# ---- block 1 ----
**Block 1: signal wires on met1**

Bar = 20 um.
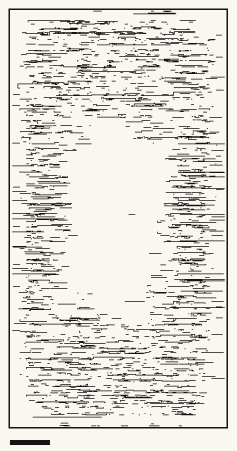
**Block 1: the metal 2 layer**

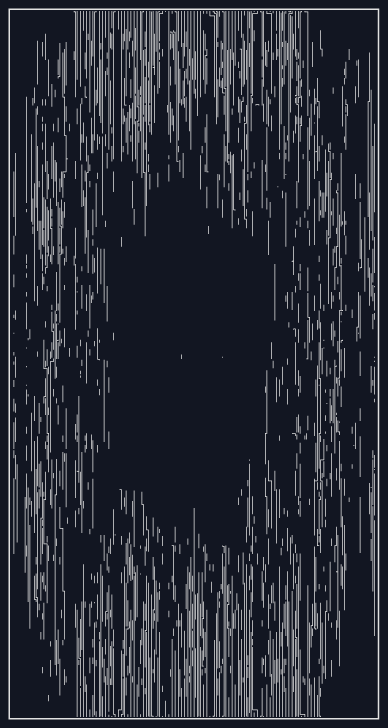
[src/rtl/pipe_pkg.sv]
// Shared types and constants for the RV32I pipeline registers.
// The control bundle width (RESULTSRC_W) must match the RESULTSRC_WIDTH of the registers that use it.
package pipe_pkg;

  localparam int RESULTSRC_W = 2;

  typedef struct packed {
    logic                   RegWrite;
    logic [RESULTSRC_W-1:0] ResultSrc;
    logic                   MemWrite;
    logic                   Jump;
    logic                   JumpReg;
  } ctrl_em_t;

  localparam ctrl_em_t CTRL_EM_BUBBLE = '0;

  localparam int REG_X0 = 0;

  localparam logic [RESULTSRC_W-1:0] RES_ALU = 2'd0;
  localparam logic [RESULTSRC_W-1:0] RES_MEM = 2'd1;
  localparam logic [RESULTSRC_W-1:0] RES_PC4 = 2'd2;

  // Strip side effects from bubbles and from writes aimed at x0.
  function automatic ctrl_em_t gate_ctrl(input ctrl_em_t raw, input logic valid,
                                         input logic rd_nonzero);
    ctrl_em_t g;
    g = CTRL_EM_BUBBLE;
    if (valid) begin
      g          = raw;
      g.RegWrite = raw.RegWrite & rd_nonzero;
    end
    return g;
  endfunction

endpackage

[src/rtl/pipe_perf_cnt.sv]
// Saturating event counter used for pipeline stall/bubble statistics.
module pipe_perf_cnt #(
  parameter int WIDTH = 32
) (
  input  logic             clk,
  input  logic             rst,
  input  logic             inc,
  output logic [WIDTH-1:0] count
);

  logic [WIDTH-1:0] count_q;
  logic [WIDTH-1:0] count_d;

  always_comb begin
    count_d = count_q;
    if (inc && (count_q != '1)) count_d = count_q + 1'b1;
  end

  always_ff @(posedge clk or posedge rst) begin
    if (rst) count_q <= '0;
    else     count_q <= count_d;
  end

  assign count = count_q;

endmodule

[src/rtl/ex_mem_pipe_reg.sv]
// EX->MEM pipeline register with stall, flush, valid tracking and side-effect gating.
// Optional stall/bubble counters are built when PIPE_PERF_CNT_EN is defined.
module ex_mem_pipe_reg
  import pipe_pkg::*;
#(
  parameter int DATA_WIDTH      = 32,
  parameter int REG_ADDR_WIDTH  = 5,
  parameter int RESULTSRC_WIDTH = 2,
  parameter int CNT_WIDTH       = 32
) (
  input  logic                       clk,
  input  logic                       rst,
  input  logic                       StallM,
  input  logic                       FlushM,
  input  logic                       ValidE,
  input  logic [DATA_WIDTH-1:0]      ALUResultE,
  input  logic [DATA_WIDTH-1:0]      WriteDataE,
  input  logic [REG_ADDR_WIDTH-1:0]  RdE,
  input  logic [DATA_WIDTH-1:0]      PCTargetE,
  input  logic [DATA_WIDTH-1:0]      PCPlus4E,
  input  logic                       RegWriteE,
  input  logic [RESULTSRC_WIDTH-1:0] ResultSrcE,
  input  logic                       MemWriteE,
  input  logic                       JumpE,
  input  logic                       JumpRegE,
  output logic                       ValidM,
  output logic [DATA_WIDTH-1:0]      ALUResultM,
  output logic [DATA_WIDTH-1:0]      WriteDataM,
  output logic [DATA_WIDTH-1:0]      PCTargetM,
  output logic [DATA_WIDTH-1:0]      PCPlus4M,
  output logic [REG_ADDR_WIDTH-1:0]  RdM,
  output logic                       RegWriteM,
  output logic                       MemWriteM,
  output logic                       JumpM,
  output logic                       JumpRegM,
  output logic [RESULTSRC_WIDTH-1:0] ResultSrcM
`ifdef PIPE_PERF_CNT_EN
  , output logic [CNT_WIDTH-1:0]     StallCnt,
  output logic [CNT_WIDTH-1:0]       BubbleCnt
`endif
);

  logic                      valid_q,  valid_d;
  ctrl_em_t                  ctrl_q,   ctrl_d;
  ctrl_em_t                  ctrl_raw;
  logic [DATA_WIDTH-1:0]     alu_q,    alu_d;
  logic [DATA_WIDTH-1:0]     wdata_q,  wdata_d;
  logic [DATA_WIDTH-1:0]     target_q, target_d;
  logic [DATA_WIDTH-1:0]     pc4_q,    pc4_d;
  logic [REG_ADDR_WIDTH-1:0] rd_q,     rd_d;

  always_comb begin
    ctrl_raw.RegWrite  = RegWriteE;
    ctrl_raw.ResultSrc = RESULTSRC_W'(ResultSrcE);
    ctrl_raw.MemWrite  = MemWriteE;
    ctrl_raw.Jump      = JumpE;
    ctrl_raw.JumpReg   = JumpRegE;
  end

  always_comb begin
    // NOTE: every _d gets its hold value first so no path through this block infers a latch.
    valid_d  = valid_q;
    ctrl_d   = ctrl_q;
    alu_d    = alu_q;
    wdata_d  = wdata_q;
    target_d = target_q;
    pc4_d    = pc4_q;
    rd_d     = rd_q;
    if (FlushM) begin
      valid_d  = 1'b0;
      ctrl_d   = CTRL_EM_BUBBLE;
      alu_d    = '0;
      wdata_d  = '0;
      target_d = '0;
      pc4_d    = '0;
      rd_d     = '0;
    end else if (!StallM) begin
      valid_d  = ValidE;
      ctrl_d   = gate_ctrl(ctrl_raw, ValidE, RdE != REG_ADDR_WIDTH'(REG_X0));
      alu_d    = ALUResultE;
      wdata_d  = WriteDataE;
      target_d = PCTargetE;
      pc4_d    = PCPlus4E;
      rd_d     = RdE;
    end
  end

  // NOTE: non-blocking assignments so every register samples the pre-edge values of its peers.
  always_ff @(posedge clk or posedge rst) begin
    if (rst) begin
      valid_q  <= 1'b0;
      ctrl_q   <= CTRL_EM_BUBBLE;
      alu_q    <= '0;
      wdata_q  <= '0;
      target_q <= '0;
      pc4_q    <= '0;
      rd_q     <= '0;
    end else begin
      valid_q  <= valid_d;
      ctrl_q   <= ctrl_d;
      alu_q    <= alu_d;
      wdata_q  <= wdata_d;
      target_q <= target_d;
      pc4_q    <= pc4_d;
      rd_q     <= rd_d;
    end
  end

  assign ValidM     = valid_q;
  assign ALUResultM = alu_q;
  assign WriteDataM = wdata_q;
  assign PCTargetM  = target_q;
  assign PCPlus4M   = pc4_q;
  assign RdM        = rd_q;
  assign RegWriteM  = ctrl_q.RegWrite;
  assign MemWriteM  = ctrl_q.MemWrite;
  assign JumpM      = ctrl_q.Jump;
  assign JumpRegM   = ctrl_q.JumpReg;
  assign ResultSrcM = RESULTSRC_WIDTH'(ctrl_q.ResultSrc);

`ifdef PIPE_PERF_CNT_EN
  logic stall_inc;
  logic bubble_inc;

  // A bubble is any edge that leaves ValidM low: a flush, or a load of an invalid EX slot.
  assign stall_inc  = StallM & ~FlushM;
  assign bubble_inc = FlushM | (~StallM & ~ValidE);

  pipe_perf_cnt #(.WIDTH(CNT_WIDTH)) u_stall_cnt (
    .clk   (clk),
    .rst   (rst),
    .inc   (stall_inc),
    .count (StallCnt)
  );

  pipe_perf_cnt #(.WIDTH(CNT_WIDTH)) u_bubble_cnt (
    .clk   (clk),
    .rst   (rst),
    .inc   (bubble_inc),
    .count (BubbleCnt)
  );
`endif

endmodule

[config.mk]
export PLATFORM = sky130hd
export DESIGN_NAME = ex_mem_pipe_reg
export DESIGN_NICKNAME = d
export VERILOG_FILES = /design/src/rtl/pipe_pkg.sv /design/src/rtl/pipe_perf_cnt.sv /design/src/rtl/ex_mem_pipe_reg.sv
export SDC_FILE = /design/constraint.sdc
export NUM_CORES = 1
export LEC_CHECK = 0
export ABC_AREA = 1
export CELL_PAD_IN_SITES_DETAIL_PLACEMENT = 1
export CELL_PAD_IN_SITES_GLOBAL_PLACEMENT = 1
export CORE_ASPECT_RATIO = 2
export CORE_MARGIN = 4
export CORE_UTILIZATION = 27
export CTS_CLUSTER_DIAMETER = 50
export DETAILED_ROUTE_END_ITERATION = 10
export PLACE_DENSITY = 0.82
export SYNTH_ARGS = -nofsm -noshare
export SYNTH_HDL_FRONTEND = slang
export SYNTH_SLANG_ARGS = --single-unit
export TNS_END_PERCENT = 10
[constraint.sdc]
create_clock -name clk -period 5.5 [get_ports clk]
set_input_delay 0.55 -clock clk [delete_from_list [all_inputs] [get_ports clk]]
set_output_delay 0.55 -clock clk [all_outputs]
set_load 0.005 [all_outputs]
==> run notes <==
Flow results follow.

The flow ran to the end, and the final reports show no timing, DRC or antenna violations. The count of placed standard cells including taps is 1118. The fraction of area in registers is 39.2%. Looking at the max-slew report, the worst-margin pin has a slew of 769 ps. Summed over all cells, the static leakage comes to 4.42 nW. Per the cell usage report, the commonest logic cell in the layout is sky130_fd_sc_hd__nand2_1. Of the cells placed in the final design, the portion with a size suffix greater than 1 is 4.27%. The start point of the worst hold path is ALUResultM[5]. The fraction of power consumed by the clock network is 43.6%.

Internal power comes to 2.01 mW. The critical path capture point is ALUResultM[13]. STA lists the maximum fanout along the critical path as 2. Ranked by power, first place goes to clock. The synthesis-stage register bit count is 140. CTS reports a maximum clock tree buffer depth of 2.

The slowest cell on the critical path is sky130_fd_sc_hd__clkdlybuf4s50_1. The number of max-slew violations in the final report is 0. The simple-gate area share of the yosys netlist is 30.4%. The setup TNS is 0 ps. The data required time at the worst endpoint is 4950 ps. The share of total power dissipated in combinational logic is 13.3%.

The fraction of the core area covered by cells at the end of the flow is 46.3%. The top routing layer in use is met4. For this configuration, the core starts out at a cell density of 27.5%. The peak supply drop is 0.171 mV. The placement summary gives the final routability congestion estimate as 0.731. In this run the critical register-to-register path is captured at WriteDataM[9]. The net total in the final layout is 1022. The clock sink count is 140. In this design, the stage delay of the slowest critical-path cell is 540 ps. In this run the number of H-tree levels came out at 4. The highest clock rate is 531 MHz. The post-route clock skew is 0 ps. The buffering stage count on the worst path with inverters included is 1. The smallest hold slack is 465 ps. Detailed routing placed a total of 1020 um of wire on met3.

For this run, asynchronously set or reset flops after synthesis account for 100%. For this run, the leading register cell type out of synthesis is sky130_fd_sc_hd__dfrtp_1. The first routing iteration left 164 violations. The routed design shows a via density per instance of 4.26. In this run the tool buffered the top-level ports with 283 buffer cells. The cell count of the worst hold path is 2. The well tap count is 259. The post-route non-filler standard cell count is 1151. The I/O pin total is 284. The final layout report lists a non-clock inverter count of 4. Per the detail_route report, routed wire per instance is 15.9 um. TritonCTS built the clock tree. The design draws 2.60 mW.

In this run the critical path is formed by clkdlybuf4s50_1. The area share of the leading cell type in the synthesized netlist is 66.2%. The global-route usage over all layers is 16.7%.

The number of distinct library cells after synthesis is 10. Switching power as a fraction of the total was reported as 22.7%. The number of sequential cells reported for the layout is 140. The register-to-register path setup slack is 4850 ps. The number of global-route vias before repair came to 5285.

Nets still carrying antenna violations after routing amount to 0. In this run the number of cells on the critical path is 1.
## Picture notes: 'signal wires on met1' of block 1
nets with wire on the layer: 892
longest straight run: 34.0 um
met1 layer usage reported by global route: 16.8%
DRT Wirelength: 18300 um
number of vias in the routed layout: 4906

## Picture notes: 'the metal 2 layer' of block 1
wire length on this layer: 10200 um
nets with wire on the layer: 862
met2 layer usage reported by global route: 31.0%


# ---- block 2 ----
--- src/rtl/fifo_wr_arbiter.sv ---
// Write-side burst arbiter for the pixel FIFO: round-robins the camera stream (port 0)
// and header/status words (port 1) onto one registered FIFO write port in bursts.
module fifo_wr_arbiter #(
  parameter int DATA_SIZE = 16,
  parameter int BURST_LEN = 4
) (
  input  logic                 w_clk,
  input  logic                 w_rst,
  input  logic                 req0_valid,
  input  logic [DATA_SIZE-1:0] req0_data,
  input  logic                 req0_last,
  output logic                 req0_ready,
  input  logic                 req1_valid,
  input  logic [DATA_SIZE-1:0] req1_data,
  input  logic                 req1_last,
  output logic                 req1_ready,
  input  logic                 fifo_almost_full,
  input  logic                 fifo_full,
  output logic                 fifo_w_en,
  output logic [DATA_SIZE-1:0] fifo_w_data,
  output logic [1:0]           grant,
  output logic                 ovf_err
);

  localparam int CNT_W = $clog2(BURST_LEN + 1);
  localparam logic [CNT_W-1:0] LAST_BEAT = CNT_W'(BURST_LEN - 1);

  typedef enum logic [1:0] {IDLE, BURST, GAP} state_t;

  state_t               state, state_nxt;
  logic [1:0]           grant_nxt;
  logic                 last_owner, last_owner_nxt;
  logic [CNT_W-1:0]     beat_cnt, beat_cnt_nxt;
  logic                 hs;
  logic                 hs_last;
  logic [DATA_SIZE-1:0] hs_data;

  // Ready depends only on who owns the burst and the hard full stop.
  assign req0_ready = (state == BURST) & grant[0] & ~fifo_full;
  assign req1_ready = (state == BURST) & grant[1] & ~fifo_full;

  assign hs      = (req0_valid & req0_ready) | (req1_valid & req1_ready);
  assign hs_data = grant[1] ? req1_data : req0_data;
  assign hs_last = grant[1] ? req1_last : req0_last;

  always_comb begin
    state_nxt      = state;
    grant_nxt      = grant;
    last_owner_nxt = last_owner;
    beat_cnt_nxt   = beat_cnt;
    case (state)
      IDLE: begin
        if (!fifo_almost_full && (req0_valid || req1_valid)) begin
          // last_owner holds the index of the previous winner; the other port wins a tie.
          if (req1_valid && (!req0_valid || !last_owner)) begin
            grant_nxt      = 2'b10;
            last_owner_nxt = 1'b1;
          end else begin
            grant_nxt      = 2'b01;
            last_owner_nxt = 1'b0;
          end
          beat_cnt_nxt = '0;
          state_nxt    = BURST;
        end
      end
      BURST: begin
        if (hs) begin
          beat_cnt_nxt = beat_cnt + CNT_W'(1);
          if (hs_last || (beat_cnt == LAST_BEAT)) begin
            grant_nxt = 2'b00;
            state_nxt = GAP;
          end
        end
      end
      GAP: begin
        // One idle cycle lets the final write update almost-full before IDLE samples it.
        state_nxt = IDLE;
      end
      default: begin
        grant_nxt = 2'b00;
        state_nxt = IDLE;
      end
    endcase
  end

  // Stage boundary: handshake -> registered FIFO write, plus control state.
  always_ff @(posedge w_clk or posedge w_rst) begin
    if (w_rst) begin
      state       <= IDLE;
      grant       <= 2'b00;
      last_owner  <= 1'b1;
      beat_cnt    <= '0;
      fifo_w_en   <= 1'b0;
      fifo_w_data <= '0;
      ovf_err     <= 1'b0;
    end else begin
      state      <= state_nxt;
      grant      <= grant_nxt;
      last_owner <= last_owner_nxt;
      beat_cnt   <= beat_cnt_nxt;
      fifo_w_en  <= hs;
      if (hs) begin
        fifo_w_data <= hs_data;
      end
      if (fifo_w_en && fifo_full) begin
        ovf_err <= 1'b1;
      end
    end
  end

endmodule

--- config.mk ---
export PLATFORM = sky130hd
export DESIGN_NAME = fifo_wr_arbiter
export DESIGN_NICKNAME = d
export VERILOG_FILES = /design/src/rtl/fifo_wr_arbiter.sv
export SDC_FILE = /design/constraint.sdc
export NUM_CORES = 1
export LEC_CHECK = 0
export ABC_AREA = 1
export CAP_MARGIN = 40
export CORE_ASPECT_RATIO = 0.5
export CORE_MARGIN = 1.5
export CORE_UTILIZATION = 36
export DETAILED_ROUTE_END_ITERATION = 8
export GPL_ROUTABILITY_DRIVEN = 0
export MAX_ROUTING_LAYER = met4
export PLACE_DENSITY_LB_ADDON = 0.1
export SKIP_LAST_GASP = 1
export SYNTH_ARGS = -nofsm -noshare
export SYNTH_HDL_FRONTEND = slang
export SYNTH_SLANG_ARGS = --single-unit
--- constraint.sdc ---
create_clock -name w_clk -period 1.1 [get_ports w_clk]
set_clock_uncertainty 0.05 [all_clocks]
set_input_delay 0.165 -clock w_clk [delete_from_list [all_inputs] [get_ports w_clk]]
set_output_delay 0.165 -clock w_clk [all_outputs]
set_load 0.005 [all_outputs]
==> run notes <==
Flow results follow.

The run finished, with violations left. The final reports fail on negative setup slack. The proportion of synthesized chip area in sequential cells is 51.6%. The worst setup path is launched from a primary input. Measured on the final layout, buffering overhead outside the clock network stands at 38.9%. The biggest slice of the total power is consumed by combinational logic. The post-CTS resize count is 94. The worst-case max-slew headroom was logged as 80.9%. The global routing stage identified its most utilized layer as met2. The first global-routing pass estimated 6530 um of wire. According to the timing report, the critical path is launched from fifo_full.

The number of setup violations in the final report is 29. The routed design uses 198 um of met3 wire. The sequential power is 1.67 mW. The worst setup slack after layout is -331 ps. The number of antenna violations at the first check in global routing is 0.

Combinational power for this build is 3.25 mW. The async set-reset flop share out of synthesis is 100%. Yosys mapped a number of flops with a built-in enable equal to 0. Setup repair after global routing could not meet its margin everywhere.
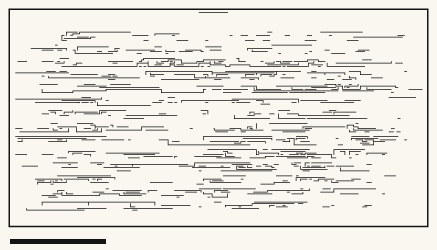
**Above:** block 2 (signal wires on met1).
Bar = 20 um.
longest straight run: 23.5 um
main direction: horizontal
wire length on this layer: 1770 um
nets with wire on the layer: 254
share of all routed wire: 42%
met1 layer usage reported by global route: 28.8%
number of vias in the routed layout: 1394
DRT Wirelength: 4180 um

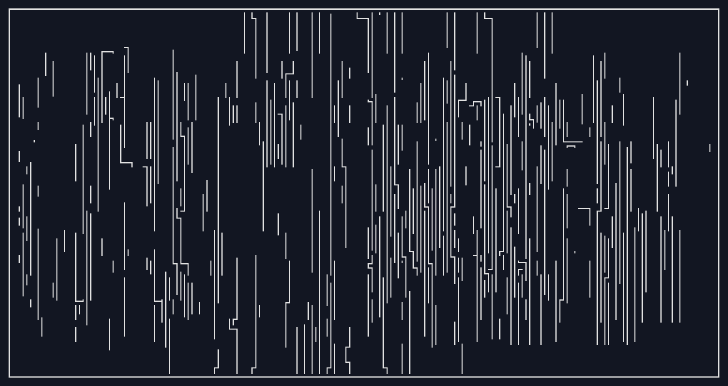
**Above:** block 2 (the metal 2 layer).
share of all routed wire: 52%
wire length on this layer: 2160 um
main direction: vertical
met2 layer usage reported by global route: 39.8%

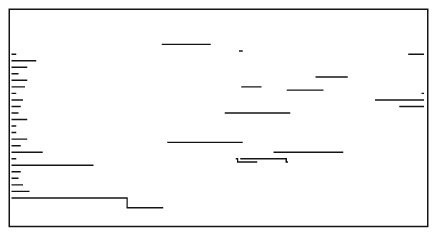
**Above:** block 2 (metal 3).
nets with wire on the layer: 34
share of all routed wire: 4.8%
longest straight run: 23.9 um
wire length on this layer: 199 um
main direction: horizontal
Global Route met3 Usage: 5.67%


# ---- block 3 ----
===== config.mk =====
export PLATFORM = sky130hd
export DESIGN_NAME = iter_alu
export DESIGN_NICKNAME = d
export VERILOG_FILES = /design/src/rtl/iter_alu.sv
export SDC_FILE = /design/constraint.sdc
export NUM_CORES = 1
export LEC_CHECK = 0
export ABC_CLOCK_PERIOD_IN_PS = 5350
export CAP_MARGIN = 20
export CORE_MARGIN = 1
export CORE_UTILIZATION = 40
export DETAILED_ROUTE_END_ITERATION = 6
export SYNTH_ARGS = -nofsm -noshare
export SYNTH_HDL_FRONTEND = slang
export SYNTH_SLANG_ARGS = --single-unit

===== constraint.sdc =====
create_clock -name Fast_Clock -period 5.35 [get_ports Fast_Clock]
set_input_delay 1.07 -clock Fast_Clock [delete_from_list [all_inputs] [get_ports Fast_Clock]]
set_output_delay 1.07 -clock Fast_Clock [all_outputs]
set_load 0.02 [all_outputs]

===== src/rtl/iter_alu.sv =====
// Multi-cycle ALU: single-cycle logic/compare ops, iterative shift-add multiply and restoring divide.
// All state advances on the falling edge of Fast_Clock; handshakes on both sides allow the pipeline to stall.
module iter_alu #(
    parameter int WIDTH      = 32,
    parameter bit SIGNED_CMP = 1'b0
) (
    input  logic             Fast_Clock,
    input  logic             Reset,
    input  logic             In_Valid,
    output logic             In_Ready,
    input  logic [4:0]       ALU_Op,
    input  logic [WIDTH-1:0] Data_1,
    input  logic [WIDTH-1:0] Data_2,
    output logic             Out_Valid,
    input  logic             Out_Ready,
    output logic [WIDTH-1:0] Result,
    output logic             True,
    output logic             Div_Zero,
    output logic             Busy
);
    localparam int CW = $clog2(WIDTH + 1);
    localparam logic [CW-1:0]    CNT_LAST  = CW'(WIDTH - 1);
    localparam logic [CW-1:0]    CNT_ONE   = CW'(1);
    localparam logic [WIDTH-1:0] SHIFT_LIM = WIDTH'(WIDTH);

    localparam logic [4:0] OP_ADD = 5'd0,  OP_SUB = 5'd1,  OP_MUL = 5'd2,  OP_DIV = 5'd3;
    localparam logic [4:0] OP_MOD = 5'd4,  OP_AND = 5'd5,  OP_OR  = 5'd6,  OP_XOR = 5'd7;
    localparam logic [4:0] OP_NOT = 5'd8,  OP_SHL = 5'd9,  OP_SHR = 5'd10, OP_EQ  = 5'd11;
    localparam logic [4:0] OP_NE  = 5'd12, OP_GE  = 5'd13, OP_GT  = 5'd14, OP_LE  = 5'd15;
    localparam logic [4:0] OP_LT  = 5'd16, OP_IMM = 5'd18;

    typedef enum logic [1:0] {
        S_IDLE   = 2'd0,
        S_MUL_IT = 2'd1,
        S_DIV_IT = 2'd2,
        S_DONE   = 2'd3
    } state_t;

    state_t           r_state, w_state_nx;
    logic [4:0]       r_op, w_op_nx;
    logic [WIDTH-1:0] r_a, w_a_nx;      // multiplier (shifts right) / dividend-quotient (shifts left)
    logic [WIDTH-1:0] r_b, w_b_nx;      // multiplicand (shifts left) / divisor
    logic [WIDTH-1:0] r_acc, w_acc_nx;  // product accumulator / partial remainder
    logic [CW-1:0]    r_cnt, w_cnt_nx;
    logic [WIDTH-1:0] r_result, w_result_nx;
    logic             r_true, w_true_nx;
    logic             r_div_zero, w_div_zero_nx;
    logic             r_out_valid, w_out_valid_nx;

    logic [WIDTH-1:0] w_fast_result;
    logic             w_fast_true;
    logic             w_is_cmp;
    logic             w_lt;
    logic             w_eq;
    logic [WIDTH-1:0] w_mul_sum;
    logic [WIDTH:0]   w_rem_sh;
    logic [WIDTH:0]   w_diff;
    logic             w_q_bit;

    // Single-cycle result for the op currently on the input port.
    always_comb begin
        w_fast_result = {WIDTH{1'b0}};
        w_fast_true   = 1'b0;
        w_is_cmp      = 1'b0;
        w_eq          = (Data_1 == Data_2);
        if (SIGNED_CMP) begin
            w_lt = ($signed(Data_1) < $signed(Data_2));
        end else begin
            w_lt = (Data_1 < Data_2);
        end
        case (ALU_Op)
            OP_ADD: w_fast_result = Data_1 + Data_2;
            OP_SUB: w_fast_result = Data_1 - Data_2;
            OP_AND: w_fast_result = Data_1 & Data_2;
            OP_OR:  w_fast_result = Data_1 | Data_2;
            OP_XOR: w_fast_result = Data_1 ^ Data_2;
            OP_NOT: w_fast_result = ~Data_1;
            OP_SHL: w_fast_result = (Data_2 >= SHIFT_LIM) ? {WIDTH{1'b0}} : (Data_1 << Data_2);
            OP_SHR: w_fast_result = (Data_2 >= SHIFT_LIM) ? {WIDTH{1'b0}} : (Data_1 >> Data_2);
            OP_EQ:  begin w_is_cmp = 1'b1; w_fast_true = w_eq;           end
            OP_NE:  begin w_is_cmp = 1'b1; w_fast_true = !w_eq;          end
            OP_GE:  begin w_is_cmp = 1'b1; w_fast_true = !w_lt;          end
            OP_GT:  begin w_is_cmp = 1'b1; w_fast_true = !w_lt && !w_eq; end
            OP_LE:  begin w_is_cmp = 1'b1; w_fast_true = w_lt || w_eq;   end
            OP_LT:  begin w_is_cmp = 1'b1; w_fast_true = w_lt;           end
            OP_IMM: w_fast_result = Data_2;
            default: w_fast_result = {WIDTH{1'b0}};
        endcase
        if (w_is_cmp) begin
            w_fast_result = {{(WIDTH-1){1'b0}}, w_fast_true};
        end else begin
            w_fast_result = w_fast_result;
        end
    end

    // FSM next-state and iterative datapath step.
    always_comb begin
        w_state_nx     = r_state;
        w_op_nx        = r_op;
        w_a_nx         = r_a;
        w_b_nx         = r_b;
        w_acc_nx       = r_acc;
        w_cnt_nx       = r_cnt;
        w_result_nx    = r_result;
        w_true_nx      = r_true;
        w_div_zero_nx  = r_div_zero;
        w_out_valid_nx = r_out_valid;
        w_mul_sum      = r_acc + r_b;
        w_rem_sh       = {r_acc, r_a[WIDTH-1]};
        w_diff         = w_rem_sh - {1'b0, r_b};
        w_q_bit        = ~w_diff[WIDTH];  // no borrow: divisor fits into shifted remainder
        case (r_state)
            S_IDLE: begin
                if (In_Valid) begin
                    w_op_nx       = ALU_Op;
                    w_a_nx        = Data_1;
                    w_b_nx        = Data_2;
                    w_acc_nx      = {WIDTH{1'b0}};
                    w_cnt_nx      = {CW{1'b0}};
                    w_true_nx     = 1'b0;
                    w_div_zero_nx = 1'b0;
                    if (ALU_Op == OP_MUL) begin
                        w_state_nx = S_MUL_IT;
                    end else if ((ALU_Op == OP_DIV) || (ALU_Op == OP_MOD)) begin
                        if (Data_2 == {WIDTH{1'b0}}) begin
                            w_result_nx    = (ALU_Op == OP_DIV) ? {WIDTH{1'b1}} : Data_1;
                            w_div_zero_nx  = 1'b1;
                            w_out_valid_nx = 1'b1;
                            w_state_nx     = S_DONE;
                        end else begin
                            w_state_nx = S_DIV_IT;
                        end
                    end else begin
                        w_result_nx    = w_fast_result;
                        w_true_nx      = w_fast_true;
                        w_out_valid_nx = 1'b1;
                        w_state_nx     = S_DONE;
                    end
                end else begin
                    w_state_nx = S_IDLE;
                end
            end
            S_MUL_IT: begin
                w_acc_nx = r_a[0] ? w_mul_sum : r_acc;
                w_a_nx   = r_a >> 1;
                w_b_nx   = r_b << 1;
                w_cnt_nx = r_cnt + CNT_ONE;
                if (r_cnt == CNT_LAST) begin
                    w_result_nx    = w_acc_nx;
                    w_out_valid_nx = 1'b1;
                    w_state_nx     = S_DONE;
                end else begin
                    w_state_nx = S_MUL_IT;
                end
            end
            S_DIV_IT: begin
                w_acc_nx = w_q_bit ? w_diff[WIDTH-1:0] : w_rem_sh[WIDTH-1:0];
                w_a_nx   = {r_a[WIDTH-2:0], w_q_bit};
                w_cnt_nx = r_cnt + CNT_ONE;
                if (r_cnt == CNT_LAST) begin
                    w_result_nx    = (r_op == OP_DIV) ? w_a_nx : w_acc_nx;
                    w_out_valid_nx = 1'b1;
                    w_state_nx     = S_DONE;
                end else begin
                    w_state_nx = S_DIV_IT;
                end
            end
            S_DONE: begin
                if (Out_Ready) begin
                    w_out_valid_nx = 1'b0;
                    w_state_nx     = S_IDLE;
                end else begin
                    w_state_nx = S_DONE;
                end
            end
            default: begin
                w_out_valid_nx = 1'b0;
                w_state_nx     = S_IDLE;
            end
        endcase
    end

    // State and datapath registers, falling-edge clocked.
    always_ff @(negedge Fast_Clock or posedge Reset) begin
        if (Reset) begin
            r_state     <= S_IDLE;
            r_op        <= 5'd0;
            r_a         <= {WIDTH{1'b0}};
            r_b         <= {WIDTH{1'b0}};
            r_acc       <= {WIDTH{1'b0}};
            r_cnt       <= {CW{1'b0}};
            r_result    <= {WIDTH{1'b0}};
            r_true      <= 1'b0;
            r_div_zero  <= 1'b0;
            r_out_valid <= 1'b0;
        end else begin
            r_state     <= w_state_nx;
            r_op        <= w_op_nx;
            r_a         <= w_a_nx;
            r_b         <= w_b_nx;
            r_acc       <= w_acc_nx;
            r_cnt       <= w_cnt_nx;
            r_result    <= w_result_nx;
            r_true      <= w_true_nx;
            r_div_zero  <= w_div_zero_nx;
            r_out_valid <= w_out_valid_nx;
        end
    end

    assign In_Ready  = (r_state == S_IDLE);
    assign Busy      = (r_state == S_MUL_IT) || (r_state == S_DIV_IT);
    assign Out_Valid = r_out_valid;
    assign Result    = r_result;
    assign True      = r_true;
    assign Div_Zero  = r_div_zero;

endmodule


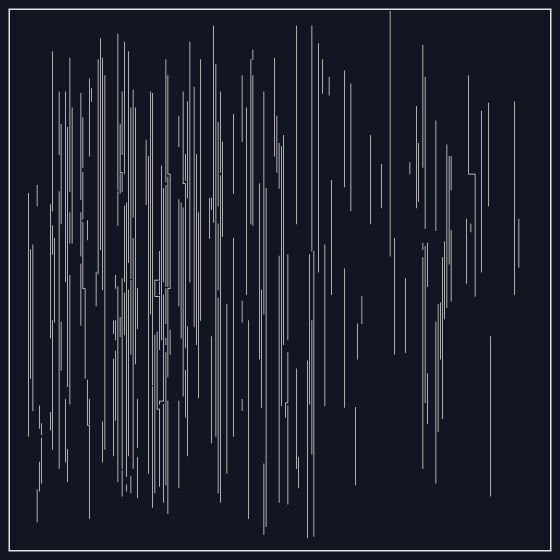
**Above:** block 3 (signal wires on met4).
main direction: vertical
wire length on this layer: 9860 um
DRT Wirelength: 116000 um
number of vias in the routed layout: 26700

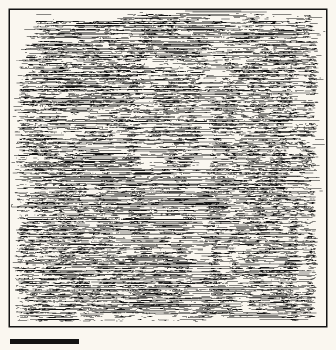
**Above:** block 3 (signal wires on met1).
Bar = 50 um.
main direction: horizontal
nets with wire on the layer: 3477
met1 layer usage reported by global route: 52.7%

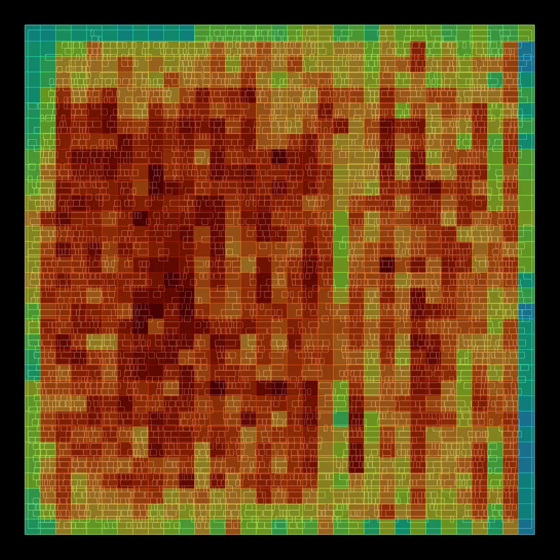
**Above:** block 3 (track usage over the die).
Global Route met3 Usage: 6.81%
routed length per placed instance: 27.8 um
final core area utilization: 61.9%

==> run notes <==
Flow results follow.

The maximum number of pins on one net before global-route repair is 78. The synthesized netlist occupies a cell area of 0.0204 mm^2. The layout contains a multi-input combinational cell count of 2289. Summing all multiplexer cells gives an area fraction of 10.6%.

The path class of the tightest hold or removal check is flip-flop to flip-flop. The run finished, with violations left. The post-place setup slack is -2570 ps.

For this floorplan the total number of well-tap instances is 672. In this run the clock root is driven by a sky130_fd_sc_hd__clkbuf_16. The die is 228 um wide.

Buffers added to address setup during post-CTS repair amount to 82. The first TritonRoute pass finished after 7 iterations. The number of setup violations in the final report is 33. The net total in the final layout is 3752. The vertical extent of the die is 228 um. On the worst setup and hold paths after CTS, the clock-pin slew comes to 40 ps. The global-route usage over all layers is 42.7%.

The synthesis-stage register bit count is 144. In this run the full chip footprint comes out at 0.0520 mm^2. The instance area at placement is 0.0272 mm^2. STA lists the startpoint of the worst hold path as r_op[1]. The number of antenna-violating nets in the routed design is 0. The OpenROAD report gives the critical path a required time of 2920 ps. The number of antenna violations at the first check in global routing is 5. The synthesis report lists the most area-consuming cells as sky130_fd_sc_hd__dfrtn_1, sky130_fd_sc_hd__ha_1, sky130_fd_sc_hd__o21ai_0. The worst register-to-register path has a setup slack of 680 ps. Per the layout report, the design carries 912 non-clock buffers. Looking at the clock tree report, the H-tree level count equals 4. Measured on the final layout, buffering overhead outside the clock network stands at 25.5%. The I/O pin total is 110. For this design the ratio of total power to cell area is 443 mW/mm^2. From synthesis to final layout, the design area changed by 52.3%. The global placer's final weighted congestion is 1.07. The tally of clock buffers in the finished layout is 18. On the worst path, the slowest cell contributes a delay of 510 ps. The global routing usage on met2 is 68.4%. For reference, the post-synthesis area per instance comes to 7.31 um^2. Traced cell by cell, the critical path runs through buf_12 > ha_4 > fa_2 > o21ba_4 > a2111oi_4 > o211ai_1 > or4_4 > a21oi_4 > nor2_4 > o211ai_2 > mux2_4 > a211oi_2 > a211oi_1.

The area occupied by multi-input gates is 0.0175 mm^2. The logic depth of the worst register-to-register path is 14. The net switching power is 7.04 mW. Counting instances, the worst hold path has a depth of 2.

The arrival time reported for the critical path endpoint is 4290 ps. The layout has 147 inverters outside the clock class. The violation tally recorded at the end of detailed-routing iteration 0 is 3208. The final reports fail on negative setup slack.

According to the dpl log, the detail-placed design has an HPWL of 90900 um. The register cell area after layout is 0.00360 mm^2. The count of placed standard cells including taps is 4037. After detailed routing, the number of remaining DRC violations is 0. The most instantiated logic cell after routing is sky130_fd_sc_hd__buf_4. In this run the tools logged warnings totalling 96.

Looking at the area split, the leading class of cells is multi-input combinational cells. The post-route cell area is 0.0311 mm^2. The clock reaches the later pin of the worst-skew pair after 410 ps. The max-cap check violation count is 0. The synthesized design spends more area on one cell type than any other, namely sky130_fd_sc_hd__dfrtn_1. STA classifies the critical path startpoint as a primary input. The reg-to-reg startpoint is r_b[0].

The worst setup slack after layout is -1370 ps. The dominant kind of combinational cell is AND-OR/OR-AND gates. The primary flip-flop cell chosen by synthesis mapping is sky130_fd_sc_hd__dfrtn_1. The async set-reset flop share out of synthesis is 100%.

The cell total in the yosys stat output is 2797. The number of antenna diodes in the final layout is 2. The fraction of cell area in multi-input combinational cells is reported as 56.3%.

The first global-routing pass estimated 166000 um of wire. The sequential power is 2.39 mW. The clock sink count is 144. The clock tree cell share of total cell area is 1.92%.

# ---- block 4 ----
**Block 4: signal wires on met1**

Bar = 20 um.
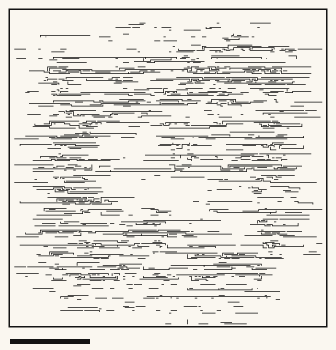
**src/rtl/wb_write_arbiter.sv**
```systemverilog
// wb_write_arbiter: shares the regfile write port between EX and MEM, MEM first with an EX age guard
module wb_write_arbiter #(
  parameter int XLEN     = 32,
  parameter int MAX_WAIT = 3
) (
  input  logic            clk_i,
  input  logic            rst_i,
  input  logic            flush_i,
  input  logic            ex_valid_i,
  output logic            ex_ready_o,
  input  logic [4:0]      ex_rd_add_i,
  input  logic [XLEN-1:0] ex_rd_data_i,
  input  logic            mem_valid_i,
  output logic            mem_ready_o,
  input  logic [4:0]      mem_rd_add_i,
  input  logic [XLEN-1:0] mem_rd_data_i,
  output logic            we_o,
  output logic [4:0]      rd_add_o,
  output logic [XLEN-1:0] rd_data_o,
  output logic            ex_starved_o
);
  localparam int WAIT_W = $clog2(MAX_WAIT + 1);
  localparam logic [WAIT_W-1:0] MAX_AGE = WAIT_W'(MAX_WAIT);
  logic [WAIT_W-1:0] age_q, age_d;
  logic              we_q, we_d;
  logic [4:0]        add_q, add_d;
  logic [XLEN-1:0]   data_q, data_d;
  logic              blk, gnt_ex, gnt_mem;
  always_comb begin
    blk          = rst_i | flush_i;
    ex_starved_o = (age_q == MAX_AGE) & ex_valid_i;
    gnt_ex       = !blk & ex_valid_i & (ex_starved_o | !mem_valid_i);
    gnt_mem      = !blk & mem_valid_i & !ex_starved_o;
    age_d        = (flush_i | !ex_valid_i | gnt_ex) ? '0 : (age_q == MAX_AGE) ? age_q : age_q + 1'b1;
    we_d         = gnt_ex ? (ex_rd_add_i != '0) : gnt_mem ? (mem_rd_add_i != '0) : 1'b0;
    add_d        = gnt_ex ? ex_rd_add_i : gnt_mem ? mem_rd_add_i : add_q;
    data_d       = gnt_ex ? ex_rd_data_i : gnt_mem ? mem_rd_data_i : data_q;
  end
  always_ff @(posedge clk_i) begin
    if (rst_i) begin
      age_q  <= '0;
      we_q   <= 1'b0;
      add_q  <= '0;
      data_q <= '0;
    end else begin
      age_q  <= age_d;
      we_q   <= we_d;
      add_q  <= add_d;
      data_q <= data_d;
    end
  end
  assign ex_ready_o  = gnt_ex;
  assign mem_ready_o = gnt_mem;
  assign we_o        = we_q;
  assign rd_add_o    = add_q;
  assign rd_data_o   = data_q;
endmodule

```
**config.mk**
```make
export PLATFORM = sky130hd
export DESIGN_NAME = wb_write_arbiter
export DESIGN_NICKNAME = d
export VERILOG_FILES = /design/src/rtl/wb_write_arbiter.sv
export SDC_FILE = /design/constraint.sdc
export NUM_CORES = 1
export LEC_CHECK = 0
export ABC_CLOCK_PERIOD_IN_PS = 5000
export CAP_MARGIN = 20
export CORE_MARGIN = 2
export CORE_UTILIZATION = 44
export CTS_CLUSTER_SIZE = 28
export DETAILED_ROUTE_END_ITERATION = 12
export PLACE_DENSITY = 0.95
export SKIP_CTS_REPAIR_TIMING = 1
export SLEW_MARGIN = 20
export SYNTH_ARGS = -nofsm -noshare
export SYNTH_HDL_FRONTEND = slang
export SYNTH_SLANG_ARGS = --single-unit
```
**constraint.sdc**
```tcl
create_clock -name clk_i -period 5 [get_ports clk_i]
set_clock_uncertainty 0.15 [all_clocks]
set_input_delay 1 -clock clk_i [delete_from_list [all_inputs] [get_ports clk_i]]
set_output_delay 1 -clock clk_i [all_outputs]
set_load 0.02 [all_outputs]
```
==> run notes <==
Flow results follow.

The max-cap check violation count is 0. The net switching power is 0.231 mW. OpenROAD reports that the post-layout worst path occupies 81.8% of the period.

The area share of and-or/or-and cells after synthesis is 21.7%. The residual DRC count is 0. The detailed router reports a met2 wire length of 3810 um.

The instance area at placement is 0.00356 mm^2. Data on the critical path is required at its endpoint by 3850 ps. The buffering stage count on the worst path with inverters included is 2. The mux contribution to synthesized area is 0%. The warning tally printed by Yosys for this design is 0. The initialized floorplan defines 27 standard-cell rows. The tree built by TritonCTS fans out to 40 sinks. The fill cell instance count of the final layout is 435.

TritonCTS built the clock tree. The register with the most flip-flops in the layout has 32 of them. After layout, the clock buffer instance count stands at 8. The net count after synthesis is 328. Per the final report, max-transition violations number 0. The area of the placeable core is 0.00547 mm^2. Per the synth log, the flip-flop and latch total comes to 40.

STA on the placed design reports a worst setup slack of 912 ps. Per the timing report, the most critical flop-to-flop path originates at age_q[0]. The count of buffers not belonging to the clock network in the layout is 125. The worst min-delay path category is flip-flop to flip-flop.

Per the OpenROAD timing report, the critical path contains 4 cells. The fraction of area in registers is 21.9%. The logic depth of the worst register-to-register path is 6. The register-to-register path setup slack is 2560 ps. The xor and xnor fraction of the mapped netlist area is 0%.

The critical path capture point is mem_ready_o. The area growth from synthesis to layout is 47.6%. Entering global routing, the biggest net connects 79 pins. The number of warnings in the stage logs is 26.

The post-route minimum period is 4090 ps. The clock network consumes a total of 0.222 mW. met3 track demand over resource after global routing is 5.34%. Hold-check failures listed in the final report amount to 0. In the final layout, the multi-input gates occupy 0.00143 mm^2.

The post-route non-filler standard cell count is 413. The overall die size recorded for this design is 0.00623 mm^2. The largest cell class by area is multi-input combinational cells. The arrival time reported for the critical path endpoint is 2940 ps. After detailed routing, the wire length on met1 is 3290 um.

The routed length per instance is 18.6 um. After synthesis, the most frequently instantiated cells are sky130_fd_sc_hd__dfxtp_1, sky130_fd_sc_hd__a21oi_1, sky130_fd_sc_hd__nor4_1, sky130_fd_sc_hd__nor4b_2, sky130_fd_sc_hd__a2111oi_0. For the pin with the worst max-slew slack, the measured transition is 906 ps. The number of distinct library cells after synthesis is 26. Adding up every negative setup slack in the final design gives 0 ps. At the end of the flow, the number of nets in the layout was 420. Across all setup checks in the final design, the least slack found is 912 ps.

The post-synth design cell area is 0.00247 mm^2. The run finished with clean final reports. The post-layout total power is 0.800 mW. The first global-routing pass estimated 12300 um of wire. The global placer's final weighted congestion is 0.769. The primary flip-flop cell chosen by synthesis mapping is sky130_fd_sc_hd__dfxtp_1. The largest driver fanout on the critical path is 16. The async set-reset flop share out of synthesis is 0%. The start-to-end type of the worst setup path is primary input to output port.
About 'signal wires on met1' of block 4:
longest straight run: 30.8 um
wire length on this layer: 3290 um
nets with wire on the layer: 355
main direction: horizontal
share of all routed wire: 43%
DRT Wirelength: 7680 um
met1 layer usage reported by global route: 32.2%
number of vias in the routed layout: 2574


# ---- block 5 ----
**Block 5: signal wires on met1**

Bar = 20 um.
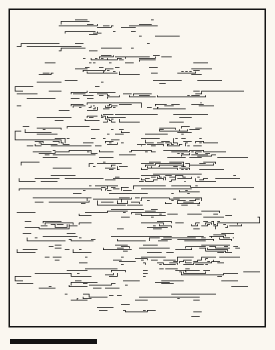
**Block 5: the metal 2 layer**

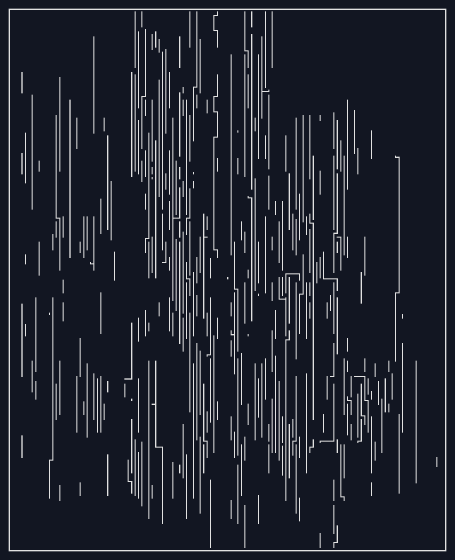
==> src/rtl/pir_pkg.sv <==
// pir_pkg: shared types and helpers for the PIR alarm controller slice.
//   state_t      - alarm FSM state encoding (IDLE, ALARM, HOLDOFF)
//   SYNC_STAGES  - depth of the per-channel input synchroniser
//   cnt_w()      - bit width needed for a counter spanning 0..n-1 (minimum 1)
package pir_pkg;

  typedef enum logic [1:0] {
    IDLE    = 2'd0,
    ALARM   = 2'd1,
    HOLDOFF = 2'd2
  } state_t;

  localparam int unsigned SYNC_STAGES = 2;

  function automatic int unsigned cnt_w(input int unsigned n);
    return (n <= 2) ? 1 : $clog2(n);
  endfunction

endpackage

==> src/rtl/pir_alarm_ctrl_if.sv <==
// pir_alarm_ctrl_if: sensor/status bundle of pir_alarm_ctrl.
//   pir_sensor, ch_enable, stop_alarm  - towards the controller
//   led, buzzer, alarm_ch, event_count - status from the controller
//   log_rd_addr, log_rd_data, log_count - event log readback (PIR_EVENT_LOG_EN only)
// modport master: the sensor/status side; modport slave: the controller.
interface pir_alarm_ctrl_if #(
  parameter int unsigned NUM_CH    = 3,
  parameter int unsigned CNT_W     = 8,
  parameter int unsigned LOG_DEPTH = 8
);
  logic [NUM_CH-1:0] pir_sensor;
  logic [NUM_CH-1:0] ch_enable;
  logic              stop_alarm;
  logic              led;
  logic              buzzer;
  logic [NUM_CH-1:0] alarm_ch;
  logic [CNT_W-1:0]  event_count;
`ifdef PIR_EVENT_LOG_EN
  logic [$clog2(LOG_DEPTH)-1:0] log_rd_addr;
  logic [NUM_CH-1:0]            log_rd_data;
  logic [$clog2(LOG_DEPTH):0]   log_count;

  modport master (output pir_sensor, ch_enable, stop_alarm, log_rd_addr,
                  input  led, buzzer, alarm_ch, event_count, log_rd_data, log_count);
  modport slave  (input  pir_sensor, ch_enable, stop_alarm, log_rd_addr,
                  output led, buzzer, alarm_ch, event_count, log_rd_data, log_count);
`else
  modport master (output pir_sensor, ch_enable, stop_alarm,
                  input  led, buzzer, alarm_ch, event_count);
  modport slave  (input  pir_sensor, ch_enable, stop_alarm,
                  output led, buzzer, alarm_ch, event_count);
`endif
endinterface

==> src/rtl/pir_debounce.sv <==
// pir_debounce: one PIR channel front end.
//   clk, rst_n - clock, async active-low reset
//   pin        - raw asynchronous sensor input
//   enable     - channel arm bit
//   ev         - one-cycle pulse when the debounced level rises while armed
// qual rises after DEBOUNCE_CYCLES consecutive synchronised highs; any
// synchronised low clears it, so a held sensor never re-triggers.
module pir_debounce
  import pir_pkg::*;
#(
  parameter int unsigned DEBOUNCE_CYCLES = 4
) (
  input  logic clk,
  input  logic rst_n,
  input  logic pin,
  input  logic enable,
  output logic ev
);

  localparam int unsigned     DW       = cnt_w(DEBOUNCE_CYCLES);
  localparam logic [DW-1:0]   CNT_LAST = DW'(DEBOUNCE_CYCLES - 1);

  logic [SYNC_STAGES-1:0] sync;
  logic [DW-1:0]          cnt;
  logic                   qual;
  logic                   qual_d;

  always_ff @(posedge clk or negedge rst_n) begin
    if (!rst_n) begin
      sync   <= '0;
      cnt    <= '0;
      qual   <= 1'b0;
      qual_d <= 1'b0;
    end else begin
      sync   <= {sync[SYNC_STAGES-2:0], pin};
      qual_d <= qual;
      if (!sync[SYNC_STAGES-1]) begin
        cnt  <= '0;
        qual <= 1'b0;
      end else if (!qual) begin
        // The qualifying sample itself is the DEBOUNCE_CYCLES-th high.
        if (cnt == CNT_LAST) qual <= 1'b1;
        else                 cnt  <= cnt + 1'b1;
      end
    end
  end

  assign ev = qual & ~qual_d & enable;

endmodule

==> src/rtl/pir_alarm_ctrl.sv <==
// pir_alarm_ctrl: multi-channel PIR motion alarm controller.
//   clk, rst_n - clock, async active-low reset
//   bus        - pir_alarm_ctrl_if.slave (sensor inputs, arm mask, stop,
//                led/buzzer, triggered channel mask, saturating alarm count)
// Optional feature: define PIR_EVENT_LOG_EN for a LOG_DEPTH-entry circular
// log of the initial alarm_ch of every alarm, read oldest-first.
module pir_alarm_ctrl
  import pir_pkg::*;
#(
  parameter int unsigned NUM_CH          = 3,
  parameter int unsigned DEBOUNCE_CYCLES = 4,
  parameter int unsigned BUZZ_CYCLES     = 100,
  parameter int unsigned HOLDOFF_CYCLES  = 16,
  parameter int unsigned CNT_W           = 8,
  parameter int unsigned LOG_DEPTH       = 8
) (
  input logic             clk,
  input logic             rst_n,
  pir_alarm_ctrl_if.slave bus
);

  localparam int unsigned   TW     = cnt_w(BUZZ_CYCLES);
  localparam int unsigned   HW     = cnt_w(HOLDOFF_CYCLES);
  localparam logic [TW-1:0] T_LAST = TW'(BUZZ_CYCLES - 1);
  localparam logic [HW-1:0] H_LAST = HW'(HOLDOFF_CYCLES - 1);

  logic [NUM_CH-1:0] ev;

  for (genvar i = 0; i < NUM_CH; i++) begin : g_ch
    pir_debounce #(
      .DEBOUNCE_CYCLES(DEBOUNCE_CYCLES)
    ) u_debounce (
      .clk   (clk),
      .rst_n (rst_n),
      .pin   (bus.pir_sensor[i]),
      .enable(bus.ch_enable[i]),
      .ev    (ev[i])
    );
  end

  state_t            state_q, state_d;
  logic [TW-1:0]     timer_q, timer_d;
  logic [HW-1:0]     hold_q, hold_d;
  logic [NUM_CH-1:0] alarm_q, alarm_d;
  logic [CNT_W-1:0]  count_q, count_d;
  logic              active_q;
  logic              start;

  always_comb begin
    state_d = state_q;
    timer_d = timer_q;
    hold_d  = hold_q;
    alarm_d = alarm_q;
    count_d = count_q;
    start   = 1'b0;
    unique case (state_q)
      IDLE: begin
        if (|ev) begin
          state_d = ALARM;
          alarm_d = ev;
          timer_d = '0;
          start   = 1'b1;
          if (count_q != '1) count_d = count_q + 1'b1;
        end
      end
      ALARM: begin
        alarm_d = alarm_q | ev;
        if ((timer_q == T_LAST) || bus.stop_alarm) begin
          state_d = HOLDOFF;
          hold_d  = '0;
        end else begin
          timer_d = timer_q + 1'b1;
        end
      end
      HOLDOFF: begin
        if (hold_q == H_LAST) state_d = IDLE;
        else                  hold_d  = hold_q + 1'b1;
      end
      default: state_d = IDLE;
    endcase
  end

  always_ff @(posedge clk or negedge rst_n) begin
    if (!rst_n) begin
      state_q  <= IDLE;
      timer_q  <= '0;
      hold_q   <= '0;
      alarm_q  <= '0;
      count_q  <= '0;
      active_q <= 1'b0;
    end else begin
      state_q  <= state_d;
      timer_q  <= timer_d;
      hold_q   <= hold_d;
      alarm_q  <= alarm_d;
      count_q  <= count_d;
      // Registered copy of "next state is ALARM" keeps led/buzzer glitch-free.
      active_q <= (state_d == ALARM);
    end
  end

  assign bus.led         = active_q;
  assign bus.buzzer      = active_q;
  assign bus.alarm_ch    = alarm_q;
  assign bus.event_count = count_q;

`ifdef PIR_EVENT_LOG_EN
  localparam int unsigned LA = $clog2(LOG_DEPTH);

  logic [NUM_CH-1:0] log_mem [LOG_DEPTH];
  logic [LA-1:0]     wr_ptr;
  logic [LA:0]       log_cnt;
  logic [LA-1:0]     oldest;
  logic [LA-1:0]     rd_idx;

  always_ff @(posedge clk or negedge rst_n) begin
    if (!rst_n) begin
      wr_ptr  <= '0;
      log_cnt <= '0;
      for (int unsigned i = 0; i < LOG_DEPTH; i++) log_mem[i] <= '0;
    end else if (start) begin
      log_mem[wr_ptr] <= ev;
      wr_ptr          <= wr_ptr + 1'b1;
      if (log_cnt != (LA+1)'(LOG_DEPTH)) log_cnt <= log_cnt + 1'b1;
    end
  end

  // Once full, the write pointer is the oldest entry; the index wraps
  // naturally because LOG_DEPTH is a power of two.
  always_comb begin
    oldest          = (log_cnt == (LA+1)'(LOG_DEPTH)) ? wr_ptr : '0;
    rd_idx          = oldest + bus.log_rd_addr;
    bus.log_rd_data = ({1'b0, bus.log_rd_addr} < log_cnt) ? log_mem[rd_idx] : '0;
  end

  assign bus.log_count = log_cnt;
`endif

endmodule

==> src/flat_wrapper.sv <==
// flat-port wrapper written by rule: the top's interface ports become plain ports
module pir_alarm_ctrl_flat import pir_pkg::*;
#(
  parameter int unsigned NUM_CH          = 3,
  parameter int unsigned DEBOUNCE_CYCLES = 4,
  parameter int unsigned BUZZ_CYCLES     = 100,
  parameter int unsigned HOLDOFF_CYCLES  = 16,
  parameter int unsigned CNT_W           = 8,
  parameter int unsigned LOG_DEPTH       = 8
)
  (clk, rst_n, bus_pir_sensor, bus_ch_enable, bus_stop_alarm, bus_led, bus_buzzer, bus_alarm_ch, bus_event_count);
  pir_alarm_ctrl_if #(.NUM_CH(NUM_CH), .CNT_W(CNT_W), .LOG_DEPTH(LOG_DEPTH)) bus_i ();
  input logic clk;
  input logic rst_n;
  input wire logic [$bits(bus_i.pir_sensor)-1:0] bus_pir_sensor;
  input wire logic [$bits(bus_i.ch_enable)-1:0] bus_ch_enable;
  input wire logic [$bits(bus_i.stop_alarm)-1:0] bus_stop_alarm;
  output wire logic [$bits(bus_i.led)-1:0] bus_led;
  output wire logic [$bits(bus_i.buzzer)-1:0] bus_buzzer;
  output wire logic [$bits(bus_i.alarm_ch)-1:0] bus_alarm_ch;
  output wire logic [$bits(bus_i.event_count)-1:0] bus_event_count;
  assign bus_i.pir_sensor = bus_pir_sensor;
  assign bus_i.ch_enable = bus_ch_enable;
  assign bus_i.stop_alarm = bus_stop_alarm;
  assign bus_led = bus_i.led;
  assign bus_buzzer = bus_i.buzzer;
  assign bus_alarm_ch = bus_i.alarm_ch;
  assign bus_event_count = bus_i.event_count;
  pir_alarm_ctrl #(.NUM_CH(NUM_CH), .DEBOUNCE_CYCLES(DEBOUNCE_CYCLES), .BUZZ_CYCLES(BUZZ_CYCLES), .HOLDOFF_CYCLES(HOLDOFF_CYCLES), .CNT_W(CNT_W), .LOG_DEPTH(LOG_DEPTH)) u_core (.clk(clk), .rst_n(rst_n), .bus(bus_i));
endmodule
==> config.mk <==
export PLATFORM = sky130hd
export DESIGN_NAME = pir_alarm_ctrl_flat
export DESIGN_NICKNAME = d
export VERILOG_FILES = /design/src/rtl/pir_pkg.sv /design/src/rtl/pir_alarm_ctrl_if.sv /design/src/rtl/pir_debounce.sv /design/src/rtl/pir_alarm_ctrl.sv /design/src/flat_wrapper.sv
export SDC_FILE = /design/constraint.sdc
export NUM_CORES = 1
export LEC_CHECK = 0
export CAP_MARGIN = 20
export CORE_ASPECT_RATIO = 1.25
export CORE_UTILIZATION = 52
export CTS_BUF_LIST = sky130_fd_sc_hd__clkbuf_8
export CTS_CLUSTER_DIAMETER = 60
export DETAILED_ROUTE_END_ITERATION = 16
export GPL_ROUTABILITY_DRIVEN = 1
export PLACE_DENSITY = 0.84
export SYNTH_ARGS = -nofsm -noshare
export SYNTH_HDL_FRONTEND = slang
export SYNTH_SLANG_ARGS = --single-unit
==> constraint.sdc <==
create_clock -name clk -period 3.4 [get_ports clk]
set_input_delay 0.34 -clock clk [delete_from_list [all_inputs] [get_ports clk]]
set_output_delay 0.34 -clock clk [all_outputs]
set_load 0.02 [all_outputs]
==> run notes <==
Flow results follow.

The run finished with clean final reports. The number of post-CTS setup repair buffers is 0. The area share of the leading cell type in the synthesized netlist is 52.1%. The number of placement rows is 25. The post-DP HPWL is 2670 um. The dominant power group in this design is registers. The area share of and-or/or-and cells after synthesis is 15.0%. The synthesized netlist net count is 214. Excluding fillers, the count of instances in the completed layout stands at 275. The post-route clock skew is 6.19 ps. The finished layout reports a core utilization of 63.8%. The worst setup path is launched from a flip-flop.

The post-synth design cell area is 0.00207 mm^2. The number of cells reported by Yosys stat comes to 195. The registers of the reported paths see a clock transition of 80 ps. The post-route met1 wirelength is 1630 um. After clock tree synthesis, the flow added hold-fix buffers numbering 0. The final layout contains a sequential cell count of 43. The register with the most flip-flops in the layout has 8 of them. The global-route wire length before repair is 6280 um. The placed instances occupy a cell area of 0.00232 mm^2. The most repeated cell in the gate-level netlist after synthesis is sky130_fd_sc_hd__dfrtp_1.

For reference, the critical path is launched at u_core.state_q[1]. Before CTS, the worst setup slack after placement is 1310 ps. The synthesized netlist devotes 3.82% of its cell area to XOR and XNOR gates.

For reference, the final report shows the hold violation count at 0. The clock network takes up 4.09% of total cell area after layout. Per the timing report, the most critical flop-to-flop path finishes at u_core.bus.buzzer. The maximum clock path buffer count is 2.

Counting both buffers and inverters, the worst setup path holds a total of 1. 0 antenna diodes ended up in the layout. Across the whole layout, multi-input logic makes up 38.7% of the cell area.

The number of antenna-violating nets in the routed design is 0. By instance count after routing, the leading logic cell types are sky130_fd_sc_hd__dfrtp_1, sky130_fd_sc_hd__clkdlybuf4s50_1, sky130_fd_sc_hd__nand2_1, sky130_fd_sc_hd__o21ai_0, sky130_fd_sc_hd__nand3_1. In this run, CTS created clock tree buffers numbering 5. In the synthesis report, Yosys lists the chip area as 0.00207 mm^2. Averaged over all synthesized cells, the footprint is 10.6 um^2. The start-to-end type of the worst setup path is flip-flop to flip-flop. The most instantiated logic cell after routing is sky130_fd_sc_hd__dfrtp_1. The vertical extent of the die is 72.5 um.

The clock network consumes a total of 0.343 mW. The CTS tree is built. The Yosys step of the flow raised 0 warnings. The proportion of synthesized chip area in sequential cells is 52.1%. Per the slew report, the remaining headroom to the max-slew limit stands at 38.0%. Adding up every negative setup slack in the final design gives 0 ps. The kind of end point of the critical path is a flip-flop. The number of max-slew violations in the final report is 0. Summing over the stages, the warning tally comes to 29. The synthesis-stage register bit count is 43. In the routed design, unresolved DRC markers number 0.

The initial core utilization is 54.6%.
Notes on 'signal wires on met1' of block 5 above:
share of all routed wire: 43%
nets with wire on the layer: 219
longest straight run: 18.9 um
DRT Wirelength: 3780 um
number of vias in the routed layout: 1515
met1 layer usage reported by global route: 22.8%

Notes on 'the metal 2 layer' of block 5 above:
longest straight run: 26.9 um
main direction: vertical
nets with wire on the layer: 200
wire length on this layer: 1990 um
share of all routed wire: 53%
met2 layer usage reported by global route: 34.9%


# ---- block 6 ----
--- src/rtl/vcmp_mask_packer_if.sv ---
// rtl/vcmp_mask_packer_if.sv - compare-beat input and mask-word output bundle for vcmp_mask_packer
interface vcmp_mask_packer_if #(
  parameter int REQ_BE_WIDTH = 8,
  parameter int SEW_WIDTH    = 2,
  parameter int MASK_WIDTH   = 64
);
  logic                          in_valid;
  logic                          in_ready;
  logic                          in_last;
  logic [2:0]                    cmp_op;
  logic [SEW_WIDTH-1:0]          sew;
  logic [REQ_BE_WIDTH-1:0]       equal;
  logic [REQ_BE_WIDTH-1:0]       lt;
  logic                          out_valid;
  logic                          out_ready;
  logic [MASK_WIDTH-1:0]         out_mask;
  logic [$clog2(MASK_WIDTH):0]   out_count;
  logic                          out_last;
  logic                          sew_err;

  modport slave (
    input  in_valid, in_last, cmp_op, sew, equal, lt, out_ready,
    output in_ready, out_valid, out_mask, out_count, out_last, sew_err
  );

  modport master (
    output in_valid, in_last, cmp_op, sew, equal, lt, out_ready,
    input  in_ready, out_valid, out_mask, out_count, out_last, sew_err
  );
endinterface

--- src/rtl/vcmp_mask_packer.sv ---
// rtl/vcmp_mask_packer.sv - packs per-element vector compare results into MASK_WIDTH-bit mask words
module vcmp_mask_packer #(
  parameter int REQ_BE_WIDTH  = 8,
  parameter int SEW_WIDTH     = 2,
  parameter int MASK_WIDTH    = 64,
  parameter int ENABLE_64_BIT = 1
) (
  input logic               clk,
  input logic               rst,
  vcmp_mask_packer_if.slave bus
);
  localparam int CNT_W = $clog2(MASK_WIDTH) + 1;

  logic [MASK_WIDTH-1:0] acc_q, acc_d;
  logic [CNT_W-1:0]      fill_q, fill_d;
  logic [SEW_WIDTH-1:0]  word_sew_q, word_sew_d;
  logic                  out_valid_q, out_valid_d;
  logic [MASK_WIDTH-1:0] out_mask_q, out_mask_d;
  logic [CNT_W-1:0]      out_count_q, out_count_d;
  logic                  out_last_q, out_last_d;
  logic                  sew_err_q, sew_err_d;

  logic [SEW_WIDTH-1:0]    sew_eff;
  logic [CNT_W-1:0]        n_elem;
  logic [REQ_BE_WIDTH-1:0] beat_bits;
  logic [MASK_WIDTH-1:0]   merged;
  logic [CNT_W-1:0]        fill_sum;
  logic                    in_ready;
  logic                    accept;
  logic                    mismatch;
  logic                    close;

  assign in_ready     = ~out_valid_q | bus.out_ready;
  assign bus.in_ready = in_ready;

  always_comb begin
    sew_eff = bus.sew;
    if (ENABLE_64_BIT == 0 && bus.sew == SEW_WIDTH'(3)) begin
      sew_eff = SEW_WIDTH'(2);
    end
  end

  assign n_elem = CNT_W'(REQ_BE_WIDTH >> sew_eff);

  // Lanes at or above n_elem belong to no element and are forced to zero.
  always_comb begin
    beat_bits = '0;
    for (int k = 0; k < REQ_BE_WIDTH; k++) begin
      if (k < int'(n_elem)) begin
        case (bus.cmp_op)
          3'd0:    beat_bits[k] = bus.equal[k];
          3'd1:    beat_bits[k] = ~bus.equal[k];
          3'd2:    beat_bits[k] = bus.lt[k];
          3'd3:    beat_bits[k] = bus.lt[k] | bus.equal[k];
          3'd4:    beat_bits[k] = ~bus.lt[k] & ~bus.equal[k];
          3'd5:    beat_bits[k] = ~bus.lt[k];
          default: beat_bits[k] = 1'b0;
        endcase
      end
    end
  end

  assign merged   = acc_q | (MASK_WIDTH'(beat_bits) << fill_q);
  assign fill_sum = fill_q + n_elem;
  assign accept   = bus.in_valid & in_ready;
  assign mismatch = (fill_q != '0) && (sew_eff != word_sew_q);
  // A discarded beat only closes through in_last; fill is nonzero there, so no empty word.
  assign close    = accept && (mismatch ? bus.in_last
                                        : (bus.in_last || fill_sum == CNT_W'(MASK_WIDTH)));

  always_comb begin
    acc_d       = acc_q;
    fill_d      = fill_q;
    word_sew_d  = word_sew_q;
    out_valid_d = out_valid_q;
    out_mask_d  = out_mask_q;
    out_count_d = out_count_q;
    out_last_d  = out_last_q;
    sew_err_d   = sew_err_q;

    if (accept && fill_q == '0) begin
      word_sew_d = sew_eff;
    end
    if (accept && mismatch) begin
      sew_err_d = 1'b1;
    end

    if (close) begin
      out_valid_d = 1'b1;
      out_mask_d  = mismatch ? acc_q : merged;
      out_count_d = mismatch ? fill_q : fill_sum;
      out_last_d  = bus.in_last;
      acc_d       = '0;
      fill_d      = '0;
    end else begin
      if (bus.out_ready) begin
        out_valid_d = 1'b0;
      end
      if (accept && !mismatch) begin
        acc_d  = merged;
        fill_d = fill_sum;
      end
    end
  end

  always_ff @(posedge clk or posedge rst) begin
    if (rst) begin
      acc_q       <= '0;
      fill_q      <= '0;
      word_sew_q  <= '0;
      out_valid_q <= 1'b0;
      out_mask_q  <= '0;
      out_count_q <= '0;
      out_last_q  <= 1'b0;
      sew_err_q   <= 1'b0;
    end else begin
      acc_q       <= acc_d;
      fill_q      <= fill_d;
      word_sew_q  <= word_sew_d;
      out_valid_q <= out_valid_d;
      out_mask_q  <= out_mask_d;
      out_count_q <= out_count_d;
      out_last_q  <= out_last_d;
      sew_err_q   <= sew_err_d;
    end
  end

  assign bus.out_valid = out_valid_q;
  assign bus.out_mask  = out_mask_q;
  assign bus.out_count = out_count_q;
  assign bus.out_last  = out_last_q;
  assign bus.sew_err   = sew_err_q;
endmodule
--- src/flat_wrapper.sv ---
// flat-port wrapper written by rule: the top's interface ports become plain ports
module vcmp_mask_packer_flat 
#(
  parameter int REQ_BE_WIDTH  = 8,
  parameter int SEW_WIDTH     = 2,
  parameter int MASK_WIDTH    = 64,
  parameter int ENABLE_64_BIT = 1
)
  (clk, rst, bus_in_valid, bus_in_last, bus_cmp_op, bus_sew, bus_equal, bus_lt, bus_out_ready, bus_in_ready, bus_out_valid, bus_out_mask, bus_out_count, bus_out_last, bus_sew_err);
  vcmp_mask_packer_if #(.REQ_BE_WIDTH(REQ_BE_WIDTH), .SEW_WIDTH(SEW_WIDTH), .MASK_WIDTH(MASK_WIDTH)) bus_i ();
  input logic clk;
  input logic rst;
  input wire logic [$bits(bus_i.in_valid)-1:0] bus_in_valid;
  input wire logic [$bits(bus_i.in_last)-1:0] bus_in_last;
  input wire logic [$bits(bus_i.cmp_op)-1:0] bus_cmp_op;
  input wire logic [$bits(bus_i.sew)-1:0] bus_sew;
  input wire logic [$bits(bus_i.equal)-1:0] bus_equal;
  input wire logic [$bits(bus_i.lt)-1:0] bus_lt;
  input wire logic [$bits(bus_i.out_ready)-1:0] bus_out_ready;
  output wire logic [$bits(bus_i.in_ready)-1:0] bus_in_ready;
  output wire logic [$bits(bus_i.out_valid)-1:0] bus_out_valid;
  output wire logic [$bits(bus_i.out_mask)-1:0] bus_out_mask;
  output wire logic [$bits(bus_i.out_count)-1:0] bus_out_count;
  output wire logic [$bits(bus_i.out_last)-1:0] bus_out_last;
  output wire logic [$bits(bus_i.sew_err)-1:0] bus_sew_err;
  assign bus_i.in_valid = bus_in_valid;
  assign bus_i.in_last = bus_in_last;
  assign bus_i.cmp_op = bus_cmp_op;
  assign bus_i.sew = bus_sew;
  assign bus_i.equal = bus_equal;
  assign bus_i.lt = bus_lt;
  assign bus_i.out_ready = bus_out_ready;
  assign bus_in_ready = bus_i.in_ready;
  assign bus_out_valid = bus_i.out_valid;
  assign bus_out_mask = bus_i.out_mask;
  assign bus_out_count = bus_i.out_count;
  assign bus_out_last = bus_i.out_last;
  assign bus_sew_err = bus_i.sew_err;
  vcmp_mask_packer #(.REQ_BE_WIDTH(REQ_BE_WIDTH), .SEW_WIDTH(SEW_WIDTH), .MASK_WIDTH(MASK_WIDTH), .ENABLE_64_BIT(ENABLE_64_BIT)) u_core (.clk(clk), .rst(rst), .bus(bus_i));
endmodule
--- config.mk ---
export PLATFORM = sky130hd
export DESIGN_NAME = vcmp_mask_packer_flat
export DESIGN_NICKNAME = d
export VERILOG_FILES = /design/src/rtl/vcmp_mask_packer_if.sv /design/src/rtl/vcmp_mask_packer.sv /design/src/flat_wrapper.sv
export SDC_FILE = /design/constraint.sdc
export NUM_CORES = 1
export LEC_CHECK = 0
export ABC_AREA = 1
export CAP_MARGIN = 10
export CORE_UTILIZATION = 51
export CTS_CLUSTER_SIZE = 10
export DETAILED_ROUTE_END_ITERATION = 8
export PLACE_DENSITY = 0.88
export SLEW_MARGIN = 20
export SYNTH_ARGS = -nofsm -noshare
export SYNTH_HDL_FRONTEND = slang
export SYNTH_SLANG_ARGS = --single-unit
export TNS_END_PERCENT = 20
--- constraint.sdc ---
create_clock -name clk -period 4.17 [get_ports clk]
set_input_delay 0.417 -clock clk [delete_from_list [all_inputs] [get_ports clk]]
set_output_delay 0.417 -clock clk [all_outputs]
set_load 0.02 [all_outputs]
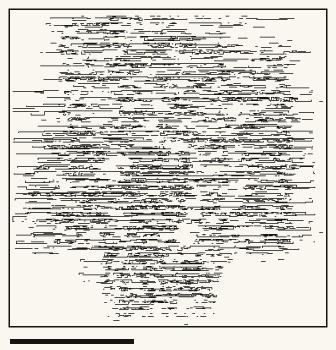
**Above:** block 6 (signal wires on met1).
Bar = 50 um.
main direction: horizontal
wire length on this layer: 9080 um
share of all routed wire: 42%
longest straight run: 28.5 um
met1 layer usage reported by global route: 38.3%
DRT Wirelength: 21700 um

==> run notes <==
Flow results follow.

The run finished with clean final reports. After layout the clock buffers and inverters come to 5.50% of cell area. The clock net in this run drives a total of 147 sinks. The maximum clock path buffer count is 2. The final hold violation count is 0. Ranked by total cell area, the synthesized netlist is headed by sky130_fd_sc_hd__dfrtp_1, sky130_fd_sc_hd__nand3_1, sky130_fd_sc_hd__a21oi_1.

The worst register-to-register path has a depth of 13. By instance count after routing, the leading logic cell types are sky130_fd_sc_hd__nand3_1, sky130_fd_sc_hd__nor2_1, sky130_fd_sc_hd__dfrtp_1, sky130_fd_sc_hd__nand2_1, sky130_fd_sc_hd__a21oi_1. The leakage component of the power was reported as 4.41 nW. The biggest cell delay along the critical path is 770 ps. The critical path starts at u_core.fill_q[2]. The clock buffer count from CTS is 17. The slowest cell on the critical path is sky130_fd_sc_hd__dfrtp_1. The start-to-end type of the worst setup path is flip-flop to flip-flop.

The most instantiated logic cell after routing is sky130_fd_sc_hd__nand3_1. According to the hold report, the worst path is of the primary input to asynchronous set/reset pin type. The synthesized design spends more area on one cell type than any other, namely sky130_fd_sc_hd__dfrtp_1. The power in combinational cells is 2.76 mW.

The fraction of area in registers is 38.2%. Per the placement log, port buffering inserted 100 buffers. Global route summary, busiest routing layer listed as met2. The synthesis run shows multiplexers occupying 0% of the cell area.

The number of nets in the synthesized netlist is 1103. Summed over all nets, wire length on met2 after detailed routing comes to 10400 um. STA classifies the critical path endpoint as a flip-flop. The kind of cell adding the most delay to the critical path is flip-flops.

The clock edge transition at the registers on the reported setup and hold paths is 60 ps. Among all cell classes, the greatest summed area belongs to flip-flops and latches. The power density over the cells is 647 mW/mm^2. The cell-mix breakdown from Yosys lists the compound-gate area share as 10.5%. From synthesis to final layout, the design area changed by 20.8%.

The synthesis run shows the most used standard cells to be sky130_fd_sc_hd__nand3_1, sky130_fd_sc_hd__nor2_1, sky130_fd_sc_hd__dfrtp_1. The async set-reset flop share out of synthesis is 100%. The post-layout total power is 6.24 mW. In this run, flip-flops and latches consume 33.3% of the power. Static timing analysis puts the maximum clock frequency at 313 MHz. The peak supply drop is 0.481 mV.

The post-route clock skew is 8.25 ps. The synthesized netlist devotes 0.878% of its cell area to adder and majority cells. The share of total power dissipated in the clock network is 22.4%. The post-synth design cell area is 0.00798 mm^2. The number of global-route vias before repair came to 7312. The synthesis log from Yosys contains 0 warnings. The width of the die is 127 um. The number of violations reported at the end of detailed-routing iteration 0 is 906.

The final report gives the core utilization as 63.2%. The initial core utilization is 52.3%. After detailed routing, the number of remaining DRC violations is 0. 741 cells are multi-input combinational gates. In the synthesized netlist, the number of instances is 1072. For this sky-water flow run, the detailed-routed wirelength per cell is reported as 16.0 um. Of the total synthesized cell area, the portion taken by XOR and XNOR cells is 0.769%. The arrival time of data at the worst endpoint is listed as 3530 ps. The max-cap check violation count is 0.

# ---- block 7 ----
## config.mk

```make
export PLATFORM = sky130hd
export DESIGN_NAME = multicycle_control_fsm
export DESIGN_NICKNAME = d
export VERILOG_FILES = /design/src/rtl/multicycle_control_fsm.sv
export SDC_FILE = /design/constraint.sdc
export NUM_CORES = 1
export LEC_CHECK = 0
export ABC_AREA = 1
export CAP_MARGIN = 20
export CORE_MARGIN = 8
export CORE_UTILIZATION = 40
export DETAILED_ROUTE_END_ITERATION = 8
export PLACE_DENSITY_LB_ADDON = 0.15
export SETUP_SLACK_MARGIN = 0.1
export SKIP_LAST_GASP = 1
export SYNTH_ARGS = -nofsm -noshare
export SYNTH_HDL_FRONTEND = slang
export SYNTH_SLANG_ARGS = --single-unit
export TNS_END_PERCENT = 30
```

## constraint.sdc

```tcl
create_clock -name CLK -period 3.9 [get_ports CLK]
set_clock_uncertainty 0.15 [all_clocks]
set_input_delay 0.39 -clock CLK [delete_from_list [all_inputs] [get_ports CLK]]
set_output_delay 0.39 -clock CLK [all_outputs]
set_load 0.01 [all_outputs]
```

## src/rtl/multicycle_control_fsm.sv

```systemverilog
// -----------------------------------------------------------------------------
// multicycle_control_fsm
//   Control sequencer for a multicycle MIPS datapath with a shared ALU, one
//   unified memory and an instruction register. Each instruction is stepped
//   through FETCH/DECODE/EXEC/MEM/WB states. All datapath mux selects and
//   enables are decoded from the current state. Memory states stall on
//   Mem_Ready so that slow memory is supported.
//   Supported instructions: lw, sw, R-type (add/sub/slt/mul), addi, beq, j.
//
// Ports
//   CLK        in   clock, rising edge
//   RST        in   synchronous active-high reset
//   OpCode     in   IR[31:26]
//   Funct      in   IR[5:0]
//   Zero_flag  in   ALU zero result, used to qualify beq
//   Mem_Ready  in   memory access completes this cycle
//   IorD       out  memory address select (0 = PC, 1 = ALUOut)
//   MemWrite   out  memory write strobe
//   IRWrite    out  instruction register load
//   RegDst     out  destination register select (0 = rt, 1 = rd)
//   MemtoReg   out  write-back data select (0 = ALUOut, 1 = Data)
//   RegWrite   out  register file write enable
//   ALUSrcA    out  ALU A select (0 = PC, 1 = A)
//   ALUSrcB    out  ALU B select (B / 4 / SignImm / SignImm<<2)
//   ALUControl out  ALU operation
//   PCSrc      out  PC source (ALUResult / ALUOut / jump target)
//   PCEn       out  PC load enable
//   State      out  current state code, for debug
//
// Outputs are combinational from the current state. FETCH additionally uses
// Mem_Ready and BRANCH uses Zero_flag.
// -----------------------------------------------------------------------------
module multicycle_control_fsm #(
  parameter int unsigned OpCode_WIDTH     = 6,
  parameter int unsigned Funct_Width      = 6,
  parameter int unsigned ALUControl_WIDTH = 3,
  parameter int unsigned STATE_WIDTH      = 4
) (
  input  logic                          CLK,
  input  logic                          RST,
  input  logic [OpCode_WIDTH-1:0]       OpCode,
  input  logic [Funct_Width-1:0]        Funct,
  input  logic                          Zero_flag,
  input  logic                          Mem_Ready,
  output logic                          IorD,
  output logic                          MemWrite,
  output logic                          IRWrite,
  output logic                          RegDst,
  output logic                          MemtoReg,
  output logic                          RegWrite,
  output logic                          ALUSrcA,
  output logic [1:0]                    ALUSrcB,
  output logic [ALUControl_WIDTH-1:0]   ALUControl,
  output logic [1:0]                    PCSrc,
  output logic                          PCEn,
  output logic [STATE_WIDTH-1:0]        State
);

  typedef enum logic [STATE_WIDTH-1:0] {
    S_FETCH    = STATE_WIDTH'(0),
    S_DECODE   = STATE_WIDTH'(1),
    S_MEMADR   = STATE_WIDTH'(2),
    S_MEMRD    = STATE_WIDTH'(3),
    S_MEMWB    = STATE_WIDTH'(4),
    S_MEMWR    = STATE_WIDTH'(5),
    S_EXECUTE  = STATE_WIDTH'(6),
    S_ALUWB    = STATE_WIDTH'(7),
    S_BRANCH   = STATE_WIDTH'(8),
    S_ADDIEXEC = STATE_WIDTH'(9),
    S_ADDIWB   = STATE_WIDTH'(10),
    S_JUMP     = STATE_WIDTH'(11)
  } state_t;

  localparam logic [OpCode_WIDTH-1:0] OP_LW   = OpCode_WIDTH'(6'b100011);
  localparam logic [OpCode_WIDTH-1:0] OP_SW   = OpCode_WIDTH'(6'b101011);
  localparam logic [OpCode_WIDTH-1:0] OP_RTYP = OpCode_WIDTH'(6'b000000);
  localparam logic [OpCode_WIDTH-1:0] OP_BEQ  = OpCode_WIDTH'(6'b000100);
  localparam logic [OpCode_WIDTH-1:0] OP_ADDI = OpCode_WIDTH'(6'b001000);
  localparam logic [OpCode_WIDTH-1:0] OP_J    = OpCode_WIDTH'(6'b000010);

  localparam logic [Funct_Width-1:0] FN_ADD = Funct_Width'(6'b100000);
  localparam logic [Funct_Width-1:0] FN_SUB = Funct_Width'(6'b100010);
  localparam logic [Funct_Width-1:0] FN_SLT = Funct_Width'(6'b101010);
  localparam logic [Funct_Width-1:0] FN_MUL = Funct_Width'(6'b011100);

  localparam logic [ALUControl_WIDTH-1:0] ALU_ADD = ALUControl_WIDTH'(3'b010);
  localparam logic [ALUControl_WIDTH-1:0] ALU_SUB = ALUControl_WIDTH'(3'b100);
  localparam logic [ALUControl_WIDTH-1:0] ALU_SLT = ALUControl_WIDTH'(3'b110);
  localparam logic [ALUControl_WIDTH-1:0] ALU_MUL = ALUControl_WIDTH'(3'b101);

  state_t     r_state;
  state_t     w_next;
  logic [1:0] w_aluop;
  logic       w_branch;
  logic       w_pcwrite;

  // State register
  always_ff @(posedge CLK) begin
    if (RST) r_state <= S_FETCH;
    else     r_state <= w_next;
  end

  // Next-state and per-state strobe decode
  always_comb begin
    w_next    = r_state;
    IorD      = 1'b0;
    MemWrite  = 1'b0;
    IRWrite   = 1'b0;
    RegDst    = 1'b0;
    MemtoReg  = 1'b0;
    RegWrite  = 1'b0;
    ALUSrcA   = 1'b0;
    ALUSrcB   = 2'b00;
    PCSrc     = 2'b00;
    w_aluop   = 2'b00;
    w_branch  = 1'b0;
    w_pcwrite = 1'b0;

    case (r_state)
      S_FETCH: begin
        ALUSrcB   = 2'b01;
        // IR and PC update only on the cycle the fetch data actually returns
        IRWrite   = Mem_Ready;
        w_pcwrite = Mem_Ready;
        if (Mem_Ready) w_next = S_DECODE;
      end
      S_DECODE: begin
        ALUSrcB = 2'b11;
        case (OpCode)
          OP_LW, OP_SW: w_next = S_MEMADR;
          OP_RTYP:      w_next = S_EXECUTE;
          OP_BEQ:       w_next = S_BRANCH;
          OP_ADDI:      w_next = S_ADDIEXEC;
          OP_J:         w_next = S_JUMP;
          default:      w_next = S_FETCH;
        endcase
      end
      S_MEMADR: begin
        ALUSrcA = 1'b1;
        ALUSrcB = 2'b10;
        w_next  = (OpCode == OP_LW) ? S_MEMRD : S_MEMWR;
      end
      S_MEMRD: begin
        IorD = 1'b1;
        if (Mem_Ready) w_next = S_MEMWB;
      end
      S_MEMWB: begin
        MemtoReg = 1'b1;
        RegWrite = 1'b1;
        w_next   = S_FETCH;
      end
      S_MEMWR: begin
        IorD     = 1'b1;
        MemWrite = 1'b1;
        if (Mem_Ready) w_next = S_FETCH;
      end
      S_EXECUTE: begin
        ALUSrcA = 1'b1;
        w_aluop = 2'b10;
        w_next  = S_ALUWB;
      end
      S_ALUWB: begin
        RegDst   = 1'b1;
        RegWrite = 1'b1;
        w_next   = S_FETCH;
      end
      S_BRANCH: begin
        ALUSrcA  = 1'b1;
        w_aluop  = 2'b01;
        PCSrc    = 2'b01;
        w_branch = 1'b1;
        w_next   = S_FETCH;
      end
      S_ADDIEXEC: begin
        ALUSrcA = 1'b1;
        ALUSrcB = 2'b10;
        w_next  = S_ADDIWB;
      end
      S_ADDIWB: begin
        RegWrite = 1'b1;
        w_next   = S_FETCH;
      end
      S_JUMP: begin
        PCSrc     = 2'b10;
        w_pcwrite = 1'b1;
        w_next    = S_FETCH;
      end
      // Unused codes recover to FETCH with every strobe left at its default
      default: w_next = S_FETCH;
    endcase
  end

  // ALU operation decode from ALUOp and Funct
  always_comb begin
    ALUControl = ALU_ADD;
    case (w_aluop)
      2'b01: ALUControl = ALU_SUB;
      2'b10: begin
        case (Funct)
          FN_ADD:  ALUControl = ALU_ADD;
          FN_SUB:  ALUControl = ALU_SUB;
          FN_SLT:  ALUControl = ALU_SLT;
          FN_MUL:  ALUControl = ALU_MUL;
          default: ALUControl = ALU_ADD;
        endcase
      end
      default: ALUControl = ALU_ADD;
    endcase
  end

  assign PCEn  = w_pcwrite | (w_branch & Zero_flag);
  assign State = r_state;

endmodule

```

==> run notes <==
Flow results follow.

The run finished with clean final reports. Max-slew check failures listed in the final report amount to 0. The register-to-register path setup slack is 2510 ps.

Max-cap violations in this run came to 0. The primary flip-flop cell chosen by synthesis mapping is sky130_fd_sc_hd__dfxtp_1. Yosys reports the multiplexer fraction of the synthesized area as 0%. The headroom to the max-slew limit is 80.8%. Once detail routing completed, the nets flagged for antenna violations numbered 0. The maximum number of pins on one net before global-route repair is 8. After detailed routing, the average wire length per cell comes to 10.2 um. On the final layout, the worst hold slack is 480 ps.

The clock network power consumption is 0.0499 mW. The fill cell instance count of the final layout is 150. Setup repair after global routing left no endpoint under its margin.

The slowest cell on the critical path is sky130_fd_sc_hd__clkdlybuf4s50_1. By area the synthesized netlist is led by sky130_fd_sc_hd__nand2_1, sky130_fd_sc_hd__inv_1, sky130_fd_sc_hd__nor2_1. Summing all non-filler instances in the final layout gives an area of 982 um^2.

Dividing the synthesized area by the synthesized cell count gives 5.12 um^2. The largest cell class by area is multi-input combinational cells.
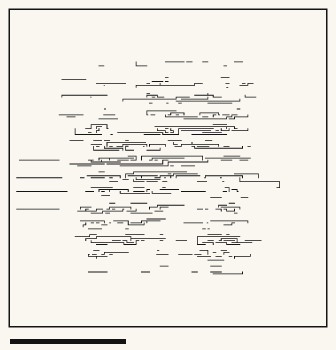
**Above:** block 7 (signal wires on met1).
Bar = 20 um.
share of all routed wire: 42%
main direction: horizontal
wire length on this layer: 731 um
nets with wire on the layer: 154
met1 layer usage reported by global route: 13.6%
DRT Wirelength: 1740 um
number of vias in the routed layout: 789

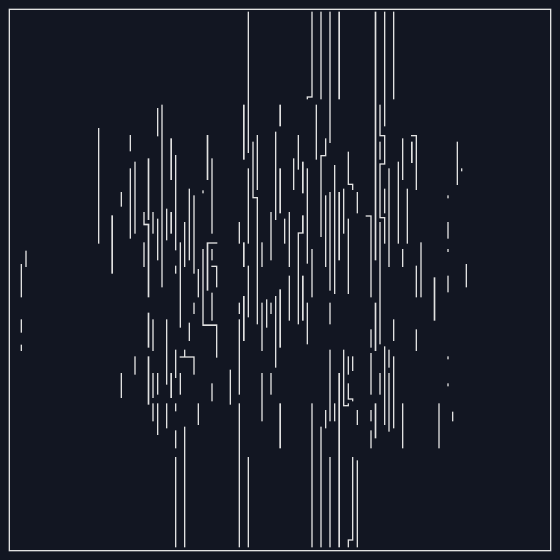
**Above:** block 7 (the metal 2 layer).
main direction: vertical
longest straight run: 25.1 um
wire length on this layer: 865 um
nets with wire on the layer: 146
share of all routed wire: 50%
met2 layer usage reported by global route: 21.1%


# ---- block 8 ----
**Block 8: signal wires on met1**

Bar = 20 um.
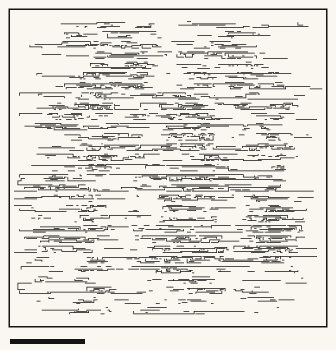
**Block 8: the metal 2 layer**

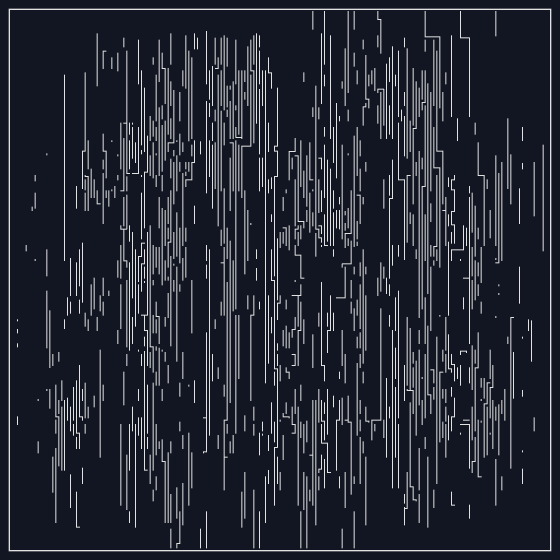
### config.mk
export PLATFORM = sky130hd
export DESIGN_NAME = taxi_fare_calc
export DESIGN_NICKNAME = d
export VERILOG_FILES = /design/src/rtl/taxi_fare_calc.sv
export SDC_FILE = /design/constraint.sdc
export NUM_CORES = 1
export LEC_CHECK = 0
export CAP_MARGIN = 0
export CORE_MARGIN = 2
export CORE_UTILIZATION = 56
export DETAILED_ROUTE_END_ITERATION = 16
export PLACE_DENSITY = 0.76
export SLEW_MARGIN = 20
export SYNTH_ARGS = -nofsm -noshare
export SYNTH_HDL_FRONTEND = slang
export SYNTH_SLANG_ARGS = --single-unit
### constraint.sdc
create_clock -name clk -period 10.49 [get_ports clk]
set_input_delay 1.5735 -clock clk [delete_from_list [all_inputs] [get_ports clk]]
set_output_delay 1.5735 -clock clk [all_outputs]
set_load 0.01 [all_outputs]
### src/rtl/taxi_fare_calc.sv
// taxi_fare_calc: trip accounting stage of the taximeter.
// Counts per-metre wheel pulses and produces a BCD fare using a base fare that
// covers a base distance, followed by a fixed BCD increment per step distance.
// Day and night increments are selected by a tariff bit latched at trip start.
// Ports:
//   clk, rst_n        clock, asynchronous active-low reset
//   start, stop       single-cycle trip control pulses
//   meter_pulse       one pulse per metre travelled
//   night             tariff select, sampled when a trip starts
//   mode_btn          toggles the fare/distance display select
//   one..sibman       fare BCD digits 10^0..10^5
//   one_meter..baek_meter  distance BCD digits
//   bus               display select (1 = fare, 0 = distance)
//   busy              trip in progress (BASE or RUN)
module taxi_fare_calc #(
  parameter logic [23:0] BASE_FARE  = 24'h003800,
  parameter int unsigned BASE_DIST  = 100,
  parameter int unsigned STEP_DIST  = 10,
  parameter logic [23:0] STEP_FARE  = 24'h000100,
  parameter logic [23:0] NIGHT_FARE = 24'h000120
) (
  input  logic       clk,
  input  logic       rst_n,
  input  logic       start,
  input  logic       stop,
  input  logic       meter_pulse,
  input  logic       night,
  input  logic       mode_btn,
  output logic [3:0] one,
  output logic [3:0] ten,
  output logic [3:0] baek,
  output logic [3:0] cheon,
  output logic [3:0] man,
  output logic [3:0] sibman,
  output logic [3:0] one_meter,
  output logic [3:0] ten_meter,
  output logic [3:0] baek_meter,
  output logic       bus,
  output logic       busy
);

  localparam int unsigned MAXD = (BASE_DIST > STEP_DIST) ? BASE_DIST : STEP_DIST;
  localparam int unsigned CW   = $clog2(MAXD + 1);
  localparam logic [CW-1:0] BASE_CNT = CW'(BASE_DIST);
  localparam logic [CW-1:0] STEP_CNT = CW'(STEP_DIST);

  typedef enum logic [1:0] {S_IDLE, S_BASE, S_RUN, S_HOLD} state_e;

  state_e        state_q, state_d;
  logic [23:0]   fare_q, fare_d;
  logic [11:0]   dist_q, dist_d;
  logic [CW-1:0] step_q, step_d;
  logic          night_q, night_d;
  logic          bus_q, bus_d;
  logic          busy_q, busy_d;

  logic [CW-1:0] step_inc;
  logic [24:0]   fare_sum;
  logic [23:0]   fare_step;

  // 6-digit BCD add; bit 24 of the result is the carry out of the top digit.
  function automatic logic [24:0] bcd_add6(input logic [23:0] a, input logic [23:0] b);
    logic        c;
    logic [4:0]  s;
    logic [23:0] r;
    c = 1'b0;
    r = '0;
    for (int unsigned i = 0; i < 6; i++) begin
      s = {1'b0, a[4*i +: 4]} + {1'b0, b[4*i +: 4]} + {4'b0, c};
      if (s > 5'd9) begin
        s = s + 5'd6;
        c = 1'b1;
      end else begin
        c = 1'b0;
      end
      r[4*i +: 4] = s[3:0];
    end
    return {c, r};
  endfunction

  // 3-digit BCD increment, holding at 999.
  function automatic logic [11:0] bcd_inc3(input logic [11:0] d);
    logic        c;
    logic [11:0] r;
    r = d;
    c = 1'b1;
    if (d != 12'h999) begin
      for (int unsigned i = 0; i < 3; i++) begin
        if (c) begin
          if (d[4*i +: 4] == 4'd9) begin
            r[4*i +: 4] = 4'd0;
          end else begin
            r[4*i +: 4] = d[4*i +: 4] + 4'd1;
            c = 1'b0;
          end
        end
      end
    end
    return r;
  endfunction

  assign step_inc  = step_q + CW'(1);
  assign fare_sum  = bcd_add6(fare_q, night_q ? NIGHT_FARE : STEP_FARE);
  assign fare_step = fare_sum[24] ? 24'h999999 : fare_sum[23:0];

  always_comb begin
    state_d = state_q;
    fare_d  = fare_q;
    dist_d  = dist_q;
    step_d  = step_q;
    night_d = night_q;
    bus_d   = bus_q ^ mode_btn;
    case (state_q)
      S_IDLE: begin
        if (start) begin
          state_d = S_BASE;
          fare_d  = BASE_FARE;
          dist_d  = '0;
          step_d  = '0;
          night_d = night;
        end
      end
      S_BASE, S_RUN: begin
        // A pulse arriving with stop is still counted before entering HOLD.
        if (meter_pulse) begin
          dist_d = bcd_inc3(dist_q);
          if (state_q == S_BASE) begin
            if (step_inc == BASE_CNT) begin
              state_d = S_RUN;
              step_d  = '0;
            end else begin
              step_d = step_inc;
            end
          end else begin
            if (step_inc == STEP_CNT) begin
              fare_d = fare_step;
              step_d = '0;
            end else begin
              step_d = step_inc;
            end
          end
        end
        if (stop) begin
          state_d = S_HOLD;
        end
      end
      S_HOLD: begin
        if (start) begin
          state_d = S_BASE;
          fare_d  = BASE_FARE;
          dist_d  = '0;
          step_d  = '0;
          night_d = night;
        end else if (stop) begin
          state_d = S_IDLE;
          fare_d  = '0;
          dist_d  = '0;
        end
      end
      default: state_d = S_IDLE;
    endcase
    busy_d = (state_d == S_BASE) || (state_d == S_RUN);
  end

  always_ff @(posedge clk or negedge rst_n) begin
    if (!rst_n) begin
      state_q <= S_IDLE;
      fare_q  <= '0;
      dist_q  <= '0;
      step_q  <= '0;
      night_q <= 1'b0;
      bus_q   <= 1'b1;
      busy_q  <= 1'b0;
    end else begin
      state_q <= state_d;
      fare_q  <= fare_d;
      dist_q  <= dist_d;
      step_q  <= step_d;
      night_q <= night_d;
      bus_q   <= bus_d;
      busy_q  <= busy_d;
    end
  end

  assign one        = fare_q[3:0];
  assign ten        = fare_q[7:4];
  assign baek       = fare_q[11:8];
  assign cheon      = fare_q[15:12];
  assign man        = fare_q[19:16];
  assign sibman     = fare_q[23:20];
  assign one_meter  = dist_q[3:0];
  assign ten_meter  = dist_q[7:4];
  assign baek_meter = dist_q[11:8];
  assign bus        = bus_q;
  assign busy       = busy_q;

endmodule
==> run notes <==
Flow results follow.

The critical path capture point is fare_q[1]. The fraction of power consumed by combinational cells is 53.7%. The largest cell class by area is multi-input combinational cells. For this run, combinational gates with multiple inputs come to 338.

The tally of clock buffers in the finished layout is 5. The async set-reset flop share out of synthesis is 100%. The routed length per instance is 15.4 um.

The slowest cell on the critical path is sky130_fd_sc_hd__o31ai_2. The worst setup slack after layout is 2590 ps. In this run the count of I/O pins placed on the die edge is 45. For the clock group, total power comes out at 0.142 mW. The highest clock rate is 127 MHz. Leaving out filler cells and counting taps, the final layout contains 541. The flow ran to the end, and the final reports show no timing, DRC or antenna violations. The clock net in this run drives a total of 48 sinks. The number of max-slew violations in the final report is 0.

Warnings raised by the tools during the run amount to 37. The width of the die is 84.1 um. The well tap count is 77. The vertical extent of the die is 84.1 um.

The final layout contains 499 nets. The count of buffers not belonging to the clock network in the layout is 47. Buffers inserted during clock tree synthesis total 5. On the final layout, the worst clock skew is 4.67 ps. The number of post-CTS setup repair buffers is 0. Per the Yosys statistics, synthesis produced 433 cells.

The layout stage reports a final design area of 0.00415 mm^2. Signal routing reaches up to met4. The detailed placer reported the number of placed instances as 533. The analysis attributes to cell leakage a power of 1.76 nW. For this block, the initial DRC count from the detailed router was 268. The Yosys chip area is 0.00359 mm^2. On met3, the global router reports a usage of 3.76%.

The capture instance of the worst register-to-register path is fare_q[1]. Power comes to 0.934 mW. The commonest register cell is sky130_fd_sc_hd__dfrtp_1.

OpenSTA, run right after detailed placement, puts the worst setup slack at 2800 ps. Internal power comes to 0.502 mW. The leftover overflow at the end of global routing is 0. Per the OpenROAD floorplan log, the area of the core is 0.00628 mm^2. Along the worst hold path, the cell count comes to 1. The script parses the final routing iteration and logs DRC violations as 0.

The fraction of area in multi-input gates is 52.8%. The script reports the combined buffer and inverter count of the critical path as 5. The library cell used most frequently in the layout, excluding fill and tap cells, is sky130_fd_sc_hd__dfrtp_1.

The category of the worst setup path launch point is a flip-flop. IR analysis of the VDD net gives a maximum drop of 0.139 mV. The worst setup path is captured at a flip-flop. The power density over the cells is 225 mW/mm^2. Per Yosys stat, the portion of area used by sequential elements is 33.5%. Tracing the worst setup path back leads to its startpoint at fare_q[1]. The reg-to-reg startpoint is fare_q[1]. The global-route usage over all layers is 23.7%. The post-synthesis cell type with the largest combined area is sky130_fd_sc_hd__dfrtp_1.

OpenROAD reports that the post-layout worst path occupies 75.3% of the period. The required time at the worst endpoint is listed as 10690 ps. The main area contributors are sky130_fd_sc_hd__dfrtp_1, sky130_fd_sc_hd__ha_1, sky130_fd_sc_hd__o21ai_0. TritonCTS built the clock tree. The tree is rooted in a sky130_fd_sc_hd__clkbuf_8. For hold timing, the worst endpoint is bus. The post-synth design cell area is 0.00359 mm^2. The post-placement cell area is 0.00404 mm^2. The start point of the worst hold path is bus. The via density per instance is 6.11. Per the breakdown, switching nets consume 46.3% of all power. For reference, the clock transition at the flip-flops on the worst setup and hold paths is 100 ps.
## Picture notes: 'signal wires on met1' of block 8
wire length on this layer: 3860 um
main direction: horizontal
DRT Wirelength: 8350 um
met1 layer usage reported by global route: 33.6%
number of vias in the routed layout: 3305

## Picture notes: 'the metal 2 layer' of block 8
wire length on this layer: 4000 um
longest straight run: 48.6 um
share of all routed wire: 48%
met2 layer usage reported by global route: 37.9%


# ---- block 9 ----
**Block 9: signal wires on met1**

Bar = 50 um.
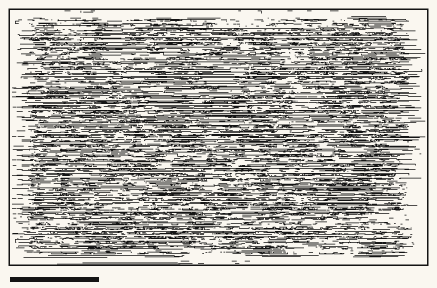
**Block 9: metal 3**

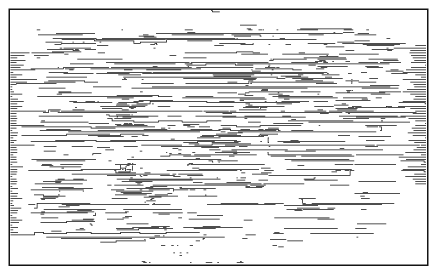
`src/rtl/cic_channel_sched_pkg.sv`:
```
// Shared definitions for the CIC channel scheduler: data/config widths, the
// scheduler state encoding and the comb-index clamp.
package cic_channel_sched_pkg;

  localparam int CIC_DW     = 32;
  localparam int CIC_DEC_W  = 16;
  localparam int CIC_COMB_W = 8;
  localparam logic [CIC_COMB_W-1:0] CIC_COMB_MAX = 8'd7;

  typedef enum logic [1:0] {
    ST_RESTART = 2'd0,
    ST_WARMUP  = 2'd1,
    ST_RUN     = 2'd2,
    ST_DRAIN   = 2'd3
  } sched_state_e;

  // The CIC comb delay line only has eight taps, so larger indices saturate.
  function automatic logic [CIC_COMB_W-1:0] clamp_comb(input logic [CIC_COMB_W-1:0] comb);
    logic [CIC_COMB_W-1:0] res;
    if (comb > CIC_COMB_MAX) begin
      res = CIC_COMB_MAX;
    end else begin
      res = comb;
    end
    return res;
  endfunction

endpackage

```
`src/rtl/cic_channel_sched_rr_arbiter.sv`:
```
// Round-robin arbiter: grants the first request at or above ptr_i, wrapping
// modulo N, as a one-hot vector plus its index.
module cic_channel_sched_rr_arbiter #(
  parameter int N  = 8,
  parameter int IW = 3
) (
  input  logic [N-1:0]  req_i,
  input  logic [IW-1:0] ptr_i,
  output logic [N-1:0]  gnt_o,
  output logic [IW-1:0] gnt_idx_o,
  output logic          gnt_vld_o
);

  int sel_s;

  // Scan from the farthest slot back to ptr_i so the nearest request wins.
  always_comb begin
    gnt_o     = '0;
    gnt_idx_o = '0;
    gnt_vld_o = 1'b0;
    sel_s     = 0;
    for (int k = N - 1; k >= 0; k--) begin
      sel_s = int'(ptr_i) + k;
      if (sel_s >= N) begin
        sel_s = sel_s - N;
      end else begin
        sel_s = sel_s + 0;
      end
      if (req_i[sel_s]) begin
        gnt_idx_o = IW'(sel_s);
        gnt_vld_o = 1'b1;
      end else begin
        gnt_vld_o = gnt_vld_o;
      end
    end
    gnt_o[gnt_idx_o] = gnt_vld_o;
  end

endmodule

```
`src/rtl/cic_channel_sched.sv`:
```
// Controller for the CIC decimator bank: rate configuration, synchronous restart
// with transient blanking, and round-robin serialisation of channel results.
module cic_channel_sched
  import cic_channel_sched_pkg::*;
#(
  parameter int NCH      = 8,
  parameter int DW       = CIC_DW,
  parameter int CW       = 3,
  parameter int DEF_DEC  = 63,
  parameter int DEF_COMB = 1,
  parameter int RST_CYC  = 2
) (
  input  logic                  clk,
  input  logic                  rst,
  input  logic                  cfg_wr,
  input  logic [CIC_DEC_W-1:0]  cfg_dec_num,
  input  logic [CIC_COMB_W-1:0] cfg_comb_num,
  output logic [CIC_DEC_W-1:0]  cic_dec_num,
  output logic [CIC_COMB_W-1:0] cic_comb_num,
  output logic                  cic_rst,
  input  logic [NCH*DW-1:0]     ch_data,
  input  logic [NCH-1:0]        ch_rdy,
  output logic                  m_valid,
  input  logic                  m_ready,
  output logic [DW-1:0]         m_data,
  output logic [CW-1:0]         m_ch,
  output logic [NCH-1:0]        ovf,
  input  logic                  ovf_clr,
  output logic                  busy
);

  localparam int RCW = $clog2(RST_CYC + 1);

  sched_state_e          state_q, state_d;
  logic [RCW-1:0]        rst_cnt_q, rst_cnt_d;
  logic [3:0]            warm_cnt_q, warm_cnt_d;
  logic                  cic_rst_q, cic_rst_d, busy_q, busy_d;
  logic [CIC_DEC_W-1:0]  dec_q, dec_d, sh_dec_q, sh_dec_d;
  logic [CIC_COMB_W-1:0] comb_q, comb_d, sh_comb_q, sh_comb_d;
  logic                  pend_q, pend_d;
  logic [NCH*DW-1:0]     hold_data_q, hold_data_d;
  logic [NCH-1:0]        hold_vld_q, hold_vld_d, ovf_q, ovf_d;
  logic [CW-1:0]         rr_ptr_q, rr_ptr_d, m_ch_q, m_ch_d;
  logic                  m_valid_q, m_valid_d;
  logic [DW-1:0]         m_data_q, m_data_d, sel_data_s;
  logic [NCH-1:0]        gnt_s, grant_s, capture_s;
  logic [CW-1:0]         gnt_idx_s;
  logic                  gnt_vld_s, slot_free_s, apply_s;

  cic_channel_sched_rr_arbiter #(.N(NCH), .IW(CW)) u_rr_arbiter (
    .req_i     (hold_vld_q),
    .ptr_i     (rr_ptr_q),
    .gnt_o     (gnt_s),
    .gnt_idx_o (gnt_idx_s),
    .gnt_vld_o (gnt_vld_s)
  );

  // Sequencing of restart, warm-up and drain, plus the shadow configuration.
  always_comb begin
    state_d    = state_q;
    rst_cnt_d  = '0;
    warm_cnt_d = warm_cnt_q;
    apply_s    = (state_q == ST_DRAIN) && (hold_vld_q == '0) && !m_valid_q;
    case (state_q)
      ST_RESTART: begin
        warm_cnt_d = 4'd0;
        if (rst_cnt_q == RCW'(RST_CYC - 1)) begin
          state_d = ST_WARMUP;
        end else begin
          rst_cnt_d = rst_cnt_q + RCW'(1);
        end
      end
      ST_WARMUP: begin
        if (ch_rdy[0]) begin
          warm_cnt_d = warm_cnt_q + 4'd1;
          state_d    = (warm_cnt_q == {1'b0, comb_q[2:0]}) ? ST_RUN : ST_WARMUP;
        end else begin
          warm_cnt_d = warm_cnt_q;
        end
      end
      ST_RUN:   state_d = pend_q ? ST_DRAIN : ST_RUN;
      ST_DRAIN: state_d = apply_s ? ST_RESTART : ST_DRAIN;
      default:  state_d = ST_RESTART;
    endcase
    // A write in the same cycle as the apply stays pending for the next restart.
    pend_d    = cfg_wr | (pend_q & ~apply_s);
    sh_dec_d  = cfg_wr ? cfg_dec_num : sh_dec_q;
    sh_comb_d = cfg_wr ? clamp_comb(cfg_comb_num) : sh_comb_q;
    dec_d     = apply_s ? sh_dec_q : dec_q;
    comb_d    = apply_s ? sh_comb_q : comb_q;
    cic_rst_d = (state_d == ST_RESTART);
    busy_d    = (state_d != ST_RUN);
  end

  // Per-channel capture with overrun detection and the output slot.
  always_comb begin
    slot_free_s = !m_valid_q || m_ready;
    grant_s     = slot_free_s ? gnt_s : '0;
    capture_s   = (state_q == ST_RUN) ? ch_rdy : '0;
    sel_data_s  = '0;
    hold_data_d = hold_data_q;
    for (int i = 0; i < NCH; i++) begin
      sel_data_s = sel_data_s | (hold_data_q[i*DW +: DW] & {DW{gnt_s[i]}});
      hold_data_d[i*DW +: DW] = capture_s[i] ? ch_data[i*DW +: DW] : hold_data_q[i*DW +: DW];
    end
    hold_vld_d = (state_q == ST_RESTART) ? '0 : ((hold_vld_q & ~grant_s) | capture_s);
    hold_data_d = (state_q == ST_RESTART) ? '0 : hold_data_d;
    ovf_d      = (ovf_q & ~{NCH{ovf_clr}}) | (capture_s & hold_vld_q & ~grant_s);
    m_valid_d  = m_valid_q;
    m_data_d   = m_data_q;
    m_ch_d     = m_ch_q;
    rr_ptr_d   = rr_ptr_q;
    if (slot_free_s) begin
      m_valid_d = gnt_vld_s;
      if (gnt_vld_s) begin
        m_data_d = sel_data_s;
        m_ch_d   = gnt_idx_s;
        rr_ptr_d = (gnt_idx_s == CW'(NCH - 1)) ? '0 : gnt_idx_s + CW'(1);
      end else begin
        m_data_d = m_data_q;
      end
    end else begin
      m_valid_d = m_valid_q;
    end
  end

  // State and output registers; reset restarts the bank with default rates.
  always_ff @(posedge clk or posedge rst) begin
    if (rst) begin
      state_q     <= ST_RESTART;
      rst_cnt_q   <= '0;
      warm_cnt_q  <= 4'd0;
      cic_rst_q   <= 1'b1;
      busy_q      <= 1'b1;
      dec_q       <= CIC_DEC_W'(DEF_DEC);
      comb_q      <= CIC_COMB_W'(DEF_COMB);
      sh_dec_q    <= CIC_DEC_W'(DEF_DEC);
      sh_comb_q   <= CIC_COMB_W'(DEF_COMB);
      pend_q      <= 1'b0;
      hold_data_q <= '0;
      hold_vld_q  <= '0;
      ovf_q       <= '0;
      rr_ptr_q    <= '0;
      m_valid_q   <= 1'b0;
      m_data_q    <= '0;
      m_ch_q      <= '0;
    end else begin
      state_q     <= state_d;
      rst_cnt_q   <= rst_cnt_d;
      warm_cnt_q  <= warm_cnt_d;
      cic_rst_q   <= cic_rst_d;
      busy_q      <= busy_d;
      dec_q       <= dec_d;
      comb_q      <= comb_d;
      sh_dec_q    <= sh_dec_d;
      sh_comb_q   <= sh_comb_d;
      pend_q      <= pend_d;
      hold_data_q <= hold_data_d;
      hold_vld_q  <= hold_vld_d;
      ovf_q       <= ovf_d;
      rr_ptr_q    <= rr_ptr_d;
      m_valid_q   <= m_valid_d;
      m_data_q    <= m_data_d;
      m_ch_q      <= m_ch_d;
    end
  end

  assign cic_dec_num  = dec_q;
  assign cic_comb_num = comb_q;
  assign cic_rst      = cic_rst_q;
  assign busy         = busy_q;
  assign m_valid      = m_valid_q;
  assign m_data       = m_data_q;
  assign m_ch         = m_ch_q;
  assign ovf          = ovf_q;

endmodule

```
`config.mk`:
```
export PLATFORM = sky130hd
export DESIGN_NAME = cic_channel_sched
export DESIGN_NICKNAME = d
export VERILOG_FILES = /design/src/rtl/cic_channel_sched_pkg.sv /design/src/rtl/cic_channel_sched_rr_arbiter.sv /design/src/rtl/cic_channel_sched.sv
export SDC_FILE = /design/constraint.sdc
export NUM_CORES = 1
export LEC_CHECK = 0
export ABC_AREA = 1
export CAP_MARGIN = 40
export CORE_ASPECT_RATIO = 0.6
export CORE_MARGIN = 3
export CORE_UTILIZATION = 56
export DETAILED_ROUTE_END_ITERATION = 12
export GPL_TIMING_DRIVEN = 0
export PLACE_DENSITY = 0.9
export SLEW_MARGIN = 20
export SYNTH_ARGS = -nofsm -noshare
export SYNTH_HDL_FRONTEND = slang
export SYNTH_HIERARCHICAL = 1
export SYNTH_SLANG_ARGS = --single-unit
```
`constraint.sdc`:
```
create_clock -name clk -period 23.6 [get_ports clk]
set_input_delay 3.54 -clock clk [delete_from_list [all_inputs] [get_ports clk]]
set_output_delay 3.54 -clock clk [all_outputs]
set_load 0.03 [all_outputs]
```
==> run notes <==
Flow results follow.

The flow ran to the end, and the final reports show no timing, DRC or antenna violations. The sequential power is 1.10 mW. The register-to-register path setup slack is 19440 ps.

The sum of met3 wire segment lengths after detailed routing is 9890 um. Detailed-route iteration 0 reported a violation count of 2601. Per the OpenROAD floorplan log, the area of the core is 0.0303 mm^2. The critical path endpoint has a required time of 20060 ps. The finished design was reported to have a net count of 2762.

The async set-reset flop share out of synthesis is 100%. Leaving out the clock tree, the finished layout contains an inverter count of 160. The pin closest to its max-slew limit shows a slew of 771 ps. The global routing stage identified its most utilized layer as met1. Leaving out fill and tap cells, the most frequent cell in the layout is sky130_fd_sc_hd__nand3_1. The biggest cell delay along the critical path is 700 ps. Among all flip-flop cells after synthesis, the most frequent one is sky130_fd_sc_hd__dfrtp_1. According to the timing report, the critical path is launched from cic_comb_num[0]. The synthesized design devotes to its leading area cell type 50.7% of total area. The leftover overflow at the end of global routing is 0.

The number of setup violations in the final report is 0. Excluding fillers, the count of instances in the completed layout stands at 2898. Relative to the synthesized area, the layout overhead comes to 30.1%.

CTS reports a maximum clock tree buffer depth of 3. The post-route cell area is 0.0227 mm^2. In the layout the commonest cells are sky130_fd_sc_hd__nand3_1, sky130_fd_sc_hd__nand2_1, sky130_fd_sc_hd__dfrtp_1, sky130_fd_sc_hd__clkdlybuf4s50_1, sky130_fd_sc_hd__inv_1. The start-to-end type of the worst setup path is flip-flop to output port. After layout, the buffer instance count without clock buffers stands at 511.

The fraction of the core area covered by cells at the end of the flow is 74.9%. The script extracted a net switching power of 1.84 mW. For reference, the final report shows the max-slew violation count at 0. The vertical extent of the die is 143 um. The average instance in the mapped netlist occupies 8.43 um^2. The worst hold endpoint is rst_cnt_q[0]. The analysis attributes to cell leakage a power of 11.0 nW.

The via density per instance is 6.16. The number of hold buffers added after CTS was 0. The post-route minimum period is 5340 ps. The highest clock rate is 187 MHz.

The detailed router reports a met2 wire length of 28400 um. Ranked by flip-flop count, first place goes to hold_data_q. The clock sink count is 370. The clock buffers instantiated in the layout total 51.

STA classifies the critical path endpoint as an output port. The count of flip-flops with a built-in enable after synthesis is 0. The dominant kind of combinational cell is simple AND/OR/NAND/NOR gates.
About 'signal wires on met1' of block 9:
nets with wire on the layer: 2515
share of all routed wire: 41%
main direction: horizontal
met1 layer usage reported by global route: 62.2%
DRT Wirelength: 69300 um
number of vias in the routed layout: 17900

About 'metal 3' of block 9:
longest straight run: 133 um
wire length on this layer: 9890 um
main direction: horizontal
nets with wire on the layer: 576
share of all routed wire: 14%
Global Route met3 Usage: 12.2%


# ---- block 10 ----
**Block 10: signal wires on met1**

Bar = 20 um.
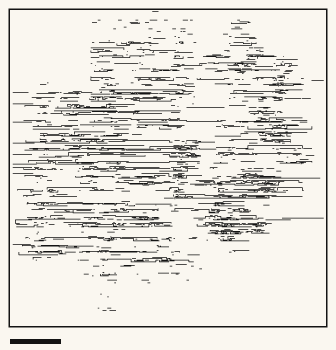
**Block 10: the metal 2 layer**

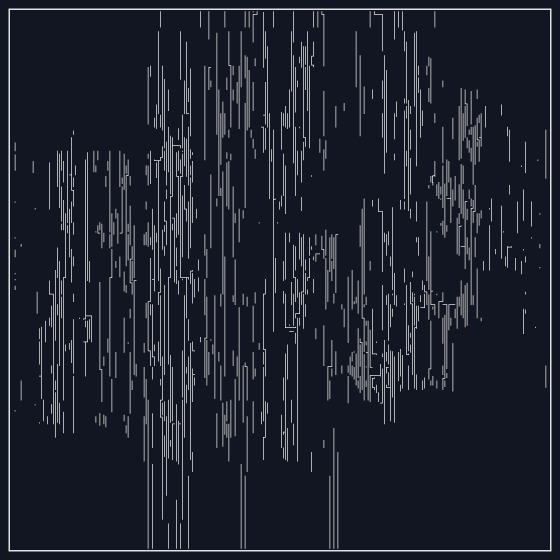
**Block 10: metal 3**

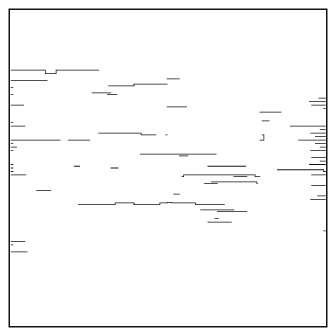
$ cat src/rtl/m_in_tx.sv
// Byte-serial to 4-byte beat packetizer feeding the match engine input port.
// Output beat layout: {sop, eop, length[2:0], data[31:0]}, data lane 0 = first byte.
module m_in_tx #(
    parameter int MAX_WORDS = 256
) (
    input  logic        clk,
    input  logic        rst,
    input  logic        byte_vld,
    input  logic [7:0]  byte_w,
    input  logic        byte_last,
    output logic        byte_accept,
    output logic        in_vld_r,
    output logic [36:0] in_r,
    input  logic        in_accept,
    output logic [15:0] pkt_cnt_r,
    output logic        err_oversize_r
);

    localparam int WORD_W = (MAX_WORDS > 1) ? $clog2(MAX_WORDS) : 1;
    localparam logic [WORD_W-1:0] WORD_LAST = WORD_W'(MAX_WORDS - 1);

    logic [3:0][7:0]    acc_reg;
    logic [3:0][7:0]    lane_next;
    logic [1:0]         idx_reg;
    logic [WORD_W-1:0]  word_reg;
    logic               sop_pend_reg;
    logic               take;
    logic               close;
    logic               out_take;
    logic [36:0]        beat_next;

    // Stalling every byte (not just closing ones) keeps accept a pure function of the output slot.
    assign byte_accept = !in_vld_r || in_accept;
    assign take        = byte_vld && byte_accept;
    assign close       = take && (idx_reg == 2'd3 || byte_last);
    assign out_take    = in_vld_r && in_accept;

    generate
        for (genvar gi = 0; gi < 4; gi++) begin : g_lane
            assign lane_next[gi] = (take && idx_reg == 2'(gi)) ? byte_w : acc_reg[gi];
        end
    endgenerate

    assign beat_next = {sop_pend_reg, byte_last, {1'b0, idx_reg} + 3'd1, lane_next};

    always_ff @(posedge clk) begin
        if (rst) begin
            acc_reg        <= '0;
            idx_reg        <= 2'd0;
            word_reg       <= '0;
            sop_pend_reg   <= 1'b1;
            in_vld_r       <= 1'b0;
            in_r           <= '0;
            pkt_cnt_r      <= 16'd0;
            err_oversize_r <= 1'b0;
        end else begin
            if (take) begin
                if (close) begin
                    acc_reg      <= '0;
                    idx_reg      <= 2'd0;
                    sop_pend_reg <= byte_last;
                    if (byte_last) begin
                        word_reg <= '0;
                    end else if (word_reg == WORD_LAST) begin
                        // Packet keeps flowing; counter saturates and the flag latches.
                        err_oversize_r <= 1'b1;
                    end else begin
                        word_reg <= word_reg + 1'b1;
                    end
                end else begin
                    acc_reg <= lane_next;
                    idx_reg <= idx_reg + 2'd1;
                end
            end

            if (close) begin
                in_vld_r <= 1'b1;
                in_r     <= beat_next;
            end else if (out_take) begin
                in_vld_r <= 1'b0;
            end

            if (out_take && in_r[35]) begin
                pkt_cnt_r <= pkt_cnt_r + 16'd1;
            end
        end
    end

endmodule

$ cat config.mk
export PLATFORM = sky130hd
export DESIGN_NAME = m_in_tx
export DESIGN_NICKNAME = d
export VERILOG_FILES = /design/src/rtl/m_in_tx.sv
export SDC_FILE = /design/constraint.sdc
export NUM_CORES = 1
export LEC_CHECK = 0
export CAP_MARGIN = 20
export CORE_MARGIN = 2
export CORE_UTILIZATION = 30
export CTS_BUF_LIST = sky130_fd_sc_hd__clkbuf_8
export DETAILED_ROUTE_END_ITERATION = 10
export HOLD_SLACK_MARGIN = 0.12
export PLACE_DENSITY = 0.57
export SLEW_MARGIN = 20
export SYNTH_ARGS = -nofsm -noshare
export SYNTH_HDL_FRONTEND = slang
export SYNTH_SLANG_ARGS = --single-unit
$ cat constraint.sdc
create_clock -name clk -period 2.8 [get_ports clk]
set_clock_uncertainty 0.2 [all_clocks]
set_input_delay 0.56 -clock clk [delete_from_list [all_inputs] [get_ports clk]]
set_output_delay 0.56 -clock clk [all_outputs]
set_load 0.05 [all_outputs]
==> run notes <==
Flow results follow.

The register with the most flip-flops in the layout has 37 of them. The setup TNS is 0 ps. Ranking logic cells in the layout by count gives the top entries sky130_fd_sc_hd__dfxtp_1, sky130_fd_sc_hd__nor2_1, sky130_fd_sc_hd__clkdlybuf4s50_1, sky130_fd_sc_hd__a211oi_2, sky130_fd_sc_hd__mux2i_1. Walking the worst path, the cells encountered are clkdlybuf4s50_1 > nor2b_2 > inv_2 > buf_4 > buf_12. The post-route non-filler standard cell count is 688. The dominant kind of combinational cell is AND-OR/OR-AND gates. According to the floorplan log, the row count is 43.

Setup repair after global routing left no endpoint under its margin. The power share of the sequential group is 50.0%. Per the CTS log, the root buffer master is sky130_fd_sc_hd__clkbuf_8. The simple-gate area share of the yosys netlist is 18.5%. By count the netlist is led by sky130_fd_sc_hd__dfxtp_1, sky130_fd_sc_hd__nor2_1, sky130_fd_sc_hd__a211oi_2, sky130_fd_sc_hd__mux2i_1, sky130_fd_sc_hd__a22oi_1. After detailed routing, the met3 layer carries 529 um of wire. The instance area at placement is 0.00518 mm^2.

The number of logic gates is 302. The arrival time reported for the critical path endpoint is 1750 ps. The layout has 9 clock buffers. The most instantiated logic cell after routing is sky130_fd_sc_hd__dfxtp_1. The power report puts the net switching power at 0.829 mW. Yosys attributes the largest share of cell area to sky130_fd_sc_hd__dfxtp_1, sky130_fd_sc_hd__a211oi_2, sky130_fd_sc_hd__mux2i_1. The flow ran to the end, and the final reports show no timing, DRC or antenna violations. Between the synthesized netlist and the finished layout, the area growth was recorded as 26.8%.

After detailed routing, the number of remaining DRC violations is 0. The net switching fraction of the power is 28.2%. Measured in cells, the most critical reg-to-reg path has a length of 7. After synthesis, flip-flops and latches occupy 46.1% of the total area.

The post-synth design cell area is 0.00425 mm^2. The number of antenna violations at the first check in global routing is 0. The largest driver fanout on the critical path is 12. The clock network power consumption is 1.00 mW. Hold-check failures listed in the final report amount to 0.
About 'signal wires on met1' of block 10:
wire length on this layer: 4730 um
nets with wire on the layer: 467
main direction: horizontal
share of all routed wire: 46%
met1 layer usage reported by global route: 18.4%
number of vias in the routed layout: 3410

About 'the metal 2 layer' of block 10:
share of all routed wire: 48%
longest straight run: 45.9 um
wire length on this layer: 4950 um
nets with wire on the layer: 437
main direction: vertical
DRT Wirelength: 10300 um
met2 layer usage reported by global route: 23.0%

About 'metal 3' of block 10:
main direction: horizontal
share of all routed wire: 5.1%
longest straight run: 29.4 um
wire length on this layer: 529 um
nets with wire on the layer: 56
Global Route met3 Usage: 3.78%


# ---- block 11 ----
**Block 11: signal wires on met1**

Bar = 50 um.
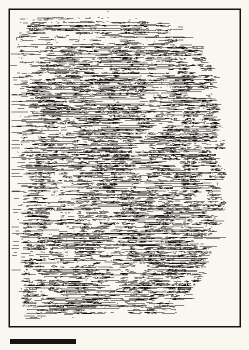
==> src/rtl/riscv_pkg.sv <==
// Shared RISC-V core types: register address width and the RV32M multiply/divide
// operation and state encodings used by the execute-stage muldiv unit.
package riscv_pkg;

    localparam int unsigned REG_ADDR_WIDTH = 5;

    // RV32M funct3 encoding
    typedef enum logic [2:0] {
        MUL    = 3'd0,
        MULH   = 3'd1,
        MULHSU = 3'd2,
        MULHU  = 3'd3,
        DIV    = 3'd4,
        DIVU   = 3'd5,
        REM    = 3'd6,
        REMU   = 3'd7
    } muldiv_op_e;

    typedef enum logic [1:0] {
        IDLE = 2'd0,
        CALC = 2'd1,
        DONE = 2'd2
    } muldiv_state_e;

    function automatic logic is_div_op(input muldiv_op_e op);
        return op inside {DIV, DIVU, REM, REMU};
    endfunction

endpackage

==> src/rtl/ex_muldiv_unit.sv <==
// Iterative RV32M multiply/divide unit for the execute stage: one operation in flight,
// shift-add multiply and restoring divide on magnitudes, result returned with its tag.
module ex_muldiv_unit
    import riscv_pkg::*;
#(
    parameter int unsigned XLEN           = 32,
    parameter int unsigned BITS_PER_CYCLE = 1,
    parameter int unsigned TAG_WIDTH      = REG_ADDR_WIDTH
) (
    input  logic                 clk,
    input  logic                 reset,
    input  logic                 flush,
    input  logic                 in_valid,
    output logic                 in_ready,
    input  logic [2:0]           op,
    input  logic [XLEN-1:0]      a,
    input  logic [XLEN-1:0]      b,
    input  logic [TAG_WIDTH-1:0] tag_in,
    output logic                 out_valid,
    input  logic                 out_ready,
    output logic [XLEN-1:0]      result,
    output logic [TAG_WIDTH-1:0] tag_out,
    output logic                 busy
);

    localparam int unsigned N     = XLEN / BITS_PER_CYCLE;
    localparam int unsigned CNT_W = $clog2(N) + 1;

    muldiv_state_e          state_q, state_d;
    muldiv_op_e             op_in, op_q;
    logic                   neg_q, rem_neg_q;
    logic [XLEN-1:0]        opnd_q;
    logic [2*XLEN-1:0]      acc_q, acc_d;
    logic [CNT_W-1:0]       cnt_q;
    logic [XLEN-1:0]        result_q;
    logic [TAG_WIDTH-1:0]   tag_q;

    logic                   accept, last_iter;
    logic                   signed_a, signed_b, a_neg, b_neg;
    logic [XLEN-1:0]        a_mag, b_mag;
    logic                   div_by_zero, overflow, special;
    logic [XLEN-1:0]        special_res;
    logic [XLEN:0]          hi, diff, sum;
    logic [2*XLEN-1:0]      prod;
    logic [XLEN-1:0]        quo, rem, fin_res;

    assign op_in     = muldiv_op_e'(op);
    assign in_ready  = (state_q == IDLE) && !reset;
    assign accept    = in_valid && in_ready && !flush;
    assign last_iter = (cnt_q == CNT_W'(N - 1));
    assign out_valid = (state_q == DONE);
    assign busy      = (state_q != IDLE);
    assign result    = result_q;
    assign tag_out   = tag_q;

    // Operand decode at the accept edge: signedness, magnitudes and special cases
    always_comb begin
        signed_a    = op_in inside {MULH, MULHSU, DIV, REM};
        signed_b    = op_in inside {MULH, DIV, REM};
        a_neg       = signed_a && a[XLEN-1];
        b_neg       = signed_b && b[XLEN-1];
        a_mag       = a_neg ? (~a + XLEN'(1)) : a;
        b_mag       = b_neg ? (~b + XLEN'(1)) : b;
        div_by_zero = (b == '0);
        overflow    = (op_in inside {DIV, REM}) && (a == {1'b1, {(XLEN-1){1'b0}}}) && (b == '1);
        special     = is_div_op(op_in) && (div_by_zero || overflow);
        special_res = '0;
        if (div_by_zero) begin
            special_res = (op_in inside {DIV, DIVU}) ? '1 : a;
        end else if (overflow) begin
            special_res = (op_in == DIV) ? a : '0;
        end
    end

    // BITS_PER_CYCLE unrolled steps; mul and div share acc_q/opnd_q
    always_comb begin
        acc_d = acc_q;
        hi    = '0;
        diff  = '0;
        sum   = '0;
        for (int unsigned i = 0; i < BITS_PER_CYCLE; i++) begin
            if (is_div_op(op_q)) begin
                hi   = {acc_d[2*XLEN-1:XLEN], acc_d[XLEN-1]};
                diff = hi - {1'b0, opnd_q};
                if (!diff[XLEN]) begin
                    acc_d = {diff[XLEN-1:0], acc_d[XLEN-2:0], 1'b1};
                end else begin
                    acc_d = {hi[XLEN-1:0], acc_d[XLEN-2:0], 1'b0};
                end
            end else begin
                sum   = {1'b0, acc_d[2*XLEN-1:XLEN]} + (acc_d[0] ? {1'b0, opnd_q} : '0);
                acc_d = {sum, acc_d[XLEN-1:1]};
            end
        end
    end

    // Sign fix-up applied to the final step's value
    always_comb begin
        prod = neg_q ? (~acc_d + (2*XLEN)'(1)) : acc_d;
        quo  = neg_q ? (~acc_d[XLEN-1:0] + XLEN'(1)) : acc_d[XLEN-1:0];
        rem  = rem_neg_q ? (~acc_d[2*XLEN-1:XLEN] + XLEN'(1)) : acc_d[2*XLEN-1:XLEN];
        case (op_q)
            MUL:                 fin_res = prod[XLEN-1:0];
            MULH, MULHSU, MULHU: fin_res = prod[2*XLEN-1:XLEN];
            DIV, DIVU:           fin_res = quo;
            default:             fin_res = rem;
        endcase
    end

    always_comb begin
        state_d = state_q;
        case (state_q)
            IDLE:    if (accept) state_d = special ? DONE : CALC;
            CALC:    if (last_iter) state_d = DONE;
            DONE:    if (out_ready) state_d = IDLE;
            default: state_d = IDLE;
        endcase
        if (flush) begin
            state_d = IDLE;
        end
    end

    always_ff @(posedge clk) begin
        if (reset) begin
            state_q <= IDLE;
        end else begin
            state_q <= state_d;
        end
    end

    always_ff @(posedge clk) begin
        if (reset) begin
            op_q      <= MUL;
            neg_q     <= 1'b0;
            rem_neg_q <= 1'b0;
            opnd_q    <= '0;
            acc_q     <= '0;
            cnt_q     <= '0;
            result_q  <= '0;
            tag_q     <= '0;
        end else if (accept) begin
            op_q      <= op_in;
            tag_q     <= tag_in;
            neg_q     <= a_neg ^ b_neg;
            rem_neg_q <= a_neg;
            cnt_q     <= '0;
            if (is_div_op(op_in)) begin
                opnd_q <= b_mag;
                acc_q  <= {{XLEN{1'b0}}, a_mag};
            end else begin
                opnd_q <= a_mag;
                acc_q  <= {{XLEN{1'b0}}, b_mag};
            end
            if (special) begin
                result_q <= special_res;
            end
        end else if (state_q == CALC && !flush) begin
            acc_q <= acc_d;
            cnt_q <= cnt_q + CNT_W'(1);
            if (last_iter) begin
                result_q <= fin_res;
            end
        end
    end

endmodule

==> config.mk <==
export PLATFORM = sky130hd
export DESIGN_NAME = ex_muldiv_unit
export DESIGN_NICKNAME = d
export VERILOG_FILES = /design/src/rtl/riscv_pkg.sv /design/src/rtl/ex_muldiv_unit.sv
export SDC_FILE = /design/constraint.sdc
export NUM_CORES = 1
export LEC_CHECK = 0
export CAP_MARGIN = 20
export CORE_ASPECT_RATIO = 1.4
export CORE_MARGIN = 5
export CORE_UTILIZATION = 44
export DETAILED_ROUTE_END_ITERATION = 7
export HOLD_SLACK_MARGIN = 0.15
export PLACE_DENSITY = 0.6
export SETUP_SLACK_MARGIN = 0.5
export SYNTH_ARGS = -nofsm -noshare
export SYNTH_HDL_FRONTEND = slang
export SYNTH_SLANG_ARGS = --single-unit
==> constraint.sdc <==
create_clock -name clk -period 8.54 [get_ports clk]
set_clock_uncertainty 0.1 [all_clocks]
set_input_delay 0.854 -clock clk [delete_from_list [all_inputs] [get_ports clk]]
set_output_delay 0.854 -clock clk [all_outputs]
set_load 0.02 [all_outputs]
==> run notes <==
Flow results follow.

The analysis reports a worst IR drop on VDD of 0.153 mV. The count of buffers not belonging to the clock network in the layout is 145. The worst register-to-register path has a depth of 21.

For reference, full adder, half adder and majority cells occupy 5.55% of the area reported after synthesis. After synthesis, the cell types taking the most area are sky130_fd_sc_hd__dfxtp_1, sky130_fd_sc_hd__a21oi_1, sky130_fd_sc_hd__nand2_1. The fill cell instance count of the final layout is 3801. The max-cap check violation count is 0. The number of sequential cells in the layout is 146. Once layout is complete, the utilization of the core stands at 49.2%. By instance count after routing, the leading logic cell types are sky130_fd_sc_hd__nand2_1, sky130_fd_sc_hd__a21oi_1, sky130_fd_sc_hd__nor2_1, sky130_fd_sc_hd__o21ai_0, sky130_fd_sc_hd__dfxtp_1. The pin closest to its max-slew limit shows a slew of 1070 ps. Total power for the finished layout comes to 2.41 mW. The CTS tree is built. The register cell area after layout is 0.00293 mm^2. The flow ran to the end, and the final reports show no timing, DRC or antenna violations.

The most repeated cell in the gate-level netlist after synthesis is sky130_fd_sc_hd__nand2_1. The largest register by flop count is acc_q. The worst hold path passes through 2 cells. Looking at area per cell type in the netlist, the leader is sky130_fd_sc_hd__dfxtp_1. According to the tapcell log, the count of inserted taps is 473. The maximum clock path buffer count is 2. The worst min-delay path category is flip-flop to flip-flop.
Notes on 'signal wires on met1' of block 11 above:
nets with wire on the layer: 2407
longest straight run: 57.5 um
wire length on this layer: 25.9 mm
number of vias in the routed layout: 18600
DRT Wirelength: 70700 um
met1 layer usage reported by global route: 35.5%



==> gallery <==
The metal 2 layer.
panel A
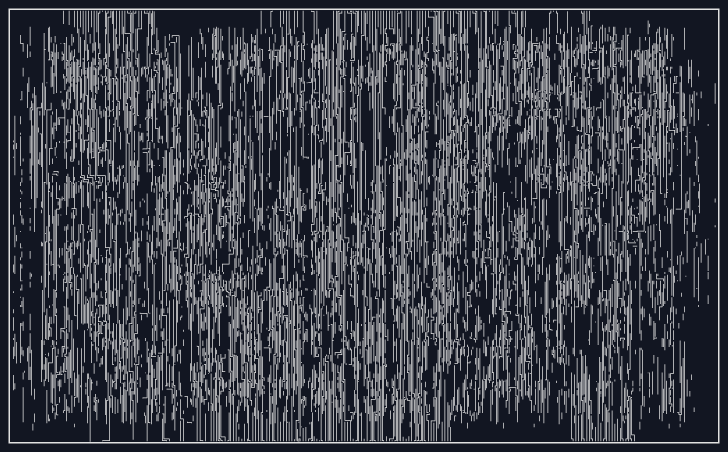
panel B
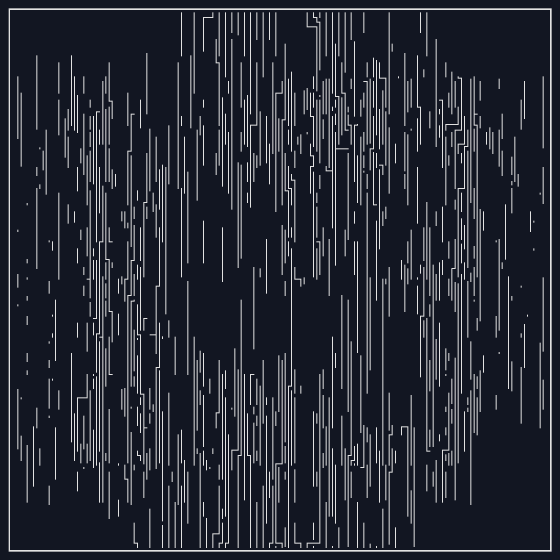
panel C
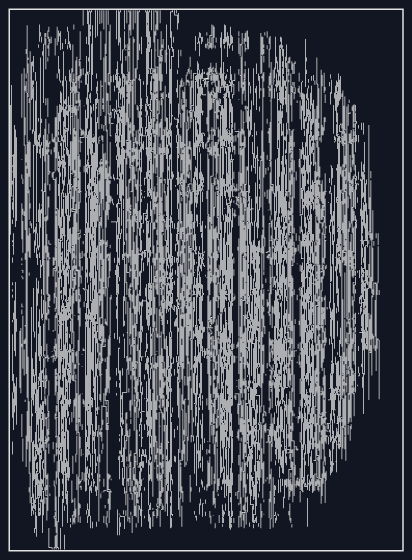
panel D
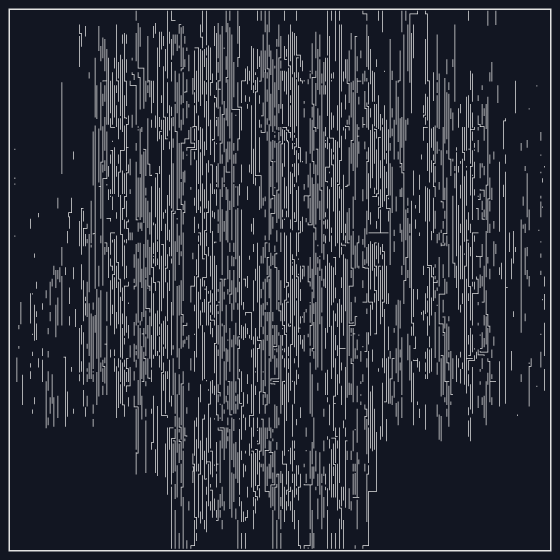
panel E
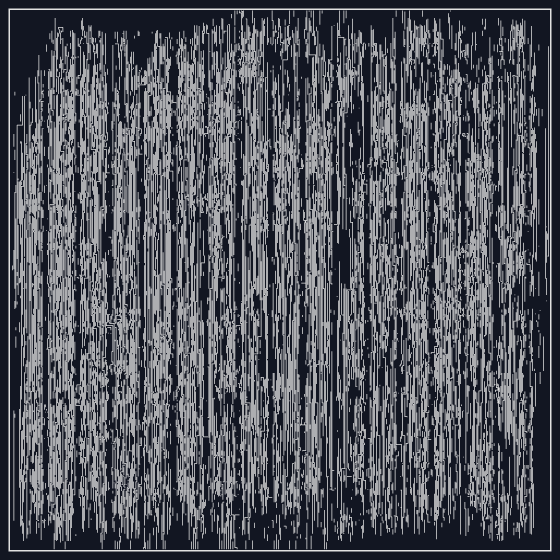
panel E -> block 3
panel C -> block 11
panel B -> block 4
panel A -> block 9
panel D -> block 6

Key to panel E:
share of all routed wire: 44%
nets with wire on the layer: 3137
main direction: vertical
longest straight run: 114 um


==> notes/layouts.md <==
Pictures saved along the way, in no particular order.

Metal 3.
(a)
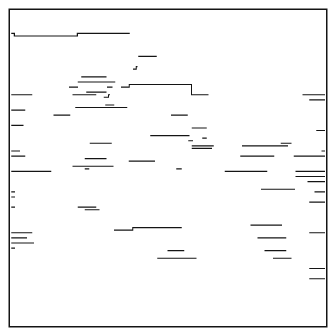
(b)
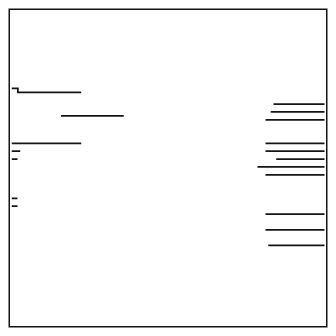
(c)
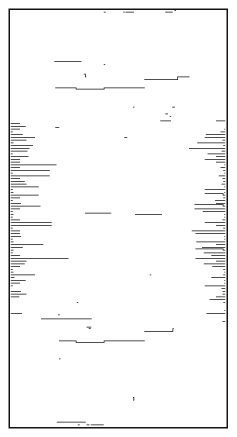
(d)
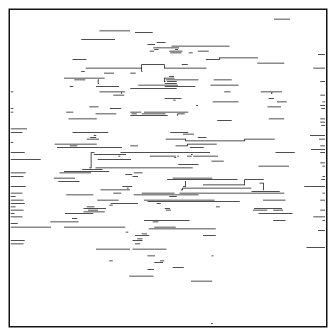
(e)
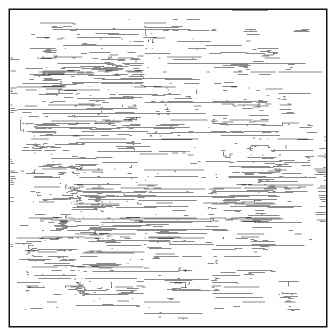
(f)
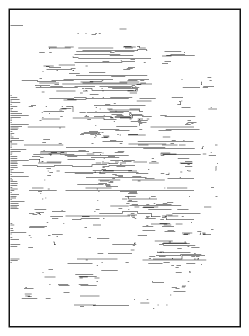
Block 8 is (a).
Block 3 is (e).
Block 11 is (f).
Block 7 is (b).
Block 6 is (d).
Block 1 is (c).

Power and IR drop assume default switching activity.
